=== pop_ack_responder ===
pop_ack_responder/met1.png
Supply wires on this layer in gray. Cells faint in the background.
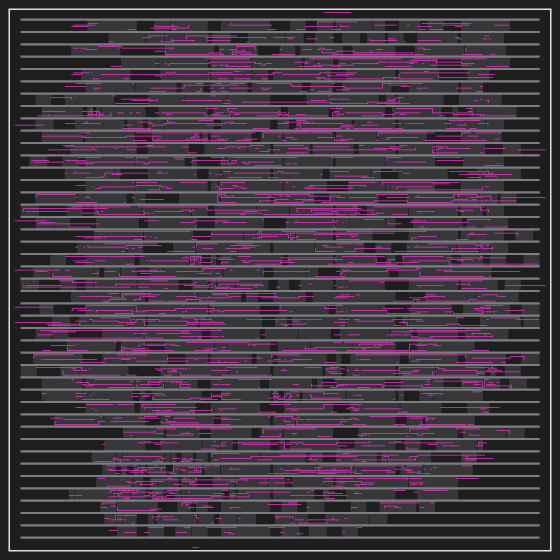
pop_ack_responder/final_congestion.png
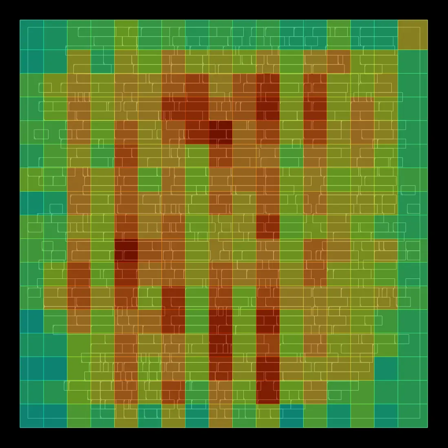
pop_ack_responder/met2.png
Cells faint in the background.
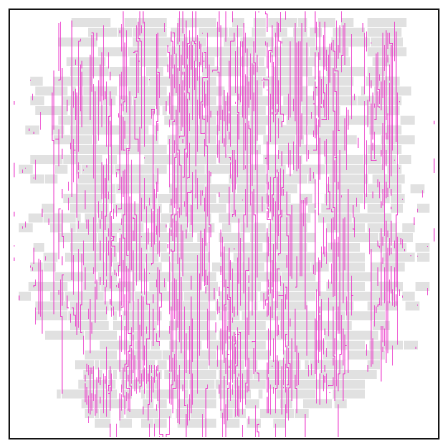
===== src/rtl/pop_ack_responder_pkg.sv =====
`default_nettype none
// ============================================================================
// Package     : pop_ack_responder_pkg
// Description : Shared types and defaults for the pop_ack responder:
//               read-side FSM state type, default depth and data width,
//               and a saturating increment used by the optional statistics.
// Revision    : 1.0 - initial release
// ============================================================================
package pop_ack_responder_pkg;

  localparam int POP_ACK_DEPTH_DEF  = 4;
  localparam int POP_ACK_DATA_W_DEF = 32;

  typedef logic [POP_ACK_DATA_W_DEF-1:0] data_t;

  typedef enum logic [1:0] {
    IDLE = 2'd0,
    WAIT = 2'd1,
    ACK  = 2'd2
  } pop_state_t;

  // Counter increment that sticks at all-ones instead of wrapping.
  function automatic logic [31:0] sat_inc(input logic [31:0] v);
    return (v == 32'hFFFF_FFFF) ? v : v + 32'd1;
  endfunction

endpackage
`default_nettype wire


===== src/rtl/pop_ack_fifo.sv =====
`default_nettype none
// ============================================================================
// Module      : pop_ack_fifo
// Description : Circular word buffer with write/read pointers and occupancy
//               count. The head word is presented combinationally from
//               storage; full/empty are decoded from the registered count.
// Ports       : clk, rst (async, active-high)
//               wr_en_i / wr_data_i : push one word (caller guarantees !full)
//               rd_en_i             : drop head word (caller guarantees !empty)
//               head_o              : oldest buffered word
//               count_o, full_o, empty_o : occupancy status
// Revision    : 1.0 - initial release
// ============================================================================
module pop_ack_fifo #(
  parameter int DATA_W = 32,
  parameter int DEPTH  = 4
) (
  input  logic                     clk,
  input  logic                     rst,
  input  logic                     wr_en_i,
  input  logic [DATA_W-1:0]        wr_data_i,
  input  logic                     rd_en_i,
  output logic [DATA_W-1:0]        head_o,
  output logic [$clog2(DEPTH):0]   count_o,
  output logic                     full_o,
  output logic                     empty_o
);

  localparam int AW = $clog2(DEPTH);
  localparam logic [AW:0] FULL_CNT = DEPTH[AW:0];

  logic [DATA_W-1:0] mem_q [DEPTH];
  logic [AW-1:0]     wr_ptr_q, wr_ptr_d;
  logic [AW-1:0]     rd_ptr_q, rd_ptr_d;
  logic [AW:0]       count_q, count_d;

  // Storage is not reset: contents are only observable through the count.
  always_ff @(posedge clk) begin
    if (wr_en_i) begin
      mem_q[wr_ptr_q] <= wr_data_i;
    end
  end

  always_comb begin
    wr_ptr_d = wr_ptr_q;
    rd_ptr_d = rd_ptr_q;
    count_d  = count_q;
    if (wr_en_i) wr_ptr_d = wr_ptr_q + 1'b1;
    if (rd_en_i) rd_ptr_d = rd_ptr_q + 1'b1;
    case ({wr_en_i, rd_en_i})
      2'b10:   count_d = count_q + 1'b1;
      2'b01:   count_d = count_q - 1'b1;
      default: count_d = count_q;
    endcase
  end

  always_ff @(posedge clk or posedge rst) begin
    if (rst) begin
      wr_ptr_q <= '0;
      rd_ptr_q <= '0;
      count_q  <= '0;
    end else begin
      wr_ptr_q <= wr_ptr_d;
      rd_ptr_q <= rd_ptr_d;
      count_q  <= count_d;
    end
  end

  assign head_o  = mem_q[rd_ptr_q];
  assign count_o = count_q;
  assign full_o  = (count_q == FULL_CNT);
  assign empty_o = (count_q == '0);

endmodule
`default_nettype wire


===== src/rtl/pop_ack_responder.sv =====
`default_nettype none
// ============================================================================
// Module      : pop_ack_responder
// Description : Responder end of the pop_ack protocol. Buffers a rdy/vld
//               write stream and answers each single-cycle pop request with
//               exactly one single-cycle ack carrying the oldest word.
// Ports       : clk, rst (async, active-high)
//               aIn_valid_i, aIn_data_i, aIn_ready_o : rdy/vld write side
//               dIn_pop_i, dIn_ack_o, dIn_data_o     : pop/ack read side
//               err_pop_o   : sticky, pop seen while one was outstanding
//               stat_pops_o, stat_wait_o : only with POP_ACK_RESPONDER_STATS_EN
// Config      : `define POP_ACK_RESPONDER_STATS_EN adds saturating counters
//               of acks issued and cycles spent waiting for data.
// Revision    : 1.0 - initial release
// ============================================================================
module pop_ack_responder
  import pop_ack_responder_pkg::*;
#(
  parameter int DATA_W = POP_ACK_DATA_W_DEF,
  parameter int DEPTH  = POP_ACK_DEPTH_DEF
) (
  input  logic              clk,
  input  logic              rst,
  input  logic              aIn_valid_i,
  input  logic [DATA_W-1:0] aIn_data_i,
  output logic              aIn_ready_o,
  input  logic              dIn_pop_i,
  output logic              dIn_ack_o,
  output logic [DATA_W-1:0] dIn_data_o,
  output logic              err_pop_o
`ifdef POP_ACK_RESPONDER_STATS_EN
  ,
  output logic [31:0]       stat_pops_o,
  output logic [31:0]       stat_wait_o
`endif
);

  localparam int AW = $clog2(DEPTH);

  pop_state_t        state_q, state_d;
  logic              rst_done_q;
  logic              err_q;
  logic [DATA_W-1:0] data_q;

  logic              wr_en;
  logic              rd_en;
  logic              ack;
  logic [DATA_W-1:0] head;
  logic [AW:0]       count;
  logic              full;
  logic              empty;

  // Ready depends only on registered state, never on the pop input.
  // rst_done_q keeps ready low while reset is held.
  assign aIn_ready_o = rst_done_q & ~full;
  assign wr_en       = aIn_valid_i & aIn_ready_o;

  pop_ack_fifo #(
    .DATA_W (DATA_W),
    .DEPTH  (DEPTH)
  ) u_fifo (
    .clk       (clk),
    .rst       (rst),
    .wr_en_i   (wr_en),
    .wr_data_i (aIn_data_i),
    .rd_en_i   (rd_en),
    .head_o    (head),
    .count_o   (count),
    .full_o    (full),
    .empty_o   (empty)
  );

  // State register
  always_ff @(posedge clk or posedge rst) begin
    if (rst) begin
      state_q <= IDLE;
    end else begin
      state_q <= state_d;
    end
  end

  // Next-state logic
  always_comb begin
    state_d = state_q;
    case (state_q)
      IDLE: begin
        if (dIn_pop_i) state_d = empty ? WAIT : ACK;
      end
      WAIT: begin
        if (!empty) state_d = ACK;
      end
      ACK: begin
        // A pop arriving during the ack is a fresh request. The head is
        // consumed this cycle, so another word must remain (count >= 2)
        // or be written right now for a back-to-back ack.
        if (dIn_pop_i) begin
          state_d = (|count[AW:1] || wr_en) ? ACK : WAIT;
        end else begin
          state_d = IDLE;
        end
      end
      default: state_d = IDLE;
    endcase
  end

  // Output logic
  always_comb begin
    ack   = (state_q == ACK);
    rd_en = ack;
  end

  assign dIn_ack_o  = ack;
  // Head is shown during the ack; otherwise the last acked word is held.
  assign dIn_data_o = ack ? head : data_q;
  assign err_pop_o  = err_q;

  always_ff @(posedge clk or posedge rst) begin
    if (rst) begin
      rst_done_q <= 1'b0;
      err_q      <= 1'b0;
      data_q     <= '0;
    end else begin
      rst_done_q <= 1'b1;
      if (state_q == WAIT && dIn_pop_i) err_q <= 1'b1;
      if (ack) data_q <= head;
    end
  end

`ifdef POP_ACK_RESPONDER_STATS_EN
  logic [31:0] stat_pops_q;
  logic [31:0] stat_wait_q;

  always_ff @(posedge clk or posedge rst) begin
    if (rst) begin
      stat_pops_q <= '0;
      stat_wait_q <= '0;
    end else begin
      if (ack)              stat_pops_q <= sat_inc(stat_pops_q);
      if (state_q == WAIT)  stat_wait_q <= sat_inc(stat_wait_q);
    end
  end

  assign stat_pops_o = stat_pops_q;
  assign stat_wait_o = stat_wait_q;
`endif

endmodule
`default_nettype wire

===== config.mk =====
export PLATFORM = sky130hd
export DESIGN_NAME = pop_ack_responder
export DESIGN_NICKNAME = d
export VERILOG_FILES = /design/src/rtl/pop_ack_responder_pkg.sv /design/src/rtl/pop_ack_fifo.sv /design/src/rtl/pop_ack_responder.sv
export SDC_FILE = /design/constraint.sdc
export NUM_CORES = 1
export LEC_CHECK = 0
export CAP_MARGIN = 20
export CORE_MARGIN = 2
export CORE_UTILIZATION = 50
export DETAILED_ROUTE_END_ITERATION = 10
export GPL_TIMING_DRIVEN = 0
export PLACE_DENSITY = 0.81
export SYNTH_ARGS = -nofsm -noshare
export SYNTH_HDL_FRONTEND = slang
export SYNTH_SLANG_ARGS = --single-unit

===== constraint.sdc =====
create_clock -name clk -period 2 [get_ports clk]
set_input_delay 0.2 -clock clk [delete_from_list [all_inputs] [get_ports clk]]
set_output_delay 0.2 -clock clk [all_outputs]
set_load 0.03 [all_outputs]

==> results_dict.tcl <==
# yosys + openroad results
set metrics [dict create \
    io_pins 71 \
    cts_resized 320 \
    ys_cells 363 \
    maxCapViolations 0 \
    p_sw_frac 0.366 \
    htree_levels 4 \
    die_w_um 119 \
    synth_sequential_area_ratio 0.743 \
    vias_per_cell 5.49 \
    status "finished with violations" \
    reg2reg_from "u_fifo.count_o[0]" \
    switchingPower_uw 6120 \
    edf_count 128 \
    crit_family "simple AND/OR/NAND/NOR gates" \
    failed_checks "negative setup slack" \
    setup.worst_path.end "u_fifo.mem_q[1][21]" \
    flop_area_mm2 0.00492 \
    drive_gt1_frac 0.403 \
    logic_gate_count 165 \
    inv_count 9 \
    timing.final.ws_setup_ns -0.0741 \
    die_area_mm2 0.0142 \
    drt_iter0_drc 301 \
    power_leader "combinational cells" \
    grt_max_degree 33 \
    pwr-share-seq 0.295 \
    slowest_stage "and2_2" \
    seq_cell_count 171 \
    async_flop_share 0.251 \
    synth_area_mm2 0.00662 \
    compound_area_frac 0.0780 \
    pg_clk_uw 3260 \
    p_leak_uw 0.00335 \
    worstPathArrival_ns 2.12 \
    total_power_uw 16700 \
    cp-startpoint "u_fifo.count_o[0]" \
    grt_pass1_vias 3828 \
    timing.rr.end "u_fifo.mem_q[1][21]" \
    tightest_slew_ns 0.939 \
    required_ns 2.05 \
    wl_met3_um 692 \
    grt_remaining_overflow 0 \
    setup_viol 152 \
    p_per_area_mw_per_mm2 1780 \
]
## Picture notes: pop_ack_responder/met1.png
wire length on this layer = 5770 µm
nets with wire on the layer = 462
main direction = horizontal
Detailed Route WL: 15.4 mm
vias post-DR: 3635
met1 usage: 0.249

## Picture notes: pop_ack_responder/final_congestion.png
GRT busiest layer: met2
GR Util met2: 0.356

## Picture notes: pop_ack_responder/met2.png
share of all routed wire = 56%
main direction = vertical

==> synthesized netlist by cell type, types with 3 or more instances <==
cell and n:
mux2i_1 65, edfxtp_1 128, and2_1 4, clkbuf_1 3, o221ai_2 29, o221ai_1 3, buf_4 3, nand2_1 37
buf_2 5, ha_1 5, inv_1 7, dfrtp_1 43, buf_6 7, xnor2_1 3
==> worst min path at each step <==
stage,start,endpoint,cells past startpoint
after floorplan,aIn_data_i[0],u_fifo.mem_q[0][0],0
after global placement,err_pop_o,err_pop_o,1
after detailed placement,err_pop_o,err_pop_o,1
after CTS,rst,data_q[3],2
after global routing,rst,data_q[3],2
final,rst,data_q[3],2

=== proc_ctrl ===
===== src/rtl/proc_ctrl.sv =====
// Multi-cycle controller for a 4-register accumulator datapath.
// Decodes mv/mvi/add/sub from a latched instruction register into bus and load enables.
module proc_ctrl (
  input  logic       clk,
  input  logic       reset,
  input  logic       run,
  input  logic [5:0] instr,
  output logic [3:0] r_en,
  output logic [3:0] r_out,
  output logic       a_en,
  output logic       g_en,
  output logic       g_out,
  output logic       din_out,
  output logic       addsub,
  output logic       busy,
  output logic       done
);

  typedef enum logic [1:0] {IDLE, T1, T2, T3} state_t;

  state_t     state_q, state_d;
  logic [5:0] ir_q, ir_d;
  logic [1:0] op;
  logic [3:0] rx_oh, ry_oh;

  assign op    = ir_q[5:4];
  assign rx_oh = 4'b0001 << ir_q[3:2];
  assign ry_oh = 4'b0001 << ir_q[1:0];

  always_ff @(posedge clk or negedge reset) begin
    if (!reset) begin
      state_q <= IDLE;
      ir_q    <= '0;
    end else begin
      state_q <= state_d;
      ir_q    <= ir_d;
    end
  end

  // Outputs depend only on state_q/ir_q; run/instr only steer the IDLE transition.
  always_comb begin
    state_d = state_q;
    ir_d    = ir_q;
    r_en    = '0;
    r_out   = '0;
    a_en    = 1'b0;
    g_en    = 1'b0;
    g_out   = 1'b0;
    din_out = 1'b0;
    addsub  = 1'b0;
    busy    = 1'b1;
    done    = 1'b0;
    case (state_q)
      IDLE: begin
        busy = 1'b0;
        if (run) begin
          ir_d    = instr;
          state_d = T1;
        end
      end
      T1: begin
        case (op)
          2'b00: begin
            r_out   = ry_oh;
            r_en    = rx_oh;
            done    = 1'b1;
            state_d = IDLE;
          end
          2'b01: begin
            din_out = 1'b1;
            r_en    = rx_oh;
            done    = 1'b1;
            state_d = IDLE;
          end
          default: begin
            r_out   = rx_oh;
            a_en    = 1'b1;
            state_d = T2;
          end
        endcase
      end
      T2: begin
        r_out   = ry_oh;
        g_en    = 1'b1;
        addsub  = op[0];
        state_d = T3;
      end
      T3: begin
        g_out   = 1'b1;
        r_en    = rx_oh;
        done    = 1'b1;
        state_d = IDLE;
      end
      default: state_d = IDLE;
    endcase
  end

endmodule

===== config.mk =====
export PLATFORM = sky130hd
export DESIGN_NAME = proc_ctrl
export DESIGN_NICKNAME = d
export VERILOG_FILES = /design/src/rtl/proc_ctrl.sv
export SDC_FILE = /design/constraint.sdc
export NUM_CORES = 1
export LEC_CHECK = 0
export CAP_MARGIN = 0
export CORE_MARGIN = 2
export CORE_UTILIZATION = 35
export DETAILED_ROUTE_END_ITERATION = 10
export PLACE_DENSITY = 0.72
export SLEW_MARGIN = 10
export SYNTH_ARGS = -nofsm -noshare
export SYNTH_HDL_FRONTEND = slang
export SYNTH_SLANG_ARGS = --single-unit
export TNS_END_PERCENT = 100

===== constraint.sdc =====
create_clock -name clk -period 1.5 [get_ports clk]
set_clock_uncertainty 0.05 [all_clocks]
set_input_delay 0.225 -clock clk [delete_from_list [all_inputs] [get_ports clk]]
set_output_delay 0.225 -clock clk [all_outputs]
set_load 0.03 [all_outputs]

proc_ctrl/port_nets.png
The bar under the picture is 10 µm long.
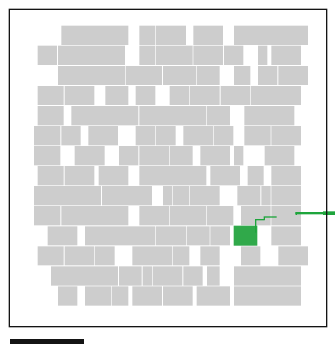
green -> addsub  # bits 1, direction output, end cells 1, buffers 1, wire 8.60 µm
Port Buffers: 23
IO Pins: 24

==> results_dict.tcl <==
# yosys + openroad results
set metrics [dict create \
    status "finished with violations" \
    failed_checks "negative setup slack" \
    path_class "reg -> out" \
    timing.final.ws_setup_ns -0.418 \
    synth_sequential_area_ratio 0.378 \
    instances_no_fill 117 \
    tightest_slew_ns 0.336 \
    grt_pass1_wl_mm 2.47 \
    core_util_floorplan 0.364 \
    n_all_buffers 45 \
    topCellsByArea "dfrtp_1 38%, mux2_2 15%, ha_1 12%, nor3b_1 4.3%, inv_1 3.5%" \
    nets 117 \
    logic_family "simple AND/OR/NAND/NOR gates" \
    ctsRootBufferMaster "clkbuf_4" \
    fin_util 0.829 \
    clkLatencyLatePin_ns 0.25 \
    setup.worst_path.end "r_out[0]" \
    comb_area_um2 492 \
    setup_viol 13 \
    seq_share 0.167 \
    cts_hold_buf 0 \
    dp_hpwl_mm 1.10 \
    cts.sinks 8 \
]
## cells in the final DEF, fill, tap and decap left out, drive strengths merged
cell type	n
nand4b	1
dfrtp	8
ha	5
and2b	1
clkbuf	3
nand2b	2
nor3	2
and2	3
o22ai	1
nand4	1
o21bai	1
nor2	3
nor2b	1
clkdlybuf4s50	8
o32ai	1
buf	37
o21ai	3
nor3b	3
a21oi	1
mux2	7
inv	5
nand2	4
## metal layers
metal,part of all wire,GRT usage
met5,0,0
met4,0.018,0.0938
met3,0.037,0.0255
met2,0.53,0.297
met1,0.41,0.226

=== vector_store_serializer_flat ===
**config.mk**
```make
export PLATFORM = sky130hd
export DESIGN_NAME = vector_store_serializer_flat
export DESIGN_NICKNAME = d
export VERILOG_FILES = /design/src/rtl/vector_store_serializer_if.sv /design/src/rtl/vector_store_serializer.sv /design/src/flat_wrapper.sv
export SDC_FILE = /design/constraint.sdc
export NUM_CORES = 1
export LEC_CHECK = 0
export CORE_ASPECT_RATIO = 1.4
export CORE_MARGIN = 1.5
export CORE_UTILIZATION = 49
export DETAILED_ROUTE_END_ITERATION = 7
export PLACE_DENSITY_LB_ADDON = 0.2
export SYNTH_ARGS = -nofsm -noshare
export SYNTH_HDL_FRONTEND = slang
export SYNTH_SLANG_ARGS = --single-unit
```
**constraint.sdc**
```tcl
create_clock -name clk -period 7.8 [get_ports clk]
set_input_delay 1.56 -clock clk [delete_from_list [all_inputs] [get_ports clk]]
set_output_delay 1.56 -clock clk [all_outputs]
set_load 0.02 [all_outputs]
```
**src/rtl/vector_store_serializer_if.sv**
```systemverilog
// vector_store_serializer_if: upstream vector handshake plus downstream memory write port.
interface vector_store_serializer_if #(parameter int N = 24, parameter int M = 6, parameter int AW = 16);
    logic          in_valid;
    logic          in_ready;
    logic [M*N-1:0] result;
    logic [AW-1:0] base_addr;
    logic [M-1:0]  lane_mask;
    logic          mem_stall;
    logic          mem_we;
    logic [AW-1:0] mem_addr;
    logic [N-1:0]  mem_wdata;
    logic          busy;
    logic          done;
    modport slave (
        input  in_valid, result, base_addr, lane_mask, mem_stall,
        output in_ready, mem_we, mem_addr, mem_wdata, busy, done
    );
    modport master (
        output in_valid, result, base_addr, lane_mask, mem_stall,
        input  in_ready, mem_we, mem_addr, mem_wdata, busy, done
    );
endinterface

```
**src/rtl/vector_store_serializer.sv**
```systemverilog
// vector_store_serializer: captures one lane vector and writes its enabled lanes to memory, one lane per cycle.
module vector_store_serializer #(parameter int N = 24, parameter int M = 6, parameter int AW = 16) (
    input logic clk,
    input logic rst,
    vector_store_serializer_if.slave bus
);
    localparam int IW = (M > 1) ? $clog2(M) : 1;
    localparam logic [1:0] S_IDLE = 2'd0, S_WRITE = 2'd1, S_DONE = 2'd2;
    logic [1:0]     r_state;
    logic [IW-1:0]  r_idx;
    logic [M*N-1:0] r_vec;
    logic [AW-1:0]  r_base;
    logic [M-1:0]   r_mask;
    logic           w_write;
    logic           w_last;
    assign w_write = r_state == S_WRITE;
    assign w_last  = r_idx == IW'(M - 1);
    always_ff @(posedge clk or posedge rst) begin
        if (rst) begin
            r_state <= S_IDLE;
            r_idx   <= '0;
            r_vec   <= '0;
            r_base  <= '0;
            r_mask  <= '0;
        end else if (r_state == S_IDLE && bus.in_valid) begin
            r_state <= S_WRITE;
            r_idx   <= '0;
            r_vec   <= bus.result;
            r_base  <= bus.base_addr;
            r_mask  <= bus.lane_mask;
        end else if (w_write && !bus.mem_stall) begin
            r_state <= w_last ? S_DONE : S_WRITE;
            r_idx   <= w_last ? r_idx : r_idx + 1'b1;
        end else if (r_state == S_DONE) begin
            r_state <= S_IDLE;
        end
    end
    // masked lanes still occupy a cycle, so latency never depends on the mask
    assign bus.in_ready  = r_state == S_IDLE && !rst;
    assign bus.mem_we    = w_write && r_mask[r_idx];
    assign bus.mem_addr  = w_write ? r_base + AW'(r_idx) : '0;
    assign bus.mem_wdata = w_write ? r_vec[r_idx*N +: N] : '0;
    assign bus.busy      = r_state != S_IDLE;
    assign bus.done      = r_state == S_DONE;
endmodule

```
**src/flat_wrapper.sv**
```systemverilog
// flat-port wrapper written by rule: the top's interface ports become plain ports
module vector_store_serializer_flat 
#(parameter int N = 24, parameter int M = 6, parameter int AW = 16)
  (clk, rst, bus_in_valid, bus_result, bus_base_addr, bus_lane_mask, bus_mem_stall, bus_in_ready, bus_mem_we, bus_mem_addr, bus_mem_wdata, bus_busy, bus_done);
  vector_store_serializer_if #(.N(N), .M(M), .AW(AW)) bus_i ();
  input logic clk;
  input logic rst;
  input wire logic [$bits(bus_i.in_valid)-1:0] bus_in_valid;
  input wire logic [$bits(bus_i.result)-1:0] bus_result;
  input wire logic [$bits(bus_i.base_addr)-1:0] bus_base_addr;
  input wire logic [$bits(bus_i.lane_mask)-1:0] bus_lane_mask;
  input wire logic [$bits(bus_i.mem_stall)-1:0] bus_mem_stall;
  output wire logic [$bits(bus_i.in_ready)-1:0] bus_in_ready;
  output wire logic [$bits(bus_i.mem_we)-1:0] bus_mem_we;
  output wire logic [$bits(bus_i.mem_addr)-1:0] bus_mem_addr;
  output wire logic [$bits(bus_i.mem_wdata)-1:0] bus_mem_wdata;
  output wire logic [$bits(bus_i.busy)-1:0] bus_busy;
  output wire logic [$bits(bus_i.done)-1:0] bus_done;
  assign bus_i.in_valid = bus_in_valid;
  assign bus_i.result = bus_result;
  assign bus_i.base_addr = bus_base_addr;
  assign bus_i.lane_mask = bus_lane_mask;
  assign bus_i.mem_stall = bus_mem_stall;
  assign bus_in_ready = bus_i.in_ready;
  assign bus_mem_we = bus_i.mem_we;
  assign bus_mem_addr = bus_i.mem_addr;
  assign bus_mem_wdata = bus_i.mem_wdata;
  assign bus_busy = bus_i.busy;
  assign bus_done = bus_i.done;
  vector_store_serializer #(.N(N), .M(M), .AW(AW)) u_core (.clk(clk), .rst(rst), .bus(bus_i));
endmodule
```
==> results_dict.tcl <==
# yosys + openroad results
set metrics [dict create \
    largest_reg_flops 144 \
    rows 55 \
    p_int_uw 3260 \
    top_cell "mux2_2" \
    cts_tree "done" \
    synth_area_mm2 0.00811 \
    switchingPower_uw 1680 \
    start_kind "flop" \
    ys_area_mm2 0.00811 \
    fin_hold_ws_ns 0.503 \
    hold_start "u_core.r_mask[4]" \
    synth.avg_cell_area_um2 14.2 \
    syn_nets 747 \
    seq_share 0.391 \
    timing.rr.end "u_core.r_vec[70]" \
    reg2reg_from "u_core.r_state[1]" \
    pwr-share-seq 0.332 \
    grt_remaining_overflow 0 \
    postRouteAntennaNets 0 \
    clkCellAreaFrac 0.0607 \
    place_inst 951 \
    clk_pin_slew_ns 0.06 \
    r2r_cells 4 \
    area_growth_pct 35.2 \
    openroad.warnings 27 \
    clockBufferDepth 2 \
    setup.worst_path.end "bus_mem_addr[12]" \
    logic_gate_count 356 \
    rrSetupSlack_ns 5.35 \
    hold_end "u_core.r_mask[4]" \
    clkLatencyLatePin_ns 0.42 \
    dp_hpwl_mm 13.4 \
    core_area_mm2 0.0162 \
    edf_count 0 \
    final_cell_mix "213 x clkdlybuf4s50_1, 189 x mux2_2, 169 x dfrtp_1" \
    flop_area_mm2 0.00428 \
    p_sw_frac 0.340 \
    largestRegisters "u_core.r_vec: 144 flops, u_core.r_base: 16 flops, u_core.r_mask: 6 flops" \
    cp-startpoint "u_core.r_idx[1]" \
    place_area_mm2 0.0103 \
    ir_drop_mv 0.365 \
    ctsRootBufferMaster "clkbuf_16" \
    ys_warn_count 0 \
    gp_congestion 0.805 \
    hold_path_depth 1 \
    fin_crit_sh 0.683 \
    largest_area_cell "dfrtp_1" \
    tap_cells 199 \
    inv_count 7 \
    syn-instance-count 571 \
    wl_met2_mm 10.5 \
    clock_buffers 19 \
    grt_util_met2 0.416 \
    grt_max_degree 92 \
    finalSetupTns_ns 0 \
    timing.final.ws_setup_ns 2.47 \
    layout.nonclk_buf_frac 0.198 \
    core_util_floorplan 0.501 \
    status "completed" \
    synth_sequential_area_ratio 0.528 \
    grt.met3_usage 0.0658 \
    ys_cells 571 \
]
power groups by stage:
stage	clock (µW)	sequential, µW	combinational, µW
3_3_place_gp	0	1610	2330
5_1_grt	991	1700	2550
2_1_floorplan	0	1530	1700
3_5_place_dp	0	1660	2380
4_1_cts	954	1640	2400
6_report	934	1640	2370
kinds of logic after synthesis:
kind of cell             share of synthesized area
buffers and inverters                       0.0329
AND/OR/NAND/NOR                             0.0449
AND-OR/OR-AND                               0.0412
flip-flops                                   0.528
adder cells (fa/ha/maj)                     0.0102
multiplexers                                 0.333
XOR/XNOR                                   0.00972
vector_store_serializer_flat/port_nets.png
The bar under the picture is 20 µm long.
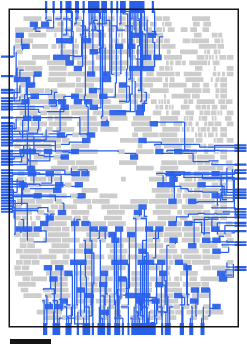
blue -> bus_result  # bits 144, direction input, end cells 144, buffers 144, wire 4590 µm


=== inst_fetch_mem ===
`config.mk`:
```
export PLATFORM = sky130hd
export DESIGN_NAME = inst_fetch_mem
export DESIGN_NICKNAME = d
export VERILOG_FILES = /design/src/rtl/inst_mem_pkg.sv /design/src/rtl/inst_mem_array.sv /design/src/rtl/inst_fetch_mem.sv
export SDC_FILE = /design/constraint.sdc
export NUM_CORES = 1
export LEC_CHECK = 0
export CAP_MARGIN = 15
export CORE_UTILIZATION = 25
export DETAILED_ROUTE_END_ITERATION = 16
export RECOVER_POWER = 25
export SYNTH_ARGS = -nofsm -noshare
export SYNTH_HDL_FRONTEND = slang
export SYNTH_SLANG_ARGS = --single-unit
```
`constraint.sdc`:
```
create_clock -name CLK -period 2.3 [get_ports CLK]
set_input_delay 0.69 -clock CLK [delete_from_list [all_inputs] [get_ports CLK]]
set_output_delay 0.69 -clock CLK [all_outputs]
set_load 0.05 [all_outputs]
```
`src/rtl/inst_mem_pkg.sv`:
```
// Shared constants and state encoding for the instruction fetch memory.
// Imported by the storage array and the fetch front end.
package inst_mem_pkg;

    localparam int ADDR_W_DEF = 5;

    localparam logic [31:0] NOP = 32'h0000_0000;

    typedef logic [0:0] state_t;

    localparam state_t ST_BOOT = 1'b0;
    localparam state_t ST_RUN  = 1'b1;

endpackage

```
`src/rtl/inst_mem_array.sv`:
```
// Instruction storage with per-word written bits and one registered read port.
// A read of the word being written in the same cycle returns the new data.
module inst_mem_array
    import inst_mem_pkg::*;
#(
    parameter int ADDR_W = ADDR_W_DEF,
    parameter int DATA_W = 32
) (
    input  logic              CLK,
    input  logic              RST_n,
    input  logic              i_we,
    input  logic [ADDR_W-1:0] i_waddr,
    input  logic [DATA_W-1:0] i_wdata,
    input  logic              i_re,
    input  logic [ADDR_W-1:0] i_raddr,
    output logic [DATA_W-1:0] o_rdata,
    output logic              o_rwritten
);

    localparam int DEPTH = 1 << ADDR_W;

    logic [DATA_W-1:0] r_mem [DEPTH];
    logic [DEPTH-1:0]  r_written;
    logic [DATA_W-1:0] r_rdata;
    logic              r_rwritten;
    logic              w_hit;

    assign w_hit = i_we && (i_waddr == i_raddr);

    // Contents survive reset; only the written bits are cleared.
    always_ff @(posedge CLK) begin
        if (i_we) begin
            r_mem[i_waddr] <= i_wdata;
        end
    end

    always_ff @(posedge CLK or negedge RST_n) begin
        if (!RST_n) begin
            r_written  <= '0;
            r_rdata    <= '0;
            r_rwritten <= 1'b0;
        end else begin
            if (i_we) begin
                r_written[i_waddr] <= 1'b1;
            end
            if (i_re) begin
                r_rdata    <= w_hit ? i_wdata : r_mem[i_raddr];
                r_rwritten <= w_hit | r_written[i_raddr];
            end
        end
    end

    assign o_rdata    = r_rdata;
    assign o_rwritten = r_rwritten;

endmodule

```
`src/rtl/inst_fetch_mem.sv`:
```
// Fetch front end: boot/run FSM, address checking and valid/ready handshake.
// The array read registers double as the stall hold register.
module inst_fetch_mem
    import inst_mem_pkg::*;
#(
    parameter int ADDR_W = ADDR_W_DEF,
    parameter int DATA_W = 32
) (
    input  logic              CLK,
    input  logic              RST_n,
    input  logic              Req,
    input  logic [31:0]       Addr,
    output logic              Ready,
    input  logic              Stall,
    output logic [DATA_W-1:0] Inst,
    output logic              InstValid,
    output logic              Fault,
    input  logic              LdEn,
    input  logic [ADDR_W-1:0] LdAddr,
    input  logic [DATA_W-1:0] LdData,
    input  logic              LdDone,
    output logic              Booted
);

    state_t            r_state;
    logic              r_valid;
    logic              r_fault;
    logic              w_booted;
    logic              w_accept;
    logic              w_bad;
    logic [ADDR_W-1:0] w_idx;
    logic [DATA_W-1:0] w_rdata;
    logic              w_rwritten;

    assign w_booted = (r_state == ST_RUN);
    assign Ready    = w_booted & ~(r_valid & Stall);
    assign w_accept = Req & Ready;
    assign w_idx    = Addr[ADDR_W+1:2];
    assign w_bad    = (|Addr[1:0]) | (|Addr[31:ADDR_W+2]);

    always_ff @(posedge CLK or negedge RST_n) begin
        if (!RST_n) begin
            r_state <= ST_BOOT;
        end else if (r_state == ST_BOOT && LdDone) begin
            r_state <= ST_RUN;
        end
    end

    always_ff @(posedge CLK or negedge RST_n) begin
        if (!RST_n) begin
            r_valid <= 1'b0;
            r_fault <= 1'b0;
        end else begin
            r_valid <= w_accept | (r_valid & Stall);
            if (w_accept) begin
                r_fault <= w_bad;
            end
        end
    end

    inst_mem_array #(
        .ADDR_W (ADDR_W),
        .DATA_W (DATA_W)
    ) u_array (
        .CLK        (CLK),
        .RST_n      (RST_n),
        .i_we       (LdEn),
        .i_waddr    (LdAddr),
        .i_wdata    (LdData),
        .i_re       (w_accept),
        .i_raddr    (w_idx),
        .o_rdata    (w_rdata),
        .o_rwritten (w_rwritten)
    );

    always_comb begin
        Inst = '0;
        if (r_valid && !r_fault) begin
            Inst = w_rwritten ? w_rdata : DATA_W'(NOP);
        end
    end

    assign InstValid = r_valid;
    assign Fault     = r_valid & r_fault;
    assign Booted    = w_booted;

endmodule

```
inst_fetch_mem/final_congestion.png
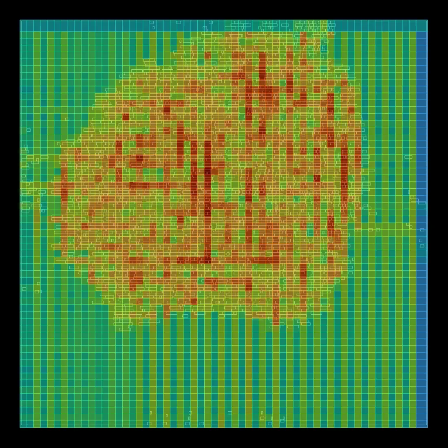
fin util: 0.320
GR Layer Usage met3: 0.0260
GR Util met2: 0.217

==> results_dict.tcl <==
# yosys + openroad results
set metrics [dict create \
    status "finished with violations" \
    failed_checks "negative setup slack" \
    topCellsByArea "edfxtp_1 73%, mux4_2 15%, dfrtp_1 4.1%, mux2i_1 0.86%, o22ai_1 0.80%" \
    setup_viol 32 \
    yosysUniqueCellTypes 49 \
    timing.final.ws_setup_ns -0.351 \
    drc_errors 0 \
    diodes 2 \
    finalMaxSlewViolations 0 \
    end_kind "output pin" \
    cts_buffers 110 \
    htree_levels 3 \
    seq_cell_count 1092 \
    layout.nonclk_buf_frac 0.0964 \
    relSlewSlack 0.0568 \
    cts.sinks 1092 \
    grt_pass1_wl_mm 162 \
    io_pins 111 \
    grt_remaining_overflow 0 \
    cts_resized 22 \
    synth_area_mm2 0.0420 \
]
-- flip-flops by register name, summed over array words and instances (netlist names) --
name                cells
u_array.o_rdata        32
u_array.r_mem        1024
r_fault                 1
u_array.o_rwritten      1
u_array.r_written      32
Booted                  1
InstValid               1
-- where the power goes --
| part | leakage, µW | internal (µW) | total (µW) | switching, µW |
|---|---|---|---|---|
| registers | 0.0100 | 22200 | 22500 | 264 |
| clock network | 0.00178 | 10200 | 17800 | 7570 |
| logic | 0.00527 | 1630 | 3350 | 1720 |

=== ps2_game_keys ===
ps2_game_keys/final_congestion.png
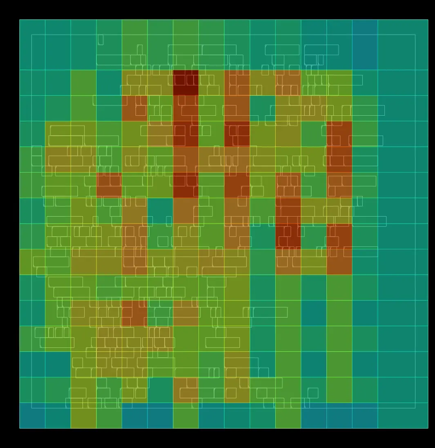
### config.mk
export PLATFORM = sky130hd
export DESIGN_NAME = ps2_game_keys
export DESIGN_NICKNAME = d
export VERILOG_FILES = /design/src/rtl/ps2_game_keys.sv
export SDC_FILE = /design/constraint.sdc
export NUM_CORES = 1
export LEC_CHECK = 0
export CORE_MARGIN = 3
export CORE_UTILIZATION = 26
export DETAILED_ROUTE_END_ITERATION = 10
export PLACE_DENSITY = 0.43
export REMOVE_ABC_BUFFERS = 1
export SLEW_MARGIN = 20
export SYNTH_ARGS = -nofsm -noshare
export SYNTH_HDL_FRONTEND = slang
export SYNTH_SLANG_ARGS = --single-unit
### constraint.sdc
create_clock -name clock -period 3.35 [get_ports clock]
set_input_delay 0.67 -clock clock [delete_from_list [all_inputs] [get_ports clock]]
set_output_delay 0.67 -clock clock [all_outputs]
set_load 0.1 [all_outputs]
### src/rtl/ps2_game_keys.sv
// PS/2 scan-code decoder for the game controls: tracks held keys, emits move pulses
// with auto-repeat on left/right/down, and reports the ASCII of the last pressed key.
module ps2_game_keys #(
    parameter int REPEAT_DELAY = 25000000,
    parameter int REPEAT_RATE  = 5000000,
    parameter int CNT_W        = 25
) (
    input  logic       clock,
    input  logic       reset,
    input  logic [7:0] ps2_key_data,
    input  logic       ps2_key_pressed,
    output logic       key_left_n,
    output logic       key_right_n,
    output logic       key_up_n,
    output logic       key_down_n,
    output logic       slow1_n,
    output logic       slow2_n,
    output logic [3:0] move_pulse,
    output logic [7:0] ascii_out,
    output logic       ascii_valid
);

    // Key indices: 0 left, 1 right, 2 up, 3 down, 4 slow1 (M), 5 slow2 (O).
    // Indices 0..3 line up with the move_pulse bit positions.
    localparam logic [CNT_W-1:0] DELAY_LOAD = CNT_W'(REPEAT_DELAY - 1);
    localparam logic [CNT_W-1:0] RATE_LOAD  = CNT_W'(REPEAT_RATE - 1);

    logic             brk_reg;
    logic             ext_reg;
    logic [5:0]       held_n_reg;
    logic [5:0]       held_n_next;
    logic [3:0]       pulse_reg;
    logic [3:0]       pulse_next;
    logic [7:0]       ascii_reg;
    logic             ascii_valid_reg;
    logic             rep_active_reg;
    logic             rep_active_next;
    logic [1:0]       rep_idx_reg;
    logic [1:0]       rep_idx_next;
    logic [CNT_W-1:0] cnt_reg;
    logic [CNT_W-1:0] cnt_next;

    logic       is_prefix;
    logic       final_strobe;
    logic       key_mapped;
    logic [2:0] key_idx;
    logic [7:0] key_ascii;
    logic       hit;
    logic       make_hit;
    logic       break_hit;
    logic       already_held;
    logic       new_make;
    logic       is_rep_key;
    logic [5:0] key_sel;

    assign is_prefix    = (ps2_key_data == 8'hF0) || (ps2_key_data == 8'hE0);
    assign final_strobe = ps2_key_pressed && !is_prefix;

    always_comb begin
        key_mapped = 1'b1;
        key_idx    = 3'd0;
        if (!ext_reg) begin
            case (ps2_key_data)
                8'h1B:   key_idx = 3'd0;
                8'h2B:   key_idx = 3'd1;
                8'h24:   key_idx = 3'd2;
                8'h23:   key_idx = 3'd3;
                8'h3A:   key_idx = 3'd4;
                8'h44:   key_idx = 3'd5;
                default: key_mapped = 1'b0;
            endcase
        end else begin
            case (ps2_key_data)
                8'h6B:   key_idx = 3'd0;
                8'h74:   key_idx = 3'd1;
                8'h75:   key_idx = 3'd2;
                8'h72:   key_idx = 3'd3;
                default: key_mapped = 1'b0;
            endcase
        end
    end

    always_comb begin
        case (key_idx)
            3'd0:    key_ascii = 8'h73;
            3'd1:    key_ascii = 8'h66;
            3'd2:    key_ascii = 8'h65;
            3'd3:    key_ascii = 8'h64;
            3'd4:    key_ascii = 8'h6D;
            3'd5:    key_ascii = 8'h6F;
            default: key_ascii = 8'h00;
        endcase
    end

    assign hit          = final_strobe && key_mapped;
    assign make_hit     = hit && !brk_reg;
    assign break_hit    = hit && brk_reg;
    assign already_held = !held_n_reg[key_idx];
    assign new_make     = make_hit && !already_held;
    assign is_rep_key   = (key_idx == 3'd0) || (key_idx == 3'd1) || (key_idx == 3'd3);
    assign key_sel      = hit ? (6'd1 << key_idx) : 6'd0;

    // A make drives the held level low (brk=0), a break drives it high (brk=1).
    generate
        for (genvar gi = 0; gi < 6; gi++) begin : g_held
            assign held_n_next[gi] = key_sel[gi] ? brk_reg : held_n_reg[gi];
        end
    endgenerate

    // Any resolved make/break takes priority over a repeat expiry in the same cycle.
    always_comb begin
        rep_active_next = rep_active_reg;
        rep_idx_next    = rep_idx_reg;
        cnt_next        = cnt_reg;
        pulse_next      = 4'd0;
        if (new_make && is_rep_key) begin
            rep_active_next = 1'b1;
            rep_idx_next    = key_idx[1:0];
            cnt_next        = DELAY_LOAD;
        end else if (break_hit && rep_active_reg && (key_idx == {1'b0, rep_idx_reg})) begin
            rep_active_next = 1'b0;
            cnt_next        = '0;
        end else if (rep_active_reg) begin
            if (cnt_reg == '0) begin
                cnt_next = RATE_LOAD;
                if (!hit) begin
                    pulse_next[rep_idx_reg] = 1'b1;
                end
            end else begin
                cnt_next = cnt_reg - CNT_W'(1);
            end
        end
        if (new_make && !key_idx[2]) begin
            pulse_next[key_idx[1:0]] = 1'b1;
        end
    end

    always_ff @(posedge clock or posedge reset) begin
        if (reset) begin
            brk_reg         <= 1'b0;
            ext_reg         <= 1'b0;
            held_n_reg      <= 6'b111111;
            pulse_reg       <= 4'd0;
            ascii_reg       <= 8'h00;
            ascii_valid_reg <= 1'b0;
            rep_active_reg  <= 1'b0;
            rep_idx_reg     <= 2'd0;
            cnt_reg         <= '0;
        end else begin
            if (ps2_key_pressed) begin
                if (ps2_key_data == 8'hF0) begin
                    brk_reg <= 1'b1;
                end else if (ps2_key_data == 8'hE0) begin
                    ext_reg <= 1'b1;
                end else begin
                    brk_reg <= 1'b0;
                    ext_reg <= 1'b0;
                end
            end
            held_n_reg      <= held_n_next;
            pulse_reg       <= pulse_next;
            ascii_valid_reg <= make_hit;
            if (make_hit) begin
                ascii_reg <= key_ascii;
            end
            rep_active_reg <= rep_active_next;
            rep_idx_reg    <= rep_idx_next;
            cnt_reg        <= cnt_next;
        end
    end

    assign key_left_n  = held_n_reg[0];
    assign key_right_n = held_n_reg[1];
    assign key_up_n    = held_n_reg[2];
    assign key_down_n  = held_n_reg[3];
    assign slow1_n     = held_n_reg[4];
    assign slow2_n     = held_n_reg[5];
    assign move_pulse  = pulse_reg;
    assign ascii_out   = ascii_reg;
    assign ascii_valid = ascii_valid_reg;

endmodule

==> results_dict.tcl <==
# yosys + openroad results
set metrics [dict create \
    powerComb_uw 691 \
    pg_clk_uw 354 \
    ys_sh_mux 0.0355 \
    path_class "in -> reg" \
    htree_levels 2 \
    inv_count 17 \
    nets 376 \
    setup_viol 0 \
    p_sw_frac 0.402 \
    logic_family "simple AND/OR/NAND/NOR gates" \
    crit_chain "clkdlybuf4s50_1, or3b_4, or4_4, mux2i_4, xnor2_2, nor4_4, buf_4, buf_12, or4_4, a21oi_2" \
    io_buffer_count 28 \
    cts_buffers 5 \
    dp_hpwl_mm 5.38 \
    finalHoldViolations 0 \
    cts_resized 5 \
    final_cell_mix "65 x buf_4, 41 x dfrtp_1, 26 x nor2_1" \
    p_int_uw 1160 \
    finalInstanceArea_mm2 0.00368 \
    fillers 1051 \
    relSlewSlack 0.572 \
    edf_count 0 \
    ir_drop_mv 0.176 \
    ys_warn_count 0 \
    drc_errors 0 \
    slowest_stage "or4_4" \
    rrSetupSlack_ns 0.32 \
    slowest_delay_ns 0.54 \
    status "completed" \
    grt_max_degree 48 \
    fin_hold_ws_ns 0.492 \
    rsz0062_at_grt "false" \
]
Notes on ps2_game_keys/final_congestion.png above:
fin util: 0.353
Total GRT Usage: 0.138
routed len/inst: 15.3 µm
GR Util met2: 0.226
GR Layer Usage met3: 0.0250

==> worst max path at each step <==
| stage | from | endpoint |
|---|---|---|
| finish | ps2_key_data[7] | cnt_reg[23] |
| global route | ps2_key_data[7] | cnt_reg[23] |
| CTS | ps2_key_data[2] | cnt_reg[20] |
| detailed placement | ps2_key_data[0] | cnt_reg[0] |
| global placement | ps2_key_data[0] | cnt_reg[0] |
| floorplan | ps2_key_data[6] | cnt_reg[2] |

=== craps_ctrl ===
craps_ctrl/port_nets.png
The bar under the picture is 20 µm long.
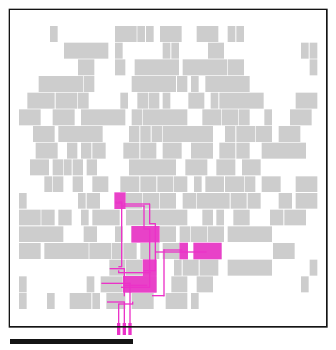
craps_ctrl/final_congestion.png
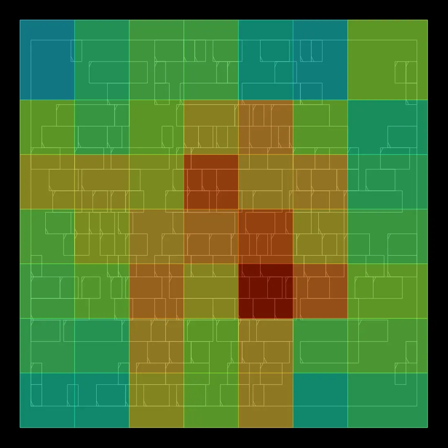
## src/rtl/craps_pkg.sv

```systemverilog
// Shared types and constants for the craps round controller.
// The state encoding, sum width and the natural/craps sum decode live here
// so the controller and its roll qualifier agree on them.
package craps_pkg;

    typedef enum logic [1:0] {
        COME_OUT = 2'd0,
        POINT    = 2'd1,
        WIN      = 2'd2,
        LOSE     = 2'd3
    } craps_state_t;

    localparam int SUM_W = 4;

    localparam logic [SUM_W-1:0] NATURAL_7  = 4'd7;
    localparam logic [SUM_W-1:0] NATURAL_11 = 4'd11;

    // A come-out sum of 2, 3 or 12 loses the round immediately.
    function automatic logic is_craps(input logic [SUM_W-1:0] sum);
        return (sum == 4'd2) || (sum == 4'd3) || (sum == 4'd12);
    endfunction

endpackage

```

## src/rtl/craps_roll_edge.sv

```systemverilog
// Roll qualifier for the craps controller.
// Registers the rollers' choose level, detects its rising edge and only
// reports a roll when both dice show a legal face (1..6). The registered
// level comes out of reset high so a choose already high at reset release
// is not mistaken for a fresh roll.
import craps_pkg::*;

module roll_edge (
    input  logic             i_clk,
    input  logic             i_rst,
    input  logic             i_choose,
    input  logic [2:0]       i_die_a,
    input  logic [2:0]       i_die_b,
    output logic             o_roll_ok,
    output logic [SUM_W-1:0] o_sum
);

    logic r_choose_q;
    logic w_rise;
    logic w_die_a_ok;
    logic w_die_b_ok;

    // Delay choose by one cycle so its rising edge can be found.
    always_ff @(posedge i_clk) begin
        if (i_rst) begin
            r_choose_q <= 1'b1;
        end else begin
            r_choose_q <= i_choose;
        end
    end

    assign w_rise     = i_choose & ~r_choose_q;
    assign w_die_a_ok = (i_die_a != 3'd0) && (i_die_a <= 3'd6);
    assign w_die_b_ok = (i_die_b != 3'd0) && (i_die_b <= 3'd6);

    assign o_roll_ok = w_rise & w_die_a_ok & w_die_b_ok;
    assign o_sum     = {1'b0, i_die_a} + {1'b0, i_die_b};

endmodule

```

## src/rtl/craps_ctrl.sv

```systemverilog
// Craps round controller.
// Turns qualified rolls from two die rollers into the come-out / point
// game, and drives win/lose, the established point, the last accepted sum
// and the per-round roll count to the display logic.
// Optional feature: define CRAPS_STATS_EN to build the saturating session
// win/loss tallies; without it those outputs are tied to zero.
import craps_pkg::*;

module craps_ctrl #(
    parameter int CNT_W = 4
) (
    input  logic             i_clk,
    input  logic             i_rst,
    input  logic [2:0]       i_die_a,
    input  logic [2:0]       i_die_b,
    input  logic             i_choose,
    input  logic             i_new_game,
    output logic             o_win,
    output logic             o_lose,
    output logic [3:0]       o_point,
    output logic [3:0]       o_last_sum,
    output logic [CNT_W-1:0] o_rolls,
    output logic [7:0]       o_wins,
    output logic [7:0]       o_losses
);

    craps_state_t     r_state;
    craps_state_t     w_state_next;
    logic [SUM_W-1:0] r_point;
    logic [SUM_W-1:0] w_point_next;
    logic [SUM_W-1:0] r_last_sum;
    logic [SUM_W-1:0] w_last_sum_next;
    logic [CNT_W-1:0] r_rolls;
    logic [CNT_W-1:0] w_rolls_next;

    logic             w_roll_ok;
    logic [SUM_W-1:0] w_sum;

    roll_edge u_roll_edge (
        .i_clk     (i_clk),
        .i_rst     (i_rst),
        .i_choose  (i_choose),
        .i_die_a   (i_die_a),
        .i_die_b   (i_die_b),
        .o_roll_ok (w_roll_ok),
        .o_sum     (w_sum)
    );

    // Hold the game state, point, last sum and roll count.
    always_ff @(posedge i_clk) begin
        if (i_rst) begin
            r_state    <= COME_OUT;
            r_point    <= '0;
            r_last_sum <= '0;
            r_rolls    <= '0;
        end else begin
            r_state    <= w_state_next;
            r_point    <= w_point_next;
            r_last_sum <= w_last_sum_next;
            r_rolls    <= w_rolls_next;
        end
    end

    // Next-state decode: new_game overrides any roll; terminal states ignore rolls.
    always_comb begin
        w_state_next    = r_state;
        w_point_next    = r_point;
        w_last_sum_next = r_last_sum;
        w_rolls_next    = r_rolls;
        if (i_new_game) begin
            w_state_next    = COME_OUT;
            w_point_next    = '0;
            w_last_sum_next = '0;
            w_rolls_next    = '0;
        end else if (w_roll_ok && ((r_state == COME_OUT) || (r_state == POINT))) begin
            w_last_sum_next = w_sum;
            if (r_rolls != {CNT_W{1'b1}}) begin
                w_rolls_next = r_rolls + CNT_W'(1);
            end
            case (r_state)
                COME_OUT: begin
                    if ((w_sum == NATURAL_7) || (w_sum == NATURAL_11)) begin
                        w_state_next = WIN;
                    end else if (is_craps(w_sum)) begin
                        w_state_next = LOSE;
                    end else begin
                        w_state_next = POINT;
                        w_point_next = w_sum;
                    end
                end
                POINT: begin
                    if (w_sum == r_point) begin
                        w_state_next = WIN;
                    end else if (w_sum == NATURAL_7) begin
                        w_state_next = LOSE;
                    end
                end
                default: begin
                    w_state_next = r_state;
                end
            endcase
        end
    end

    assign o_win      = (r_state == WIN);
    assign o_lose     = (r_state == LOSE);
    assign o_point    = r_point;
    assign o_last_sum = r_last_sum;
    assign o_rolls    = r_rolls;

`ifdef CRAPS_STATS_EN
    logic [7:0] r_wins;
    logic [7:0] r_losses;
    logic       w_enter_win;
    logic       w_enter_lose;

    assign w_enter_win  = (w_state_next == WIN)  && (r_state != WIN);
    assign w_enter_lose = (w_state_next == LOSE) && (r_state != LOSE);

    // Session tallies count entries into WIN and LOSE, saturating at 255.
    always_ff @(posedge i_clk) begin
        if (i_rst) begin
            r_wins   <= '0;
            r_losses <= '0;
        end else begin
            if (w_enter_win && (r_wins != 8'hFF)) begin
                r_wins <= r_wins + 8'd1;
            end
            if (w_enter_lose && (r_losses != 8'hFF)) begin
                r_losses <= r_losses + 8'd1;
            end
        end
    end

    assign o_wins   = r_wins;
    assign o_losses = r_losses;
`else
    assign o_wins   = 8'd0;
    assign o_losses = 8'd0;
`endif

endmodule

```

## config.mk

```make
export PLATFORM = sky130hd
export DESIGN_NAME = craps_ctrl
export DESIGN_NICKNAME = d
export VERILOG_FILES = /design/src/rtl/craps_pkg.sv /design/src/rtl/craps_roll_edge.sv /design/src/rtl/craps_ctrl.sv
export SDC_FILE = /design/constraint.sdc
export NUM_CORES = 1
export LEC_CHECK = 0
export CORE_UTILIZATION = 43
export DETAILED_ROUTE_END_ITERATION = 7
export HOLD_SLACK_MARGIN = 0.06
export MAX_ROUTING_LAYER = met4
export PLACE_DENSITY = 0.85
export SYNTH_ARGS = -nofsm -noshare
export SYNTH_HDL_FRONTEND = slang
export SYNTH_SLANG_ARGS = --single-unit
```

## constraint.sdc

```tcl
create_clock -name i_clk -period 2.45 [get_ports i_clk]
set_clock_uncertainty 0.15 [all_clocks]
set_input_delay 0.3675 -clock i_clk [delete_from_list [all_inputs] [get_ports i_clk]]
set_output_delay 0.3675 -clock i_clk [all_outputs]
set_load 0.02 [all_outputs]
```

==> results_dict.tcl <==
# yosys + openroad results
set metrics [dict create \
    ys_seq_elements 15 \
    worstPathArrival_ns 2.43 \
    highest_layer "met4" \
    first_pass_iters 4 \
    drc_errors 0 \
    seq_share 0.220 \
    status "completed" \
    diodes 0 \
    comb_share 0.494 \
    combPwrFrac 0.335 \
    ys_top_cells_by_count "16 x buf_4, 15 x dfxtp_1, 10 x a21oi_1, 8 x nor2_1, 7 x nand3_1" \
    crit_chain "clkdlybuf4s50_1, inv_1, fa_2, buf_4, xnor2_1, nor2_1, o221ai_2, a311oi_1, o21a_1" \
    timing.final.ws_setup_ns 0.112 \
    flop_area_um2 300 \
    hold_path.class "reg -> reg" \
    vias 984 \
    vias_per_cell 5.29 \
    tap_cells 28 \
    ir_drop_mv 0.392 \
    timing.rr.end "o_point[1]" \
    rsz0062_at_grt "false" \
    instances_no_fill 186 \
    hold_path_depth 2 \
    crit_family "buffers and inverters" \
    ff_type "dfxtp_1" \
    wl_met3_um 108 \
    dp_slack_ns -0.425 \
]
## Picture notes: craps_ctrl/port_nets.png
magenta -> i_die_b  # bits 3, direction input, end cells 6, buffers 5, wire 113 µm
IO Pins: 40
Port Buffers: 23

## Picture notes: craps_ctrl/final_congestion.png
GR Util met2: 0.355
fin util: 0.605
GRT busiest layer: met2
GR Layer Usage met3: 0.0526

==> placed cells by master, fill, tap and decap left out, types with 2 or more instances in the layout <==
master,count
dfxtp_1,15
nor2b_1,2
nand2_1,6
clkbuf_4,3
nor2_1,8
a21oi_1,10
dlygate4sd2_1,2
and3_1,2
buf_4,12
xor2_1,3
nor3_1,3
inv_1,3
ha_1,3
conb_1,16
nand2b_1,3
clkdlybuf4s50_1,21
a211oi_1,4
or2_2,2
nand3_1,7
o21ai_0,4
==> sequential cells by signal (all words and copies together), names as in the netlist <==
signal                  flops
o_last_sum                  4
o_point                     4
o_rolls                     4
r_state                     2
u_roll_edge.r_choose_q      1

=== fetch_unit_flat ===
fetch_unit_flat/port_nets.png
The bar under the picture is 20 µm long.
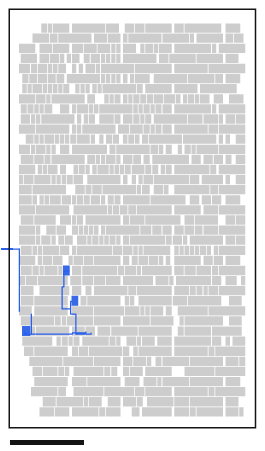
fetch_unit_flat/final_congestion.png
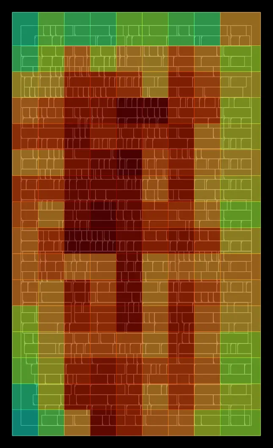
==> config.mk <==
export PLATFORM = sky130hd
export DESIGN_NAME = fetch_unit_flat
export DESIGN_NICKNAME = d
export VERILOG_FILES = /design/src/rtl/fetch_unit_if.sv /design/src/rtl/fetch_unit.sv /design/src/flat_wrapper.sv
export SDC_FILE = /design/constraint.sdc
export NUM_CORES = 1
export LEC_CHECK = 0
export ABC_AREA = 1
export CAP_MARGIN = 20
export CORE_ASPECT_RATIO = 1.75
export CORE_MARGIN = 2
export CORE_UTILIZATION = 46
export CTS_CLUSTER_DIAMETER = 50
export DETAILED_ROUTE_END_ITERATION = 8
export PLACE_DENSITY = 0.86
export SLEW_MARGIN = 20
export SYNTH_ARGS = -nofsm -noshare
export SYNTH_HDL_FRONTEND = slang
export SYNTH_SLANG_ARGS = --single-unit
==> constraint.sdc <==
create_clock -name clk -period 1.8 [get_ports clk]
set_clock_uncertainty 0.2 [all_clocks]
set_input_delay 0.18 -clock clk [delete_from_list [all_inputs] [get_ports clk]]
set_output_delay 0.18 -clock clk [all_outputs]
set_load 0.05 [all_outputs]
==> src/rtl/fetch_unit_if.sv <==
// Fetch-stage bus bundle: ROM port, decode-side instruction port and
// redirect/stall inputs from downstream.
//   master : the fetch unit (drives ROM address/read and the instruction port)
//   slave  : ROM plus decode/execute stages
`timescale 1ns/1ps
interface fetch_unit_if #(
  parameter int unsigned ADDR_W = 12,
  parameter int unsigned DATA_W = 16
);
  localparam int unsigned OFF_W = 6;

  // ROM port
  logic [ADDR_W-1:0] rom_addr;
  logic              rom_rd;
  logic [DATA_W-1:0] rom_data;

  // Instruction port to decode
  logic [DATA_W-1:0] instr;
  logic              instr_valid;
  logic [ADDR_W-1:0] pc_out;
  logic [ADDR_W-1:0] pc_plus1;

  // Backpressure and redirects
  logic              stall;
  logic              br_taken;
  logic [ADDR_W-1:0] br_base_pc;
  logic [OFF_W-1:0]  br_offset;
  logic              jump_en;
  logic [ADDR_W-1:0] jump_addr;

  modport master (
    output rom_addr, rom_rd, instr, instr_valid, pc_out, pc_plus1,
    input  rom_data, stall, br_taken, br_base_pc, br_offset, jump_en, jump_addr
  );

  modport slave (
    input  rom_addr, rom_rd, instr, instr_valid, pc_out, pc_plus1,
    output rom_data, stall, br_taken, br_base_pc, br_offset, jump_en, jump_addr
  );
endinterface

==> src/rtl/fetch_unit.sv <==
// Instruction-fetch stage: owns the PC, reads a synchronous ROM and presents
// one instruction per cycle to decode. Handles downstream stall and PC
// redirects (taken branch / jump), inserting a NOP bubble for the wrong path.
// Ports:
//   clk  - clock, all state on rising edge
//   rst  - asynchronous active-high reset
//   bus  - fetch_unit_if.master: ROM port, instruction port, stall/redirects
`timescale 1ns/1ps
module fetch_unit #(
  parameter int unsigned       ADDR_W   = 12,
  parameter int unsigned       DATA_W   = 16,
  parameter logic [ADDR_W-1:0] RESET_PC = '0,
  parameter logic [DATA_W-1:0] NOP_WORD = '0
) (
  input  logic          clk,
  input  logic          rst,
  fetch_unit_if.master  bus
);

  localparam int unsigned OFF_W = 6;

  typedef enum logic [1:0] {
    BOOT  = 2'd0,
    RUN   = 2'd1,
    STALL = 2'd2,
    FLUSH = 2'd3
  } state_t;

  state_t            state;
  logic [ADDR_W-1:0] fetch_pc;
  logic [ADDR_W-1:0] issued_pc;
  logic              issued_valid;
  logic [DATA_W-1:0] hold_q;
  logic              hold_sel;

  logic              redirect_c;
  logic [ADDR_W-1:0] br_target_c;
  logic [ADDR_W-1:0] target_c;

  // Redirect target; jump has priority over a simultaneous branch
  assign redirect_c  = bus.br_taken | bus.jump_en;
  assign br_target_c = bus.br_base_pc + ADDR_W'(1)
                     + {{(ADDR_W-OFF_W){bus.br_offset[OFF_W-1]}}, bus.br_offset};
  assign target_c    = bus.jump_en ? bus.jump_addr : br_target_c;

  // State, PC and issue registers
  always_ff @(posedge clk or posedge rst) begin
    if (rst) begin
      state        <= BOOT;
      fetch_pc     <= RESET_PC;
      issued_pc    <= '0;
      issued_valid <= 1'b0;
      hold_q       <= '0;
      hold_sel     <= 1'b0;
    end else if (state == BOOT) begin
      state <= RUN;
    end else if (redirect_c) begin
      fetch_pc     <= target_c;
      issued_valid <= 1'b0;
      hold_sel     <= 1'b0;
      state        <= FLUSH;
    end else if (bus.stall) begin
      // ROM read is suppressed while stalled; capture the presented word once
      if (state != FLUSH) begin
        if (!hold_sel) begin
          hold_q   <= bus.rom_data;
          hold_sel <= 1'b1;
        end
        state <= STALL;
      end
    end else begin
      issued_pc    <= fetch_pc;
      issued_valid <= 1'b1;
      fetch_pc     <= fetch_pc + ADDR_W'(1);
      hold_sel     <= 1'b0;
      state        <= RUN;
    end
  end

  // ROM and decode-side outputs
  assign bus.rom_rd      = (state != BOOT) && !bus.stall;
  assign bus.rom_addr    = fetch_pc;
  assign bus.instr       = !issued_valid ? NOP_WORD
                         : (hold_sel ? hold_q : bus.rom_data);
  assign bus.instr_valid = issued_valid;
  assign bus.pc_out      = issued_pc;
  assign bus.pc_plus1    = issued_pc + ADDR_W'(1);

endmodule
==> src/flat_wrapper.sv <==
// flat-port wrapper written by rule: the top's interface ports become plain ports
module fetch_unit_flat 
#(
  parameter int unsigned       ADDR_W   = 12,
  parameter int unsigned       DATA_W   = 16,
  parameter logic [ADDR_W-1:0] RESET_PC = '0,
  parameter logic [DATA_W-1:0] NOP_WORD = '0
)
  (clk, rst, bus_rom_addr, bus_rom_rd, bus_instr, bus_instr_valid, bus_pc_out, bus_pc_plus1, bus_rom_data, bus_stall, bus_br_taken, bus_br_base_pc, bus_br_offset, bus_jump_en, bus_jump_addr);
  fetch_unit_if #(.ADDR_W(ADDR_W), .DATA_W(DATA_W)) bus_i ();
  input  logic clk;
  input  logic rst;
  output wire logic [$bits(bus_i.rom_addr)-1:0] bus_rom_addr;
  output wire logic [$bits(bus_i.rom_rd)-1:0] bus_rom_rd;
  output wire logic [$bits(bus_i.instr)-1:0] bus_instr;
  output wire logic [$bits(bus_i.instr_valid)-1:0] bus_instr_valid;
  output wire logic [$bits(bus_i.pc_out)-1:0] bus_pc_out;
  output wire logic [$bits(bus_i.pc_plus1)-1:0] bus_pc_plus1;
  input wire logic [$bits(bus_i.rom_data)-1:0] bus_rom_data;
  input wire logic [$bits(bus_i.stall)-1:0] bus_stall;
  input wire logic [$bits(bus_i.br_taken)-1:0] bus_br_taken;
  input wire logic [$bits(bus_i.br_base_pc)-1:0] bus_br_base_pc;
  input wire logic [$bits(bus_i.br_offset)-1:0] bus_br_offset;
  input wire logic [$bits(bus_i.jump_en)-1:0] bus_jump_en;
  input wire logic [$bits(bus_i.jump_addr)-1:0] bus_jump_addr;
  assign bus_rom_addr = bus_i.rom_addr;
  assign bus_rom_rd = bus_i.rom_rd;
  assign bus_instr = bus_i.instr;
  assign bus_instr_valid = bus_i.instr_valid;
  assign bus_pc_out = bus_i.pc_out;
  assign bus_pc_plus1 = bus_i.pc_plus1;
  assign bus_i.rom_data = bus_rom_data;
  assign bus_i.stall = bus_stall;
  assign bus_i.br_taken = bus_br_taken;
  assign bus_i.br_base_pc = bus_br_base_pc;
  assign bus_i.br_offset = bus_br_offset;
  assign bus_i.jump_en = bus_jump_en;
  assign bus_i.jump_addr = bus_jump_addr;
  fetch_unit #(.ADDR_W(ADDR_W), .DATA_W(DATA_W), .RESET_PC(RESET_PC), .NOP_WORD(NOP_WORD)) u_core (.clk(clk), .rst(rst), .bus(bus_i));
endmodule
==> results_dict.tcl <==
# yosys + openroad results
set metrics [dict create \
    met1Wirelength_mm 5.10 \
    ys_cells 417 \
    required_ns 1.42 \
    syn_nets 482 \
    clk_pin_slew_ns 0.07 \
    die_area_mm2 0.00740 \
    die_w_um 65.9 \
    timing.final.ws_setup_ns -0.535 \
    ys_top_cells_by_count "82 x nand2_1, 68 x nor2_1, 44 x dfrtp_1, 35 x o21ai_0, 34 x inv_1" \
    edf_count 0 \
    reg2reg_from "u_core.bus.rom_addr[1]" \
    die_h_um 112 \
    vias_per_cell 6.23 \
    failed_checks "negative setup slack" \
    nets 654 \
    cts_buffers 5 \
    grt_pass1_wl_mm 19.5 \
    topCellsByArea "dfrtp_1 36%, nand2_1 10%, nor2_1 8.3%, o21ai_0 5.7%, ha_1 5.3%" \
    top_cell "nand2_1" \
    maxCapViolations 0 \
    setup_viol 34 \
    worstPathMaxFanout 4 \
    compound_area_frac 0.132 \
    post_cts_buffers 7 \
    gp_congestion 0.879 \
    ys_area_mm2 0.00308 \
    synth_area_mm2 0.00308 \
    cts_tree "done" \
    path_depth 9 \
    largest_reg_flops 16 \
    logic_family "simple AND/OR/NAND/NOR gates" \
    comb_area_mm2 0.00251 \
    slowest_delay_ns 0.48 \
    seq_share 0.185 \
    cp_num_buf_inv 2 \
    start_kind "flop" \
    dp_hpwl_mm 7.98 \
    core_util_floorplan 0.475 \
    p_per_area_mw_per_mm2 853 \
    tap_cells 82 \
    wl_met2_mm 8.11 \
    drc_errors 0 \
    first_pass_iters 6 \
    instances_no_fill 672 \
    p_sw_frac 0.446 \
    ctsRootBufferMaster "clkbuf_16" \
    end_kind "output pin" \
    combPwrFrac 0.534 \
    p_int_uw 2860 \
    clock_buffers 5 \
    status "finished with violations" \
    cp-startpoint "u_core.bus.pc_out[0]" \
    hold_path.class "in -> async" \
    pwr-share-seq 0.285 \
    grt_remaining_overflow 0 \
    r2r_cells 8 \
]
About fetch_unit_flat/port_nets.png:
blue -> bus_br_taken  # bits 1, direction input, end cells 3, buffers 2, wire 71.8 µm
IO Pins: 105
Port Buffers: 104

About fetch_unit_flat/final_congestion.png:
GR Util met2: 0.638
GR Layer Usage met3: 0.0371
fin util: 0.932
routed len/inst: 23.3 µm
met1 usage: 0.379

through the flow:
stage          area (µm²)  power [µW]  worst slack [ns]  hold slack, ns  setup TNS [ns]
2_1_floorplan        3330        2670            -0.395           0.110           -2.26
3_3_place_gp         5110        3650            -0.484           0.267           -4.44
3_5_place_dp         5110        3730            -0.592           0.273           -5.51
4_1_cts              5640        4760            -0.404         0.00653           -2.48
5_1_grt              6050        5310            -0.621          0.0726           -5.92
6_report             6050        5160            -0.535          0.0231           -4.81

=== cpu_player ===
cpu_player/met1.png
Supply wires on this layer in gray. Cells faint in the background.
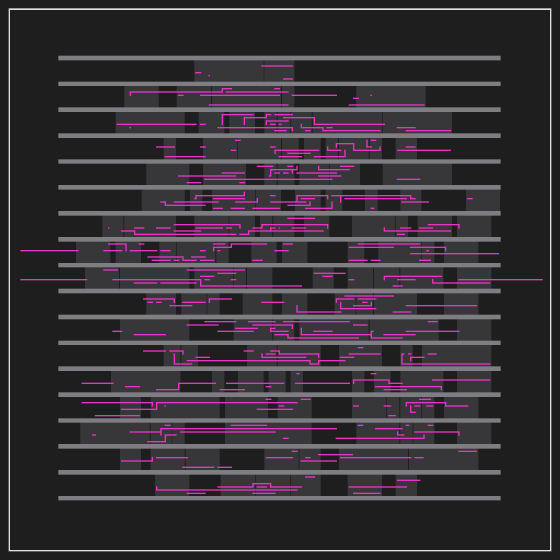
cpu_player/met2.png
Cells faint in the background.
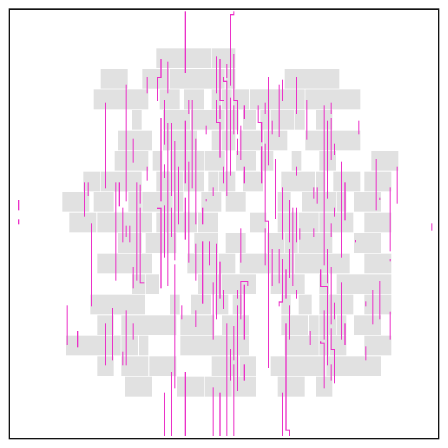
cpu_player/registers.png
Other sequential cells in the stronger gray, the rest of the logic in the fainter gray.
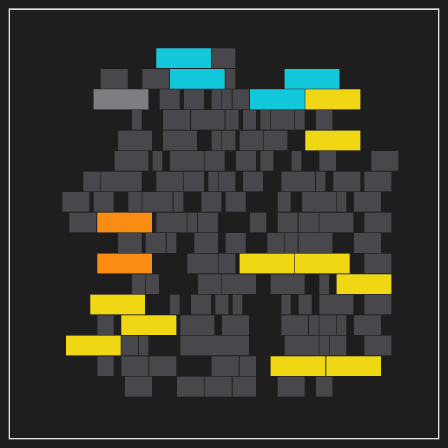
[config.mk]
export PLATFORM = sky130hd
export DESIGN_NAME = cpu_player
export DESIGN_NICKNAME = d
export VERILOG_FILES = /design/src/rtl/cpu_player.sv
export SDC_FILE = /design/constraint.sdc
export NUM_CORES = 1
export LEC_CHECK = 0
export ABC_AREA = 0
export CORE_MARGIN = 5
export CORE_UTILIZATION = 43
export CTS_CLUSTER_DIAMETER = 150
export DETAILED_ROUTE_END_ITERATION = 12
export PLACE_DENSITY = 0.74
export RECOVER_POWER = 25
export SYNTH_ARGS = -nofsm -noshare
export SYNTH_HDL_FRONTEND = slang
export SYNTH_SLANG_ARGS = --single-unit
[constraint.sdc]
create_clock -name clk -period 2.1 [get_ports clk]
set_input_delay 0.525 -clock clk [delete_from_list [all_inputs] [get_ports clk]]
set_output_delay 0.525 -clock clk [all_outputs]
set_load 0.02 [all_outputs]
[src/rtl/cpu_player.sv]
// Computer opponent for tug-of-war: LFSR-driven press pulses gated by a difficulty threshold.
// Optional press counter enabled by defining CPU_PLAYER_PRESS_COUNT_EN.
module cpu_player #(
    parameter logic [9:0]  SEED     = 10'h000,
    parameter int unsigned COOLDOWN = 1
) (
    input  logic       clk,
    input  logic       reset,
    input  logic       enable,
    input  logic       game_over,
    input  logic [8:0] difficulty,
    output logic       press,
    output logic [9:0] lfsr_value
`ifdef CPU_PLAYER_PRESS_COUNT_EN
    ,
    output logic [7:0] press_count
`endif
);

    typedef enum logic [1:0] {StIdle, StArmed, StFire, StCool} state_e;

    localparam logic [3:0] CoolLoad = 4'((COOLDOWN > 0) ? COOLDOWN - 1 : 0);

    state_e     state_q;
    logic [9:0] lfsr_q;
    logic [3:0] cnt_q;
    logic       press_q;
    logic       hit;

    // Compare against the pre-shift LFSR value.
    assign hit        = enable & ~game_over & ({1'b0, difficulty} > lfsr_q);
    assign press      = press_q;
    assign lfsr_value = lfsr_q;

    always_ff @(posedge clk) begin
        if (!reset) begin
            lfsr_q  <= SEED;
            state_q <= StIdle;
            cnt_q   <= 4'd0;
            press_q <= 1'b0;
        end else begin
            lfsr_q  <= {lfsr_q[8:0], ~(lfsr_q[9] ^ lfsr_q[6])};
            press_q <= 1'b0;
            if (!enable || game_over) begin
                state_q <= StIdle;
            end else begin
                case (state_q)
                    StIdle:  state_q <= StArmed;
                    StArmed: begin
                        if (hit) begin
                            state_q <= StFire;
                            press_q <= 1'b1;
                        end
                    end
                    StFire: begin
                        if (COOLDOWN > 0) begin
                            state_q <= StCool;
                            cnt_q   <= CoolLoad;
                        end else begin
                            state_q <= StArmed;
                        end
                    end
                    StCool: begin
                        if (cnt_q == 4'd0) state_q <= StArmed;
                        else               cnt_q   <= cnt_q - 4'd1;
                    end
                    default: state_q <= StIdle;
                endcase
            end
        end
    end

`ifdef CPU_PLAYER_PRESS_COUNT_EN
    logic [7:0] press_count_q;
    logic       game_over_q;

    assign press_count = press_count_q;

    // Clear on the rising edge of game_over takes priority over counting.
    always_ff @(posedge clk) begin
        if (!reset) begin
            press_count_q <= 8'd0;
            game_over_q   <= 1'b0;
        end else begin
            game_over_q <= game_over;
            if (game_over && !game_over_q)              press_count_q <= 8'd0;
            else if (press_q && press_count_q != 8'hFF) press_count_q <= press_count_q + 8'd1;
        end
    end
`endif

endmodule
==> results_dict.tcl <==
# yosys + openroad results
set metrics [dict create \
    cts_hold_buf 0 \
    vias 760 \
    path_class "in -> reg" \
    grt_remaining_overflow 0 \
    dominant_cells "logic gates" \
    async_flop_share 0 \
    seq_cell_count 17 \
    dp_hpwl_mm 1.51 \
    combPwrFrac 0.169 \
    tightest_slew_ns 0.438 \
    required_ns 2.32 \
    fin_hold_ws_ns 0.496 \
    core_area_mm2 0.00215 \
    syn_nets 128 \
    clkLatencyLatePin_ns 0.28 \
    synth_sequential_area_ratio 0.363 \
    synth.avg_cell_area_um2 9.29 \
    logic_gate_count 69 \
    cp_num_buf_inv 1 \
    die_w_um 56.7 \
    status "completed" \
    timing.final.ws_setup_ns 0.0603 \
    finalMaxSlewViolations 0 \
    nets 161 \
    cts_buffers 3 \
    topCellsByArea "dfxtp_1 36%, ha_1 19%, and2_1 6.7%, inv_1 5.6%, xnor2_1 3.7%" \
    postRouteAntennaNets 0 \
    crit_chain "clkdlybuf4s50_1, ha_4, a21o_2, a21oi_2, a2111o_1, a2111o_1, a21oi_1" \
    grt_pass1_vias 844 \
    clock_buffers 3 \
    crit_family "AND-OR/OR-AND gates" \
    powerComb_uw 102 \
    largest_area_cell "dfxtp_1" \
    timing.rr.end "state_q[0]" \
    inv_count 14 \
    crit_top_cell "a2111o_1" \
    p_per_area_mw_per_mm2 466 \
    largest_reg_flops 10 \
    reg2reg_from "lfsr_value[6]" \
    start_kind "input pin" \
    post_cts_buffers 0 \
    vias_per_cell 4.72 \
    ys_warn_count 0 \
    drc_errors 0 \
    relSlewSlack 0.708 \
    power_leader "registers" \
    worstPathArrival_ns 2.26 \
    top_cell "dfxtp_1" \
    fillers 199 \
    layout_min_cycle_time_ns 2.04 \
    drt_iter0_drc 1 \
    hold_start "lfsr_value[7]" \
    io_pins 24 \
    dp_slack_ns -0.361 \
]
Notes on cpu_player/met1.png above:
main direction = horizontal
nets with wire on the layer = 146
wire length on this layer = 856 µm
share of all routed wire = 46%

Notes on cpu_player/met2.png above:
nets with wire on the layer = 135
share of all routed wire = 47%
longest straight run = 21.4 µm
wire length on this layer = 874 µm

Notes on cpu_player/registers.png above:
orange -> state_q  # sequential cells 2
cyan -> cnt_q  # sequential cells 4, where top middle
yellow -> lfsr_value  # sequential cells 10
not colored = 1
Flop area: 340 µm²
power in sequential cells: 332 µW

layer usage:
layer	share of wire	GRT usage	wire [µm]	vias to the layer above
li1	-	-	-	407
met1	0.46	0.159	856	338
met2	0.47	0.233	873	13
met3	0.054	0.0391	99	2
met4	0.0076	0.0237	14	0
met5	0	0	0	-
kinds of logic (layout without fill, tap and decap cells):
kind of cell,after synthesis,in the layout,share of synthesized area
AOI/OAI and AO/OA,18,18,0.141
xor gates and xnor gates,4,4,0.0373
adders and majority gates,14,14,0.187
buffers and inverters,15,47,0.0600
DFF,17,17,0.363
muxes,2,2,0.0213
and+or+nand+nor,31,31,0.191

=== pes_bcd7seg_scan ===
--- src/rtl/pes_bcd7seg_pkg.sv ---
// pes_bcd7seg_pkg -- shared definitions for the two-digit seven-segment
// scan driver.
//   scan_state_t   : scan FSM states (UNITS, DEAD_UT, TENS, DEAD_TU)
//   SEG_DIGITS     : segment patterns {g,f,e,d,c,b,a} for BCD digits 0-9
//   SEG_DASH/OFF   : dash for invalid nibbles, all segments dark
//   AN_*           : one-hot digit-enable patterns
//   bcd_invalid()  : true for nibbles A-F
package pes_bcd7seg_pkg;

  typedef enum logic [1:0] {
    UNITS   = 2'd0,
    DEAD_UT = 2'd1,
    TENS    = 2'd2,
    DEAD_TU = 2'd3
  } scan_state_t;

  localparam logic [6:0] SEG_DIGITS [10] = '{
    7'h3F, 7'h06, 7'h5B, 7'h4F, 7'h66,
    7'h6D, 7'h7D, 7'h07, 7'h7F, 7'h6F
  };
  localparam logic [6:0] SEG_DASH = 7'h40;
  localparam logic [6:0] SEG_OFF  = 7'h00;

  localparam logic [1:0] AN_OFF   = 2'b00;
  localparam logic [1:0] AN_UNITS = 2'b01;
  localparam logic [1:0] AN_TENS  = 2'b10;

  function automatic logic bcd_invalid(input logic [3:0] nibble);
    return nibble > 4'd9;
  endfunction

endpackage

--- src/rtl/pes_bcd7seg_dec.sv ---
// pes_bcd7seg_dec -- combinational BCD nibble to seven-segment decoder.
//   nibble : 4-bit digit to show
//   seg    : segments {g,f,e,d,c,b,a}, active-high; A-F decode to a dash
module pes_bcd7seg_dec
  import pes_bcd7seg_pkg::*;
(
  input  logic [3:0] nibble,
  output logic [6:0] seg
);

  // NOTE: every always_comb output gets a default first so no path can
  // leave it unassigned and infer a latch.
  always_comb begin
    seg = SEG_DASH;
    if (!bcd_invalid(nibble)) seg = SEG_DIGITS[nibble];
  end

endmodule

--- src/rtl/pes_bcd7seg_scan.sv ---
// pes_bcd7seg_scan -- two-digit multiplexed seven-segment display driver.
// Captures a packed {tens, units} BCD byte on LD and scans the two digits
// onto one shared segment bus, with a one-cycle dark gap between digits.
//   SCAN_DIV : cycles each digit stays lit per phase (>= 1)
//   CK       : clock, rising edge
//   RN       : synchronous active-low reset
//   EN       : display enable; low freezes the scan and blanks AN/SEG
//   LD       : load strobe for D
//   D        : packed BCD, [7:4] tens, [3:0] units
//   SEG      : segments {g,f,e,d,c,b,a}, active-high
//   AN       : digit enables, [0] units, [1] tens, active-high
//   ERR      : either latched nibble is above 9
// Build option: define PES_BCD7SEG_LZB_EN to blank a leading zero in the
// tens phase (timing of the scan is unchanged).
module pes_bcd7seg_scan
  import pes_bcd7seg_pkg::*;
#(
  parameter int SCAN_DIV = 1000
) (
  input  logic       CK,
  input  logic       RN,
  input  logic       EN,
  input  logic       LD,
  input  logic [7:0] D,
  output logic [6:0] SEG,
  output logic [1:0] AN,
  output logic       ERR
);

  localparam int CW = (SCAN_DIV > 1) ? $clog2(SCAN_DIV) : 1;
  localparam logic [CW-1:0] CNT_LAST = CW'(SCAN_DIV - 1);

  scan_state_t   state, state_nxt;
  logic [CW-1:0] cnt, cnt_nxt;
  logic [7:0]    shadow, shadow_nxt;
  logic [3:0]    digit;
  logic [6:0]    dec_seg, seg_nxt;
  logic [1:0]    an_nxt;
  logic          err_nxt;

  // Next-state logic: the prescaler only runs in the lit phases and the
  // dead phases always last one cycle.
  always_comb begin
    state_nxt  = state;
    cnt_nxt    = cnt;
    shadow_nxt = LD ? D : shadow;
    if (EN) begin
      unique case (state)
        UNITS, TENS: begin
          if (cnt == CNT_LAST) begin
            state_nxt = (state == UNITS) ? DEAD_UT : DEAD_TU;
            cnt_nxt   = '0;
          end else begin
            cnt_nxt = cnt + 1'b1;
          end
        end
        DEAD_UT: state_nxt = TENS;
        DEAD_TU: state_nxt = UNITS;
        default: state_nxt = UNITS;
      endcase
    end
  end

  // Outputs are decoded from the next-state values so a phase change or a
  // fresh load reaches the pins on the very edge it happens.
  assign digit = (state_nxt == TENS) ? shadow_nxt[7:4] : shadow_nxt[3:0];

  pes_bcd7seg_dec u_dec (
    .nibble (digit),
    .seg    (dec_seg)
  );

  always_comb begin
    an_nxt  = AN_OFF;
    seg_nxt = SEG_OFF;
    if (EN) begin
      if (state_nxt == UNITS) begin
        an_nxt  = AN_UNITS;
        seg_nxt = dec_seg;
      end else if (state_nxt == TENS) begin
`ifdef PES_BCD7SEG_LZB_EN
        if (shadow_nxt[7:4] != 4'd0) begin
          an_nxt  = AN_TENS;
          seg_nxt = dec_seg;
        end
`else
        an_nxt  = AN_TENS;
        seg_nxt = dec_seg;
`endif
      end
    end
  end

  assign err_nxt = bcd_invalid(shadow_nxt[3:0]) | bcd_invalid(shadow_nxt[7:4]);

  // NOTE: sequential state uses non-blocking assignments so every register
  // samples pre-edge values regardless of statement order.
  always_ff @(posedge CK) begin
    if (!RN) begin
      state  <= UNITS;
      cnt    <= '0;
      shadow <= 8'h00;
      AN     <= AN_UNITS;
      SEG    <= SEG_DIGITS[0];
      ERR    <= 1'b0;
    end else begin
      state  <= state_nxt;
      cnt    <= cnt_nxt;
      shadow <= shadow_nxt;
      AN     <= an_nxt;
      SEG    <= seg_nxt;
      ERR    <= err_nxt;
    end
  end

endmodule

--- config.mk ---
export PLATFORM = sky130hd
export DESIGN_NAME = pes_bcd7seg_scan
export DESIGN_NICKNAME = d
export VERILOG_FILES = /design/src/rtl/pes_bcd7seg_pkg.sv /design/src/rtl/pes_bcd7seg_dec.sv /design/src/rtl/pes_bcd7seg_scan.sv
export SDC_FILE = /design/constraint.sdc
export NUM_CORES = 1
export LEC_CHECK = 0
export ABC_CLOCK_PERIOD_IN_PS = 2300
export CORE_AREA = 8 8 75 77
export DETAILED_ROUTE_END_ITERATION = 16
export DIE_AREA = 0 0 83 85
export GPL_TIMING_DRIVEN = 0
export HOLD_SLACK_MARGIN = 0.05
export PLACE_DENSITY = 0.64
export SLEW_MARGIN = 20
export SYNTH_ARGS = -nofsm -noshare
export SYNTH_HDL_FRONTEND = slang
export SYNTH_HIERARCHICAL = 1
export SYNTH_SLANG_ARGS = --single-unit
export TNS_END_PERCENT = 10
--- constraint.sdc ---
create_clock -name CK -period 2.3 [get_ports CK]
set_input_delay 0.575 -clock CK [delete_from_list [all_inputs] [get_ports CK]]
set_output_delay 0.575 -clock CK [all_outputs]
set_load 0.05 [all_outputs]
pes_bcd7seg_scan/met1.png
Supply wires on this layer in gray. Cells faint in the background.
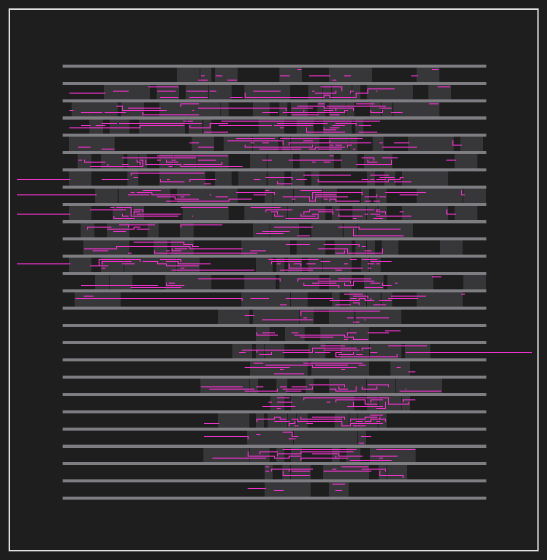
wire length on this layer = 1650 µm
longest straight run = 26.2 µm
share of all routed wire = 49%

==> results_dict.tcl <==
# yosys + openroad results
set metrics [dict create \
    top_cell "dfxtp_1" \
    ys_area_mm2 0.00166 \
    syn_nets 190 \
    die_w_um 83 \
    edf_count 0 \
    gp_congestion 0.729 \
    final_cell_mix "26 x dfxtp_1, 19 x clkdlybuf4s50_1, 15 x nor2_1" \
    wl_met3_um 127 \
    place_inst 241 \
    setup_viol 6 \
    met1_usage 0.113 \
    worstPathArrival_ns 2.67 \
    topCellsByArea "dfxtp_1 36%, ha_1 8.3%, mux4_1 6.3%, mux2i_1 4.8%, xnor2_1 4.2%" \
    nets 227 \
    end_kind "flop" \
    logic_gate_count 124 \
    drc_errors 0 \
    ir_drop_mv 0.220 \
    timing.final.ws_setup_ns -0.159 \
    clkLatencyLatePin_ns 0.28 \
    status "finished with violations" \
    tap_cells 54 \
    ys_warn_count 6 \
    ys_top_cells_by_count "30 x dfxtp_1, 16 x nor2_1, 13 x nand2_1, 11 x ha_1, 10 x nor2b_1" \
    cts.sinks 30 \
    rrSetupSlack_ns -0.16 \
    ys_seq_elements 30 \
    r2r_cells 11 \
    slowest_stage "or3b_4" \
    cp_num_buf_inv 2 \
    comb_area_mm2 0.00106 \
    failed_checks "negative setup slack" \
    grt_max_degree 11 \
    met1Wirelength_mm 1.65 \
    clkPwrFrac 0.348 \
    core_util_floorplan 0.367 \
    flop_area_um2 608 \
    n_all_buffers 37 \
    diodes 0 \
    fin_util 0.479 \
    hold_path_depth 2 \
]
pes_bcd7seg_scan/final_congestion.png
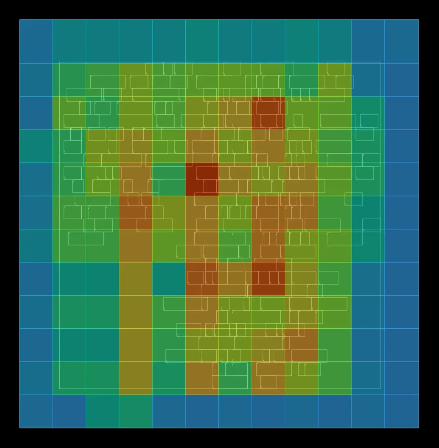
GRT busiest layer: met2
GR Util met2: 0.151
routed len/inst: 12.9 µm
Total GRT Usage: 0.0965

## power by group through the flow
stage / combinational [µW] / sequential (µW) / clock [µW]
6_report: 261 / 557 / 437
5_1_grt: 282 / 560 / 476
4_1_cts: 254 / 557 / 457
3_5_place_dp: 243 / 569 / 0
3_3_place_gp: 242 / 568 / 0
2_1_floorplan: 125 / 615 / 0
## cells by family (layout without fill, tap and decap cells)
family	after synthesis	after routing	share of synthesized area
flops	30	30	0.361
xor+xnor	9	9	0.0474
simple gates	62	62	0.211
mux	12	12	0.111
compound gates	30	30	0.147
buf+inv	13	51	0.0399
fa+ha+maj	11	11	0.0828

=== uart_rx_fifo_flat ===
uart_rx_fifo_flat/registers.png
Other sequential cells in the stronger gray, the rest of the logic in the fainter gray.
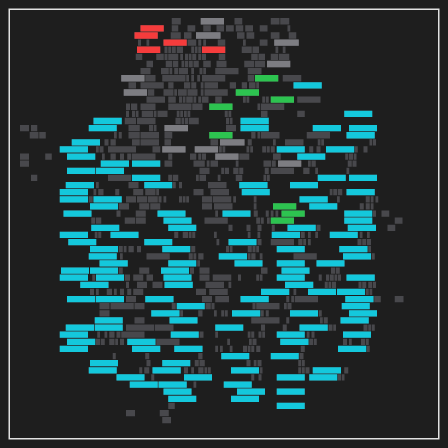
uart_rx_fifo_flat/port_nets.png
The bar under the picture is 50 µm long.
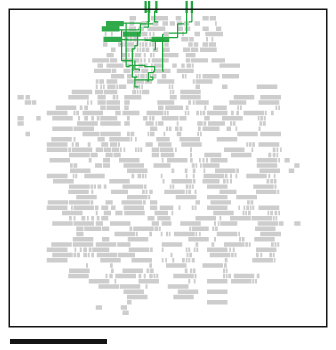
$ cat src/rtl/uart_rx_fifo_if.sv
// Byte/handshake bundle between the UART receive FIFO and its producer/consumer.
// The FIFO takes the slave view; whoever feeds and drains it takes the master view.
interface uart_rx_fifo_if #(
    parameter int aw = 4
);
    logic [7:0]  in_data;
    logic        in_stb;
    logic        rd;
    logic        ovf_clr;
    logic [7:0]  out;
    logic        empty;
    logic        full;
    logic [aw:0] count;
    logic        ovf;

    modport master (
        output in_data, in_stb, rd, ovf_clr,
        input  out, empty, full, count, ovf
    );

    modport slave (
        input  in_data, in_stb, rd, ovf_clr,
        output out, empty, full, count, ovf
    );
endinterface

$ cat src/rtl/uart_rx_fifo.sv
// Receive-side byte FIFO: captures a byte on each rising edge of the receiver strobe.
// Define UART_RX_FIFO_FWFT_EN for first-word fall-through; the default build uses a registered read.
module uart_rx_fifo #(
    parameter int aw = 4
) (
    input logic          clk,
    input logic          dr_rst,
    uart_rx_fifo_if.slave bus
);
    localparam int unsigned depth = 2 ** aw;
    localparam logic [aw:0] depth_c = (aw + 1)'(depth);

    logic [7:0]    mem [depth];
    logic [aw-1:0] wp;
    logic [aw-1:0] rp;
    logic [aw:0]   count_q;
    logic [aw:0]   count_nxt;
    logic          empty_q;
    logic          full_q;
    logic          ovf_q;
    logic          stb_q;

    logic wr_ev;
    logic pop;
    logic push;
    logic ovf_ev;

    // A full FIFO still accepts a byte when the same cycle frees a slot.
    assign wr_ev  = bus.in_stb & ~stb_q;
    assign pop    = bus.rd & ~empty_q;
    assign push   = wr_ev & (~full_q | pop);
    assign ovf_ev = wr_ev & full_q & ~pop;

    always_comb begin
        count_nxt = count_q;
        case ({push, pop})
            2'b10:   count_nxt = count_q + 1'b1;
            2'b01:   count_nxt = count_q - 1'b1;
            default: count_nxt = count_q;
        endcase
    end

    // NOTE: sequential state uses non-blocking assignments so every register
    // samples pre-edge values regardless of statement order.
    always_ff @(posedge clk or posedge dr_rst) begin
        if (dr_rst) begin
            stb_q   <= 1'b1;
            wp      <= '0;
            rp      <= '0;
            count_q <= '0;
            empty_q <= 1'b1;
            full_q  <= 1'b0;
            ovf_q   <= 1'b0;
        end else begin
            stb_q   <= bus.in_stb;
            if (push) wp <= wp + 1'b1;
            if (pop)  rp <= rp + 1'b1;
            count_q <= count_nxt;
            empty_q <= (count_nxt == '0);
            full_q  <= (count_nxt == depth_c);
            if (ovf_ev)
                ovf_q <= 1'b1;
            else if (bus.ovf_clr)
                ovf_q <= 1'b0;
        end
    end

    // NOTE: the storage array has no reset; count/pointers define what is
    // valid, and leaving it unreset lets it map onto plain RAM.
    always_ff @(posedge clk) begin
        if (push) mem[wp] <= bus.in_data;
    end

`ifdef UART_RX_FIFO_FWFT_EN
    // Forced to zero while empty so reset and drain show a clean output.
    assign bus.out = empty_q ? 8'h00 : mem[rp];
`else
    logic [7:0] out_q;

    always_ff @(posedge clk or posedge dr_rst) begin
        if (dr_rst)
            out_q <= 8'h00;
        else if (pop)
            out_q <= mem[rp];
    end

    assign bus.out = out_q;
`endif

    assign bus.empty = empty_q;
    assign bus.full  = full_q;
    assign bus.count = count_q;
    assign bus.ovf   = ovf_q;
endmodule

$ cat src/flat_wrapper.sv
// flat-port wrapper written by rule: the top's interface ports become plain ports
module uart_rx_fifo_flat 
#(
    parameter int aw = 4
)
  (clk, dr_rst, bus_in_data, bus_in_stb, bus_rd, bus_ovf_clr, bus_out, bus_empty, bus_full, bus_count, bus_ovf);
  uart_rx_fifo_if #(.aw(aw)) bus_i ();
  input logic clk;
  input logic dr_rst;
  input wire logic [$bits(bus_i.in_data)-1:0] bus_in_data;
  input wire logic [$bits(bus_i.in_stb)-1:0] bus_in_stb;
  input wire logic [$bits(bus_i.rd)-1:0] bus_rd;
  input wire logic [$bits(bus_i.ovf_clr)-1:0] bus_ovf_clr;
  output wire logic [$bits(bus_i.out)-1:0] bus_out;
  output wire logic [$bits(bus_i.empty)-1:0] bus_empty;
  output wire logic [$bits(bus_i.full)-1:0] bus_full;
  output wire logic [$bits(bus_i.count)-1:0] bus_count;
  output wire logic [$bits(bus_i.ovf)-1:0] bus_ovf;
  assign bus_i.in_data = bus_in_data;
  assign bus_i.in_stb = bus_in_stb;
  assign bus_i.rd = bus_rd;
  assign bus_i.ovf_clr = bus_ovf_clr;
  assign bus_out = bus_i.out;
  assign bus_empty = bus_i.empty;
  assign bus_full = bus_i.full;
  assign bus_count = bus_i.count;
  assign bus_ovf = bus_i.ovf;
  uart_rx_fifo #(.aw(aw)) u_core (.clk(clk), .dr_rst(dr_rst), .bus(bus_i));
endmodule
$ cat config.mk
export PLATFORM = sky130hd
export DESIGN_NAME = uart_rx_fifo_flat
export DESIGN_NICKNAME = d
export VERILOG_FILES = /design/src/rtl/uart_rx_fifo_if.sv /design/src/rtl/uart_rx_fifo.sv /design/src/flat_wrapper.sv
export SDC_FILE = /design/constraint.sdc
export NUM_CORES = 1
export LEC_CHECK = 0
export ABC_AREA = 1
export CAP_MARGIN = 20
export CORE_MARGIN = 2
export CORE_UTILIZATION = 25
export CTS_CLUSTER_DIAMETER = 50
export DETAILED_ROUTE_END_ITERATION = 6
export PLACE_DENSITY = 0.44
export SETUP_SLACK_MARGIN = 0.2
export SLEW_MARGIN = 20
export SYNTH_ARGS = -nofsm -noshare
export SYNTH_HDL_FRONTEND = slang
export SYNTH_SLANG_ARGS = --single-unit
$ cat constraint.sdc
create_clock -name clk -period 1.95 [get_ports clk]
set_input_delay 0.39 -clock clk [delete_from_list [all_inputs] [get_ports clk]]
set_output_delay 0.39 -clock clk [all_outputs]
set_load 0.02 [all_outputs]
==> results_dict.tcl <==
# yosys + openroad results
set metrics [dict create \
    status "finished with violations" \
    failed_checks "negative setup slack" \
    cts_tree "done" \
    ys_cells 559 \
    cts.sinks 153 \
    start_kind "flop" \
    timing.final.ws_setup_ns -0.0702 \
    area_growth_pct 34.4 \
    p_per_area_mw_per_mm2 1420 \
    drive_gt1_frac 0.231 \
    rows 58 \
    rrSetupSlack_ns -0.07 \
    largest_reg_flops 128 \
    yosys.area_share.simple 0.148 \
    drc_errors 0 \
    worstPathArrival_ns 2.37 \
    openroad.warnings 33 \
    cts_hold_buf 0 \
    timing.fmax_mhz 495 \
    htree_levels 4 \
    cp-startpoint "u_core.bus.empty" \
    grt-busiest-layer "met2" \
    slowest_delay_ns 0.55 \
    worstPathMaxFanout 4 \
    fin_hold_ws_ns 0.269 \
    ys_top_cells_by_count "142 x nand2_1, 128 x edfxtp_1, 63 x nor2_1, 33 x a21oi_1" \
    p_leak_uw 0.00319 \
    finalSetupTns_ns -0.197 \
    post_cts_buffers 9 \
    place_inst 941 \
    maxCapViolations 0 \
    final_cell_mix "134 x nand2_1, 128 x edfxtp_1, 43 x nor2_1" \
    setup_viol 3 \
    compound_area_frac 0.0782 \
    gp_congestion 0.790 \
    ys_sh_mux 0 \
    ys_warn_count 0 \
]
About uart_rx_fifo_flat/registers.png:
red -> u_core.bus.count  # sequential cells 5
cyan -> u_core.mem  # sequential cells 128
green -> u_core.bus.out  # sequential cells 8
not colored = 12
power in sequential cells: 4300 µW
Flop area: 0.00447 mm²
fin util: 0.341
sequential share of cell area: 0.524

About uart_rx_fifo_flat/port_nets.png:
green -> bus_count  # bits 5, direction output, end cells 5, buffers 5, wire 293 µm

## worst max-delay path: cells and delay by family, from the launching register on
| kind | cells | cell delay [ns] |
|---|---|---|
| simple gates | 12 | 0.84 |
| flops | 1 | 0.55 |
| fa+ha+maj | 2 | 0.33 |
| buf+inv | 4 | 0.24 |
## final cells by class
cell class / instances / area share
clock buffer: 19 / 0.0507
inverter: 37 / 0.0192
clock inverter: 12 / 0.0195
timing repair buffer: 89 / 0.113
multi-input combinational: 347 / 0.226
tap: 330 / 0.0484
sequential: 153 / 0.524

=== logic_74hc191_updown ===
logic_74hc191_updown/met2.png
Cells faint in the background.
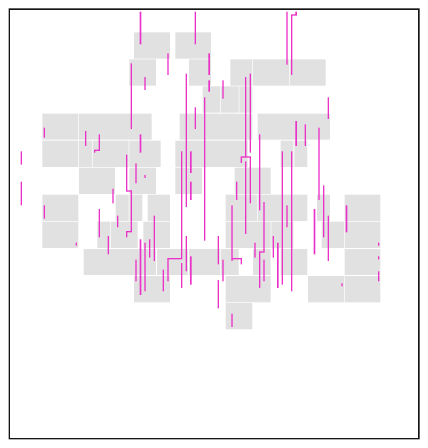
## config.mk

```make
export PLATFORM = sky130hd
export DESIGN_NAME = logic_74hc191_updown
export DESIGN_NICKNAME = d
export VERILOG_FILES = /design/src/rtl/logic_74hc191_updown.sv
export SDC_FILE = /design/constraint.sdc
export NUM_CORES = 1
export LEC_CHECK = 0
export ABC_AREA = 0
export CORE_AREA = 2 2 39 41
export CTS_BUF_LIST = sky130_fd_sc_hd__clkbuf_4
export DETAILED_ROUTE_END_ITERATION = 6
export DIE_AREA = 0 0 41 43
export GPL_TIMING_DRIVEN = 1
export PLACE_DENSITY = 0.58
export SYNTH_ARGS = -nofsm -noshare
export SYNTH_HDL_FRONTEND = slang
export SYNTH_SLANG_ARGS = --single-unit
export TNS_END_PERCENT = 10
```

## constraint.sdc

```tcl
create_clock -name CK -period 3.65 [get_ports CK]
set_clock_uncertainty 0.2 [all_clocks]
set_input_delay 0.5475 -clock CK [delete_from_list [all_inputs] [get_ports CK]]
set_output_delay 0.5475 -clock CK [all_outputs]
set_load 0.005 [all_outputs]
```

## src/rtl/logic_74hc191_updown.sv

```systemverilog
// 74HC191-style synchronous up/down binary counter with parallel load.
// Latency: one CK edge from control change to COUNTER; MAXMIN/nRCO are combinational.
// Backpressure: none; nCTEN gates counting, and nRCO feeds a downstream stage's nCTEN.
// Optional: define LOGIC_74HC191_STICKY_WRAP_EN to add the registered sticky WRAP output.
module logic_74hc191_updown #(
    parameter int WIDTH = 4
) (
    input  logic             CK,
    input  logic             CLR,
    input  logic             nLOAD,
    input  logic             nCTEN,
    input  logic             DnUP,
    input  logic [WIDTH-1:0] DATAIN,
    output logic [WIDTH-1:0] COUNTER,
    output logic             MAXMIN,
    output logic             nRCO
`ifdef LOGIC_74HC191_STICKY_WRAP_EN
    ,
    output logic             WRAP
`endif
);

    localparam logic [WIDTH-1:0] ALL_ONES = {WIDTH{1'b1}};
    localparam logic [WIDTH-1:0] ALL_ZERO = {WIDTH{1'b0}};
    localparam logic [WIDTH-1:0] ONE      = {{(WIDTH-1){1'b0}}, 1'b1};

    logic [WIDTH-1:0] count_q;
    logic [WIDTH-1:0] count_d;
    logic             count_en;
    logic             at_term;

    // Terminal count depends on the live direction, so MAXMIN flips with DnUP without a clock.
    always_comb begin
        at_term  = DnUP ? (count_q == ALL_ZERO) : (count_q == ALL_ONES);
        count_en = ~nCTEN;
    end

    // Next-state: clear beats load, load beats count; otherwise hold.
    always_comb begin
        count_d = count_q;
        if (CLR) begin
            count_d = ALL_ZERO;
        end else if (!nLOAD) begin
            count_d = DATAIN;
        end else if (count_en) begin
            count_d = DnUP ? (count_q - ONE) : (count_q + ONE);
        end
    end

    // Count register with synchronous active-high clear.
    always_ff @(posedge CK) begin
        count_q <= count_d;
    end

    // Outputs: nRCO is asserted only while terminal and enabled, so the next stage
    // counts on the same edge at which this stage wraps.
    always_comb begin
        COUNTER = count_q;
        MAXMIN  = at_term;
        nRCO    = ~(at_term & count_en);
    end

`ifdef LOGIC_74HC191_STICKY_WRAP_EN
    logic wrap_q;
    logic wrap_d;

    // Sticky wrap: set by a counting wrap, cleared by clear or load (clear/load win).
    always_comb begin
        wrap_d = wrap_q;
        if (CLR || !nLOAD) begin
            wrap_d = 1'b0;
        end else if (count_en && at_term) begin
            wrap_d = 1'b1;
        end
    end

    // Wrap flag register.
    always_ff @(posedge CK) begin
        wrap_q <= wrap_d;
    end

    // Drive the registered flag onto the port.
    always_comb begin
        WRAP = wrap_q;
    end
`endif

endmodule

```

==> results_dict.tcl <==
# yosys + openroad results
set metrics [dict create \
    status "completed" \
    layout_min_cycle_time_ns 2.68 \
    rrSetupSlack_ns 2.01 \
    topCellsByArea "dfxtp_1 25%, ha_1 7.7%, fa_1 6.2%, mux2i_1 6.2%, nand2b_1 5.8%" \
    place_area_um2 475 \
    end_kind "output pin" \
    path_class "in -> out" \
    async_flop_share 0 \
    gp_congestion 0.625 \
    tap_cells 16 \
    combPwrFrac 0.310 \
    cp_num_buf_inv 2 \
    ctsRootBufferMaster "clkbuf_4" \
    core_area_mm2 0.00138 \
    total_power_uw 163 \
    setup_viol 0 \
    top_cell_area_share 0.246 \
    ys_sh_xor 0.0808 \
    crit_chain "clkdlybuf4s50_1, mux2i_2, clkdlybuf4s50_1" \
    ys_warn_count 0 \
    synth.avg_cell_area_um2 8.56 \
]
About logic_74hc191_updown/met2.png:
share of all routed wire = 40%
main direction = vertical
longest straight run = 14.3 µm
nets with wire on the layer = 57
wire length on this layer = 271 µm

==> placed cells by master, fill, tap and decap left out, types with 2 or more instances in the layout <==
cell / Yosys / routed
a211oi_1: 2 / 2
a21oi_1: 2 / 2
clkbuf_4: 0 / 3
clkdlybuf4s50_1: 0 / 14
dfxtp_1: 4 / 4
ha_1: 2 / 2
inv_1: 3 / 3
mux2i_1: 2 / 2
nand2b_1: 3 / 3
nor2_1: 4 / 4
xnor2_1: 2 / 2
==> per-layer routing <==
layer	part of all wire	GRT usage	wire length (µm)
met1	0.47	0.126	322
met2	0.40	0.106	271
met3	0.090	0.0471	61
met4	0.034	0.100	23
met5	0	0	0

=== pmu_multi_domain ===
==> config.mk <==
export PLATFORM = sky130hd
export DESIGN_NAME = pmu_multi_domain
export DESIGN_NICKNAME = d
export VERILOG_FILES = /design/src/rtl/pmu_pkg.sv /design/src/rtl/pmu_dom_fsm.sv /design/src/rtl/pmu_multi_domain.sv
export SDC_FILE = /design/constraint.sdc
export NUM_CORES = 1
export LEC_CHECK = 0
export ABC_AREA = 1
export CAP_MARGIN = 25
export CORE_ASPECT_RATIO = 1.1
export CORE_MARGIN = 2
export CORE_UTILIZATION = 35
export CTS_CLUSTER_DIAMETER = 40
export DETAILED_ROUTE_END_ITERATION = 16
export PLACE_DENSITY_LB_ADDON = 0.08
export SYNTH_ARGS = -nofsm -noshare
export SYNTH_HDL_FRONTEND = slang
export SYNTH_SLANG_ARGS = --single-unit
==> constraint.sdc <==
create_clock -name clk -period 3 [get_ports clk]
set_input_delay 0.6 -clock clk [delete_from_list [all_inputs] [get_ports clk]]
set_output_delay 0.6 -clock clk [all_outputs]
set_load 0.05 [all_outputs]
==> src/rtl/pmu_pkg.sv <==
// Shared definitions for the multi-domain power management unit:
// per-domain state enumeration, default parameter values and a small helper.
package pmu_pkg;

  // Per-domain power sequencing states.
  typedef enum logic [2:0] {
    ST_ON       = 3'd0,
    ST_ISO      = 3'd1,
    ST_SAVE     = 3'd2,
    ST_OFF_WAIT = 3'd3,
    ST_OFF      = 3'd4,
    ST_UP_WAIT  = 3'd5,
    ST_RESTORE  = 3'd6
  } pmu_state_e;

  // Width of one encoded state on the flattened debug bus.
  localparam int STATE_W = 3;

  // Default configuration.
  localparam int DEF_NUM_DOM = 4;
  localparam int DEF_ISO_DLY = 2;
  localparam int DEF_ACK_TO  = 8;
  localparam int DEF_CNT_W   = 8;

  // Larger of two integers; sizes the shared phase timer.
  function automatic int max2(input int a, input int b);
    return (a > b) ? a : b;
  endfunction

endpackage

==> src/rtl/pmu_dom_fsm.sv <==
// One power domain: sequencing FSM (ON -> ISO -> SAVE -> OFF_WAIT -> OFF ->
// UP_WAIT -> RESTORE -> ON), a shared phase timer used for the ISO dwell and
// both switch-acknowledge timeouts, a sticky timeout error flag and a
// saturating count of entries into OFF.
module pmu_dom_fsm
  import pmu_pkg::*;
#(
  parameter int ISO_DLY = DEF_ISO_DLY,
  parameter int ACK_TO  = DEF_ACK_TO,
  parameter int CNT_W   = DEF_CNT_W
) (
  input  logic             clk,
  input  logic             rst,
  input  logic             idle_req,
  input  logic             psw_ack,
  input  logic             err_clr,
  output logic             iso_ctrl,
  output logic             psw_ctrl,
  output logic             ret_save,
  output logic             ret_restore,
  output logic             dom_on,
  output logic             err,
  output logic [CNT_W-1:0] sleep_cnt,
  output pmu_state_e       state_dbg
);

  // The timer counts completed cycles in the current timed state, so it only
  // has to reach the larger of the two dwell limits minus one.
  localparam int TMR_MAX = max2(ISO_DLY, ACK_TO);
  localparam int TMR_W   = $clog2(TMR_MAX + 1);

  localparam logic [TMR_W-1:0] ISO_LAST = TMR_W'(ISO_DLY - 1);
  localparam logic [TMR_W-1:0] ACK_LAST = TMR_W'(ACK_TO - 1);

  pmu_state_e       state, state_nxt;
  logic [TMR_W-1:0] tmr, tmr_nxt;
  logic             ack_timeout;
  logic             enter_off;

  // State and phase timer registers; reset parks the domain fully on.
  always_ff @(posedge clk or negedge rst) begin
    if (!rst) begin
      state <= ST_ON;
      tmr   <= '0;
    end else begin
      state <= state_nxt;
      tmr   <= tmr_nxt;
    end
  end

  // Next-state logic: idle_req is only looked at in ON, ISO and OFF; the
  // wait states advance on the switch acknowledge or on timeout.
  always_comb begin
    state_nxt   = state;
    tmr_nxt     = tmr;
    ack_timeout = 1'b0;
    case (state)
      ST_ON: begin
        if (idle_req) begin
          state_nxt = ST_ISO;
          tmr_nxt   = '0;
        end
      end
      ST_ISO: begin
        if (!idle_req) begin
          state_nxt = ST_ON;
          tmr_nxt   = '0;
        end else if (tmr == ISO_LAST) begin
          state_nxt = ST_SAVE;
          tmr_nxt   = '0;
        end else begin
          tmr_nxt = tmr + TMR_W'(1);
        end
      end
      ST_SAVE: begin
        state_nxt = ST_OFF_WAIT;
        tmr_nxt   = '0;
      end
      ST_OFF_WAIT: begin
        if (!psw_ack) begin
          state_nxt = ST_OFF;
          tmr_nxt   = '0;
        end else if (tmr == ACK_LAST) begin
          state_nxt   = ST_OFF;
          tmr_nxt     = '0;
          ack_timeout = 1'b1;
        end else begin
          tmr_nxt = tmr + TMR_W'(1);
        end
      end
      ST_OFF: begin
        if (!idle_req) begin
          state_nxt = ST_UP_WAIT;
          tmr_nxt   = '0;
        end
      end
      ST_UP_WAIT: begin
        if (psw_ack) begin
          state_nxt = ST_RESTORE;
          tmr_nxt   = '0;
        end else if (tmr == ACK_LAST) begin
          state_nxt   = ST_RESTORE;
          tmr_nxt     = '0;
          ack_timeout = 1'b1;
        end else begin
          tmr_nxt = tmr + TMR_W'(1);
        end
      end
      ST_RESTORE: begin
        state_nxt = ST_ON;
        tmr_nxt   = '0;
      end
      default: begin
        state_nxt = ST_ON;
        tmr_nxt   = '0;
      end
    endcase
  end

  // OFF is only ever entered from OFF_WAIT.
  assign enter_off = (state == ST_OFF_WAIT) && (state_nxt == ST_OFF);

  // Moore outputs decoded purely from the registered state.
  always_comb begin
    iso_ctrl    = 1'b1;
    psw_ctrl    = 1'b0;
    ret_save    = 1'b0;
    ret_restore = 1'b0;
    dom_on      = 1'b0;
    case (state)
      ST_ON: begin
        iso_ctrl = 1'b0;
        psw_ctrl = 1'b1;
        dom_on   = 1'b1;
      end
      ST_ISO: begin
        psw_ctrl = 1'b1;
      end
      ST_SAVE: begin
        psw_ctrl = 1'b1;
        ret_save = 1'b1;
      end
      ST_OFF_WAIT, ST_OFF: begin
        psw_ctrl = 1'b0;
      end
      ST_UP_WAIT: begin
        psw_ctrl = 1'b1;
      end
      ST_RESTORE: begin
        psw_ctrl    = 1'b1;
        ret_restore = 1'b1;
      end
      default: begin
        iso_ctrl = 1'b0;
        psw_ctrl = 1'b1;
        dom_on   = 1'b1;
      end
    endcase
  end

  // Sticky timeout flag; a timeout in the same cycle as a clear keeps it set.
  always_ff @(posedge clk or negedge rst) begin
    if (!rst) begin
      err <= 1'b0;
    end else if (ack_timeout) begin
      err <= 1'b1;
    end else if (err_clr) begin
      err <= 1'b0;
    end
  end

  // Saturating count of entries into OFF.
  always_ff @(posedge clk or negedge rst) begin
    if (!rst) begin
      sleep_cnt <= '0;
    end else if (enter_off && (sleep_cnt != {CNT_W{1'b1}})) begin
      sleep_cnt <= sleep_cnt + CNT_W'(1);
    end
  end

  assign state_dbg = state;

endmodule

==> src/rtl/pmu_multi_domain.sv <==
// Multi-domain power management unit: NUM_DOM fully independent copies of the
// per-domain sequencer, with per-domain vectors on the boundary.
//
// Handshake with the power switches: psw_ctrl is a level request (1 = close
// the switch); psw_ack is the level status returned by the switch
// (1 = rail up). A power-down completes when psw_ack is seen low, a power-up
// when it is seen high; either wait gives up after ACK_TO cycles, moves on,
// and raises the domain's sticky err flag. idle_req is a level request that
// is only observed in the ON, ISO and OFF states.
module pmu_multi_domain
  import pmu_pkg::*;
#(
  parameter int NUM_DOM = DEF_NUM_DOM,
  parameter int ISO_DLY = DEF_ISO_DLY,
  parameter int ACK_TO  = DEF_ACK_TO,
  parameter int CNT_W   = DEF_CNT_W
) (
  input  logic                     clk,
  input  logic                     rst,
  input  logic [NUM_DOM-1:0]       idle_req,
  input  logic [NUM_DOM-1:0]       psw_ack,
  input  logic [NUM_DOM-1:0]       err_clr,
  output logic [NUM_DOM-1:0]       iso_ctrl,
  output logic [NUM_DOM-1:0]       psw_ctrl,
  output logic [NUM_DOM-1:0]       ret_save,
  output logic [NUM_DOM-1:0]       ret_restore,
  output logic [NUM_DOM-1:0]       dom_on,
  output logic [NUM_DOM-1:0]       err,
  output logic [NUM_DOM*CNT_W-1:0] sleep_cnt,
  output logic [NUM_DOM*STATE_W-1:0] dbg_state
);

  for (genvar i = 0; i < NUM_DOM; i++) begin : g_dom
    pmu_state_e dom_state;

    pmu_dom_fsm #(
      .ISO_DLY (ISO_DLY),
      .ACK_TO  (ACK_TO),
      .CNT_W   (CNT_W)
    ) u_dom (
      .clk         (clk),
      .rst         (rst),
      .idle_req    (idle_req[i]),
      .psw_ack     (psw_ack[i]),
      .err_clr     (err_clr[i]),
      .iso_ctrl    (iso_ctrl[i]),
      .psw_ctrl    (psw_ctrl[i]),
      .ret_save    (ret_save[i]),
      .ret_restore (ret_restore[i]),
      .dom_on      (dom_on[i]),
      .err         (err[i]),
      .sleep_cnt   (sleep_cnt[i*CNT_W +: CNT_W]),
      .state_dbg   (dom_state)
    );

    // Expose each domain's state on the flattened debug bus.
    assign dbg_state[i*STATE_W +: STATE_W] = dom_state;
  end

endmodule

pmu_multi_domain/final_congestion.png
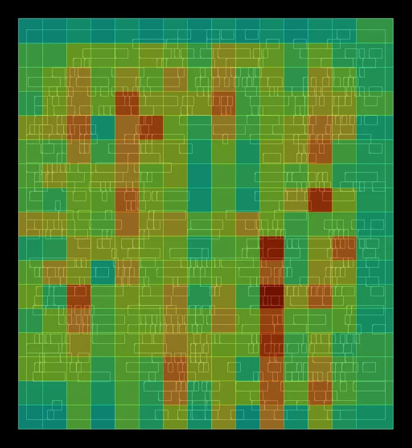
Total GRT Usage: 0.147
fin util: 0.454
GRT busiest layer: met2
GR Layer Usage met3: 0.0356
GR Util met2: 0.233

pmu_multi_domain/met2.png
Cells faint in the background.
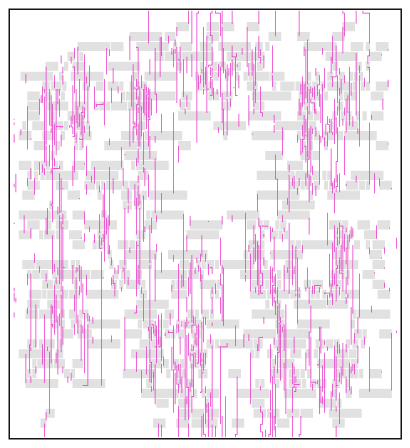
share of all routed wire = 47%
main direction = vertical
longest straight run = 36.7 µm
nets with wire on the layer = 494
wire length on this layer = 4110 µm

==> synth_stat cells, drive strengths merged <==
cell     number  share of area
o21ai        26          0.033
a31o          3         0.0064
clkinv        1         0.0012
o21a          4         0.0073
nand3b        2         0.0037
nor2         40          0.046
nand3        43          0.070
o2111ai       3         0.0064
o211ai        1         0.0018
or2           1         0.0015
nor3          7          0.014
o2bb2ai       4         0.0086
nand2       149           0.15
ha           12          0.037
inv          82          0.076
o21bai        1         0.0018
buf          27          0.049
xnor2         6          0.013
nand4        18          0.027
a21oi        21          0.032
o22ai         3         0.0046
dfrtp        64           0.39
xor2         10          0.021
==> results_dict.tcl <==
# yosys + openroad results
set metrics [dict create \
    fillers 1163 \
    cts_resized 0 \
    layout.nonclk_buf_frac 0.157 \
    status "completed" \
    grt_pass1_vias 3306 \
    rrSetupSlack_ns 1.49 \
    rsz0062_at_grt "false" \
    slowest_stage "clkdlybuf4s50_1" \
    place_area_mm2 0.00489 \
    drc_errors 0 \
    p_leak_uw 0.00239 \
    largest_reg_flops 32 \
    ys_sh_mux 0 \
    power_leader "combinational cells" \
    crit_chain "or2_2, a21oi_1, clkdlybuf4s50_1" \
    vias_per_cell 4.64 \
    tap_cells 150 \
    yosysUniqueCellTypes 39 \
    clkPwrFrac 0.209 \
    logic_family "simple AND/OR/NAND/NOR gates" \
    grt_max_degree 65 \
    clkLatencyLatePin_ns 0.33 \
    clk_pin_slew_ns 0.05 \
    dp_slack_ns 0.624 \
    drt-wirelength-per-cell_um 11.6 \
    compound_area_frac 0.102 \
    ys_warn_count 0 \
    drive_gt1_frac 0.110 \
    powerComb_uw 2590 \
    comb_share 0.380 \
    postRouteAntennaNets 0 \
    ctsRootBufferMaster "clkbuf_16" \
    fin_hold_ws_ns 0.459 \
    combPwrFrac 0.511 \
    tightest_slew_ns 0.867 \
    core_util_floorplan 0.358 \
    ys_sh_xor 0.0342 \
    diodes 0 \
    clockBufferDepth 2 \
]

=== ham_encode_stream ===
ham_encode_stream/met1.png
Supply wires on this layer in gray. Cells faint in the background.
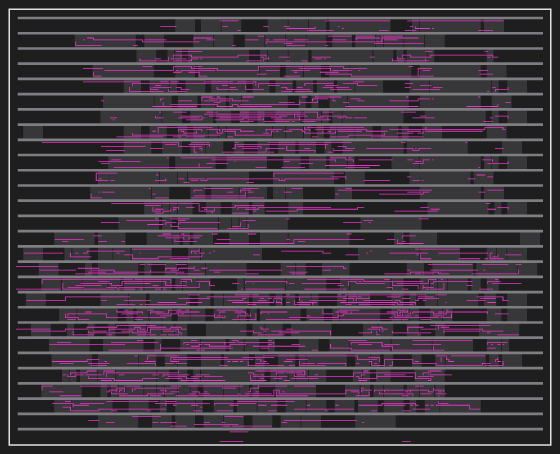
ham_encode_stream/final_congestion.png
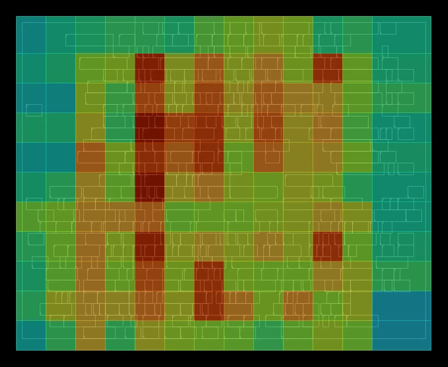
===== src/rtl/ham_encode_stream.sv =====
// ham_encode_stream
// Streaming Hamming(15,11) encoder feeding the hamFix corrector. Data words
// arrive on a valid/ready handshake, are encoded and optionally corrupted
// with a single-bit error, buffered in a small FIFO and presented on a second
// valid/ready handshake. Free-running wrap-around counters track accepted
// words and injected errors.
//
// DEPTH must be a power of two in 2..16 so that the pointers wrap naturally.

module ham_encode_stream #(
    parameter int DEPTH = 2,
    parameter int CNT_W = 16
) (
    input  logic             clock,
    input  logic             reset,
    // upstream data handshake
    input  logic             in_valid,
    output logic             in_ready,
    input  logic [11:1]      in_data,
    // per-word error injection
    input  logic             inj_en,
    input  logic [3:0]       inj_pos,
    // downstream codeword handshake
    output logic             out_valid,
    input  logic             out_ready,
    output logic [15:1]      out_ham,
    // statistics
    output logic [CNT_W-1:0] word_count,
    output logic [CNT_W-1:0] inj_count
);

    localparam int PTR_W = (DEPTH > 1) ? $clog2(DEPTH) : 1;
    localparam logic [PTR_W:0] FULL_OCC = (PTR_W + 1)'(DEPTH);

    // ------------------------------------------------------------------
    // Hamming(15,11) encoder: parity bits at the power-of-two positions,
    // data bits fill the remaining positions in ascending order.
    // ------------------------------------------------------------------
    function automatic logic [15:1] encode(input logic [11:1] d);
        logic p1, p2, p4, p8;
        p1 = d[1] ^ d[2] ^ d[4] ^ d[5] ^ d[7] ^ d[9]  ^ d[11];
        p2 = d[1] ^ d[3] ^ d[4] ^ d[6] ^ d[7] ^ d[10] ^ d[11];
        p4 = d[2] ^ d[3] ^ d[4] ^ d[8] ^ d[9] ^ d[10] ^ d[11];
        p8 = d[5] ^ d[6] ^ d[7] ^ d[8] ^ d[9] ^ d[10] ^ d[11];
        return {d[11:5], p8, d[4:2], p4, d[1], p2, p1};
    endfunction

    // ------------------------------------------------------------------
    // State
    // ------------------------------------------------------------------
    logic [15:1]      mem_q [DEPTH];
    logic [PTR_W-1:0] wr_ptr_q,   wr_ptr_d;
    logic [PTR_W-1:0] rd_ptr_q,   rd_ptr_d;
    logic [PTR_W:0]   occ_q,      occ_d;
    logic [CNT_W-1:0] word_cnt_q, word_cnt_d;
    logic [CNT_W-1:0] inj_cnt_q,  inj_cnt_d;

    // ------------------------------------------------------------------
    // Handshake qualifiers
    // ------------------------------------------------------------------
    logic        push;
    logic        pop;
    logic        inj_hit;
    logic [15:1] inj_mask;
    logic [15:1] wr_word;

    // Readiness is a function of registered occupancy only, so there is
    // no combinational path from out_ready back to in_ready.
    assign in_ready  = (occ_q < FULL_OCC);
    assign out_valid = (occ_q != '0);

    // A word presented while reset is high must never land in the FIFO.
    assign push    = in_valid && in_ready && !reset;
    assign pop     = out_valid && out_ready;
    assign inj_hit = inj_en && (inj_pos != 4'd0);

    // Build the one-hot error mask for the selected codeword position.
    always_comb begin
        // NOTE: every signal driven here gets a default first so no path
        // leaves it unassigned, which would otherwise infer a latch.
        inj_mask = '0;
        if (inj_en) begin
            for (int i = 1; i <= 15; i++) begin
                if (inj_pos == 4'(i)) begin
                    inj_mask[i] = 1'b1;
                end
            end
        end
    end

    assign wr_word = encode(in_data) ^ inj_mask;

    // ------------------------------------------------------------------
    // Next-state logic for pointers, occupancy and counters
    // ------------------------------------------------------------------

    // Advance pointers and occupancy on push/pop; bump statistics on push.
    always_comb begin
        wr_ptr_d   = wr_ptr_q;
        rd_ptr_d   = rd_ptr_q;
        occ_d      = occ_q;
        word_cnt_d = word_cnt_q;
        inj_cnt_d  = inj_cnt_q;

        if (push) begin
            wr_ptr_d   = wr_ptr_q + PTR_W'(1);
            word_cnt_d = word_cnt_q + CNT_W'(1);
            if (inj_hit) begin
                inj_cnt_d = inj_cnt_q + CNT_W'(1);
            end
        end

        if (pop) begin
            rd_ptr_d = rd_ptr_q + PTR_W'(1);
        end

        // Simultaneous push and pop leaves occupancy unchanged.
        unique case ({push, pop})
            2'b10:   occ_d = occ_q + (PTR_W + 1)'(1);
            2'b01:   occ_d = occ_q - (PTR_W + 1)'(1);
            default: occ_d = occ_q;
        endcase
    end

    // ------------------------------------------------------------------
    // Registers
    // ------------------------------------------------------------------

    // Control state register with synchronous active-high reset.
    always_ff @(posedge clock) begin
        // NOTE: sequential state uses non-blocking assignments so every
        // register samples the pre-edge values, independent of block order.
        if (reset) begin
            wr_ptr_q   <= '0;
            rd_ptr_q   <= '0;
            occ_q      <= '0;
            word_cnt_q <= '0;
            inj_cnt_q  <= '0;
        end else begin
            wr_ptr_q   <= wr_ptr_d;
            rd_ptr_q   <= rd_ptr_d;
            occ_q      <= occ_d;
            word_cnt_q <= word_cnt_d;
            inj_cnt_q  <= inj_cnt_d;
        end
    end

    // Codeword storage, written at the tail on every accepted word.
    always_ff @(posedge clock) begin
        // NOTE: the storage array is deliberately not reset; occupancy
        // gates every read, so stale entries are never observable.
        if (push) begin
            mem_q[wr_ptr_q] <= wr_word;
        end
    end

    // ------------------------------------------------------------------
    // Outputs
    // ------------------------------------------------------------------

    // Head entry is shown only while the FIFO holds data; zero otherwise.
    assign out_ham    = out_valid ? mem_q[rd_ptr_q] : '0;
    assign word_count = word_cnt_q;
    assign inj_count  = inj_cnt_q;

endmodule


===== config.mk =====
export PLATFORM = sky130hd
export DESIGN_NAME = ham_encode_stream
export DESIGN_NICKNAME = d
export VERILOG_FILES = /design/src/rtl/ham_encode_stream.sv
export SDC_FILE = /design/constraint.sdc
export NUM_CORES = 1
export LEC_CHECK = 0
export CORE_ASPECT_RATIO = 0.8
export CORE_UTILIZATION = 45
export CTS_CLUSTER_DIAMETER = 200
export DETAILED_ROUTE_END_ITERATION = 12
export HOLD_SLACK_MARGIN = 0.06
export MAX_ROUTING_LAYER = met4
export PLACE_DENSITY = 0.82
export SETUP_SLACK_MARGIN = 0.05
export SKIP_CTS_REPAIR_TIMING = 1
export SKIP_LAST_GASP = 1
export SYNTH_ARGS = -nofsm -noshare
export SYNTH_HDL_FRONTEND = slang
export SYNTH_SLANG_ARGS = --single-unit

===== constraint.sdc =====
create_clock -name clock -period 2.7 [get_ports clock]
set_clock_uncertainty 0.1 [all_clocks]
set_input_delay 0.54 -clock clock [delete_from_list [all_inputs] [get_ports clock]]
set_output_delay 0.54 -clock clock [all_outputs]
set_load 0.01 [all_outputs]

==> results_dict.tcl <==
# yosys + openroad results
set metrics [dict create \
    layout_min_cycle_time_ns 2.42 \
    grt_pass1_vias 2430 \
    layout_top_cell "clkdlybuf4s50_1" \
    place_area_mm2 0.00409 \
    place_inst 467 \
    drt-wirelength-per-cell_um 14.7 \
    reg2reg_from "word_count[3]" \
    fin_hold_ws_ns 0.381 \
    synth_area_mm2 0.00321 \
    hold_path.class "reg -> reg" \
    largest_register "mem_q" \
    n_all_buffers 81 \
    fin_crit_sh 0.897 \
    instances_no_fill 483 \
    nets 414 \
    die_area_mm2 0.00749 \
    rrSetupSlack_ns 0.71 \
    fa_ha_area_frac 0.0117 \
    ys_sh_xor 0.150 \
    dp_hpwl_mm 5.21 \
    start_kind "flop" \
    antenna_found_initial 0 \
    dominant_cells "sequential cells" \
    clkCellAreaFrac 0.0419 \
    logic_gate_count 223 \
    status "completed" \
    seq_share 0.385 \
    worstPathMaxFanout 17 \
    finalSetupTns_ns 0 \
    fillers 578 \
    grt_pass1_wl_mm 11.5 \
    relSlewSlack 0.688 \
    path_class "reg -> out" \
    r2r_cells 4 \
    cts_tree "done" \
    setup_viol 0 \
    hold_path_depth 2 \
    tap_cells 87 \
    ys_warn_count 0 \
    seq_cell_count 67 \
    layout.nonclk_buf_frac 0.188 \
    top_cell "nor2_1" \
    rows 27 \
    powerSeq_uw 1190 \
    grt_max_degree 18 \
    clkPwrFrac 0.267 \
    postRouteAntennaNets 0 \
    comb_area_mm2 0.00150 \
    openroad.warnings 26 \
    dp_slack_ns 0.119 \
    maxCapViolations 0 \
    ff_type "dfxtp_1" \
    pwr-share-seq 0.431 \
]
## Picture notes: ham_encode_stream/met1.png
share of all routed wire = 48%
longest straight run = 24.8 µm
nets with wire on the layer = 380
Detailed Route WL: 7.08 mm
met1 usage: 0.269

## Picture notes: ham_encode_stream/final_congestion.png
Total GRT Usage: 0.208
GRT busiest layer: met2

==> stage by stage <==
step                total power, µW   util
floorplan                      1640      -
global placement               2020  0.593
detailed placement             2040  0.593
CTS                            2780  0.619
global route                   2890  0.619
finish                         2750  0.619
==> layer usage <==
metal	share of wire	global-route usage
met2	0.48	0.314
met4	0.016	0.0897
met5	0	-
met1	0.48	0.269
met3	0.031	0.0412
==> critical path, cell delays in order, from the launching register on <==
cell	delay, ns
dfxtp_1	0.46
nor2_1	0.08
buf_4	0.20
nor2_1	0.16
clkdlybuf4s50_1	0.56


==> layout pictures side by side <==
Met2 routing.
Cells faint in the background.
(a)
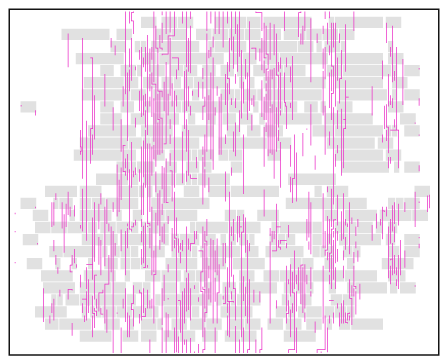
(b)
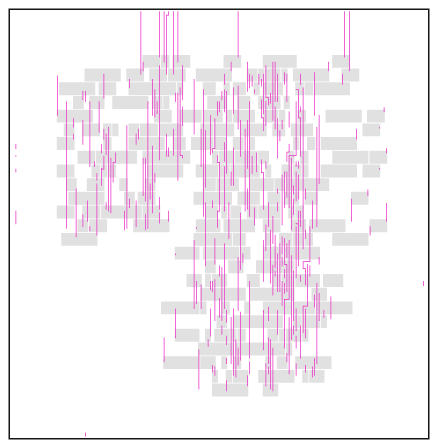
(c)
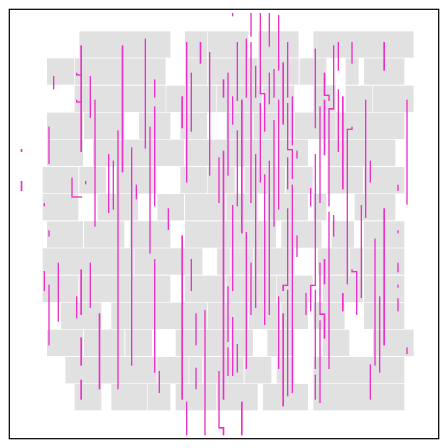
(d)
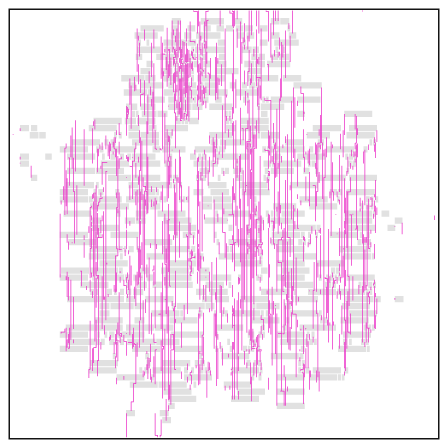
(e)
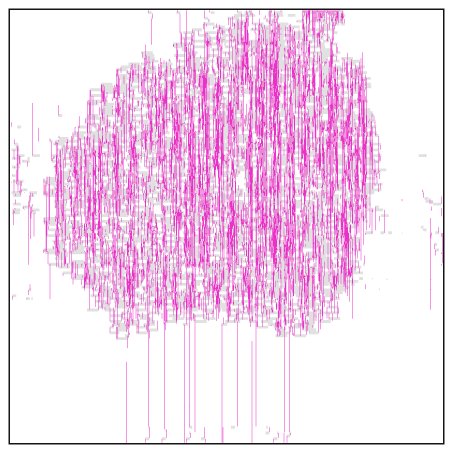
(f)
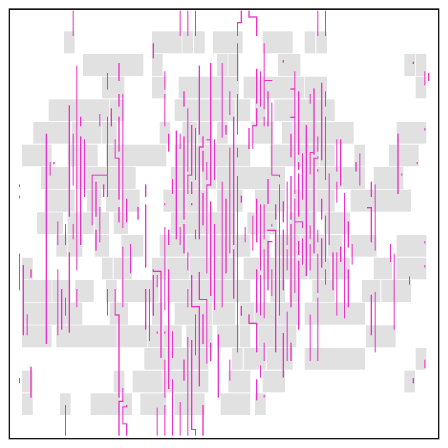
- inst_fetch_mem = (e)
- uart_rx_fifo_flat = (d)
- craps_ctrl = (f)
- ham_encode_stream = (a)
- proc_ctrl = (c)
- pes_bcd7seg_scan = (b)

Key to (c):
longest straight run = 25.8 µm
share of all routed wire = 53%
wire length on this layer = 841 µm
main direction = vertical
nets with wire on the layer = 102


==> gallery <==
Met2 routing.
Cells faint in the background.
image #1
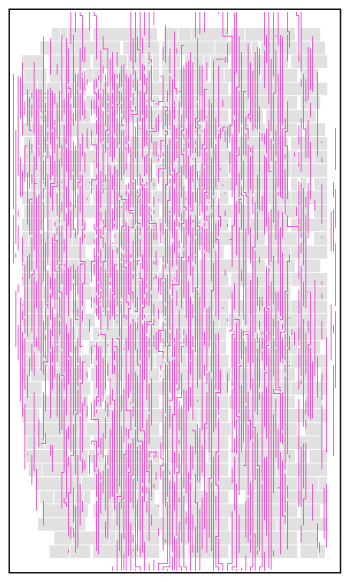
image #2
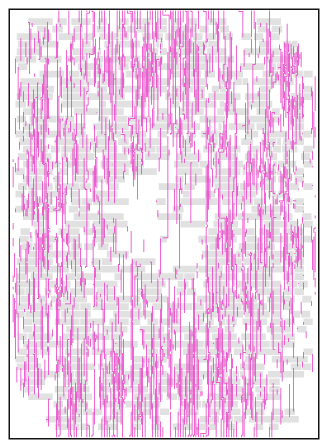
image #3
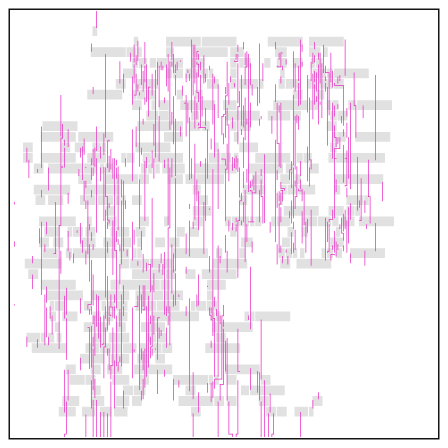
image #3: ps2_game_keys
image #2: vector_store_serializer_flat
image #1: fetch_unit_flat

Power is estimated from default activity; no workload was simulated.
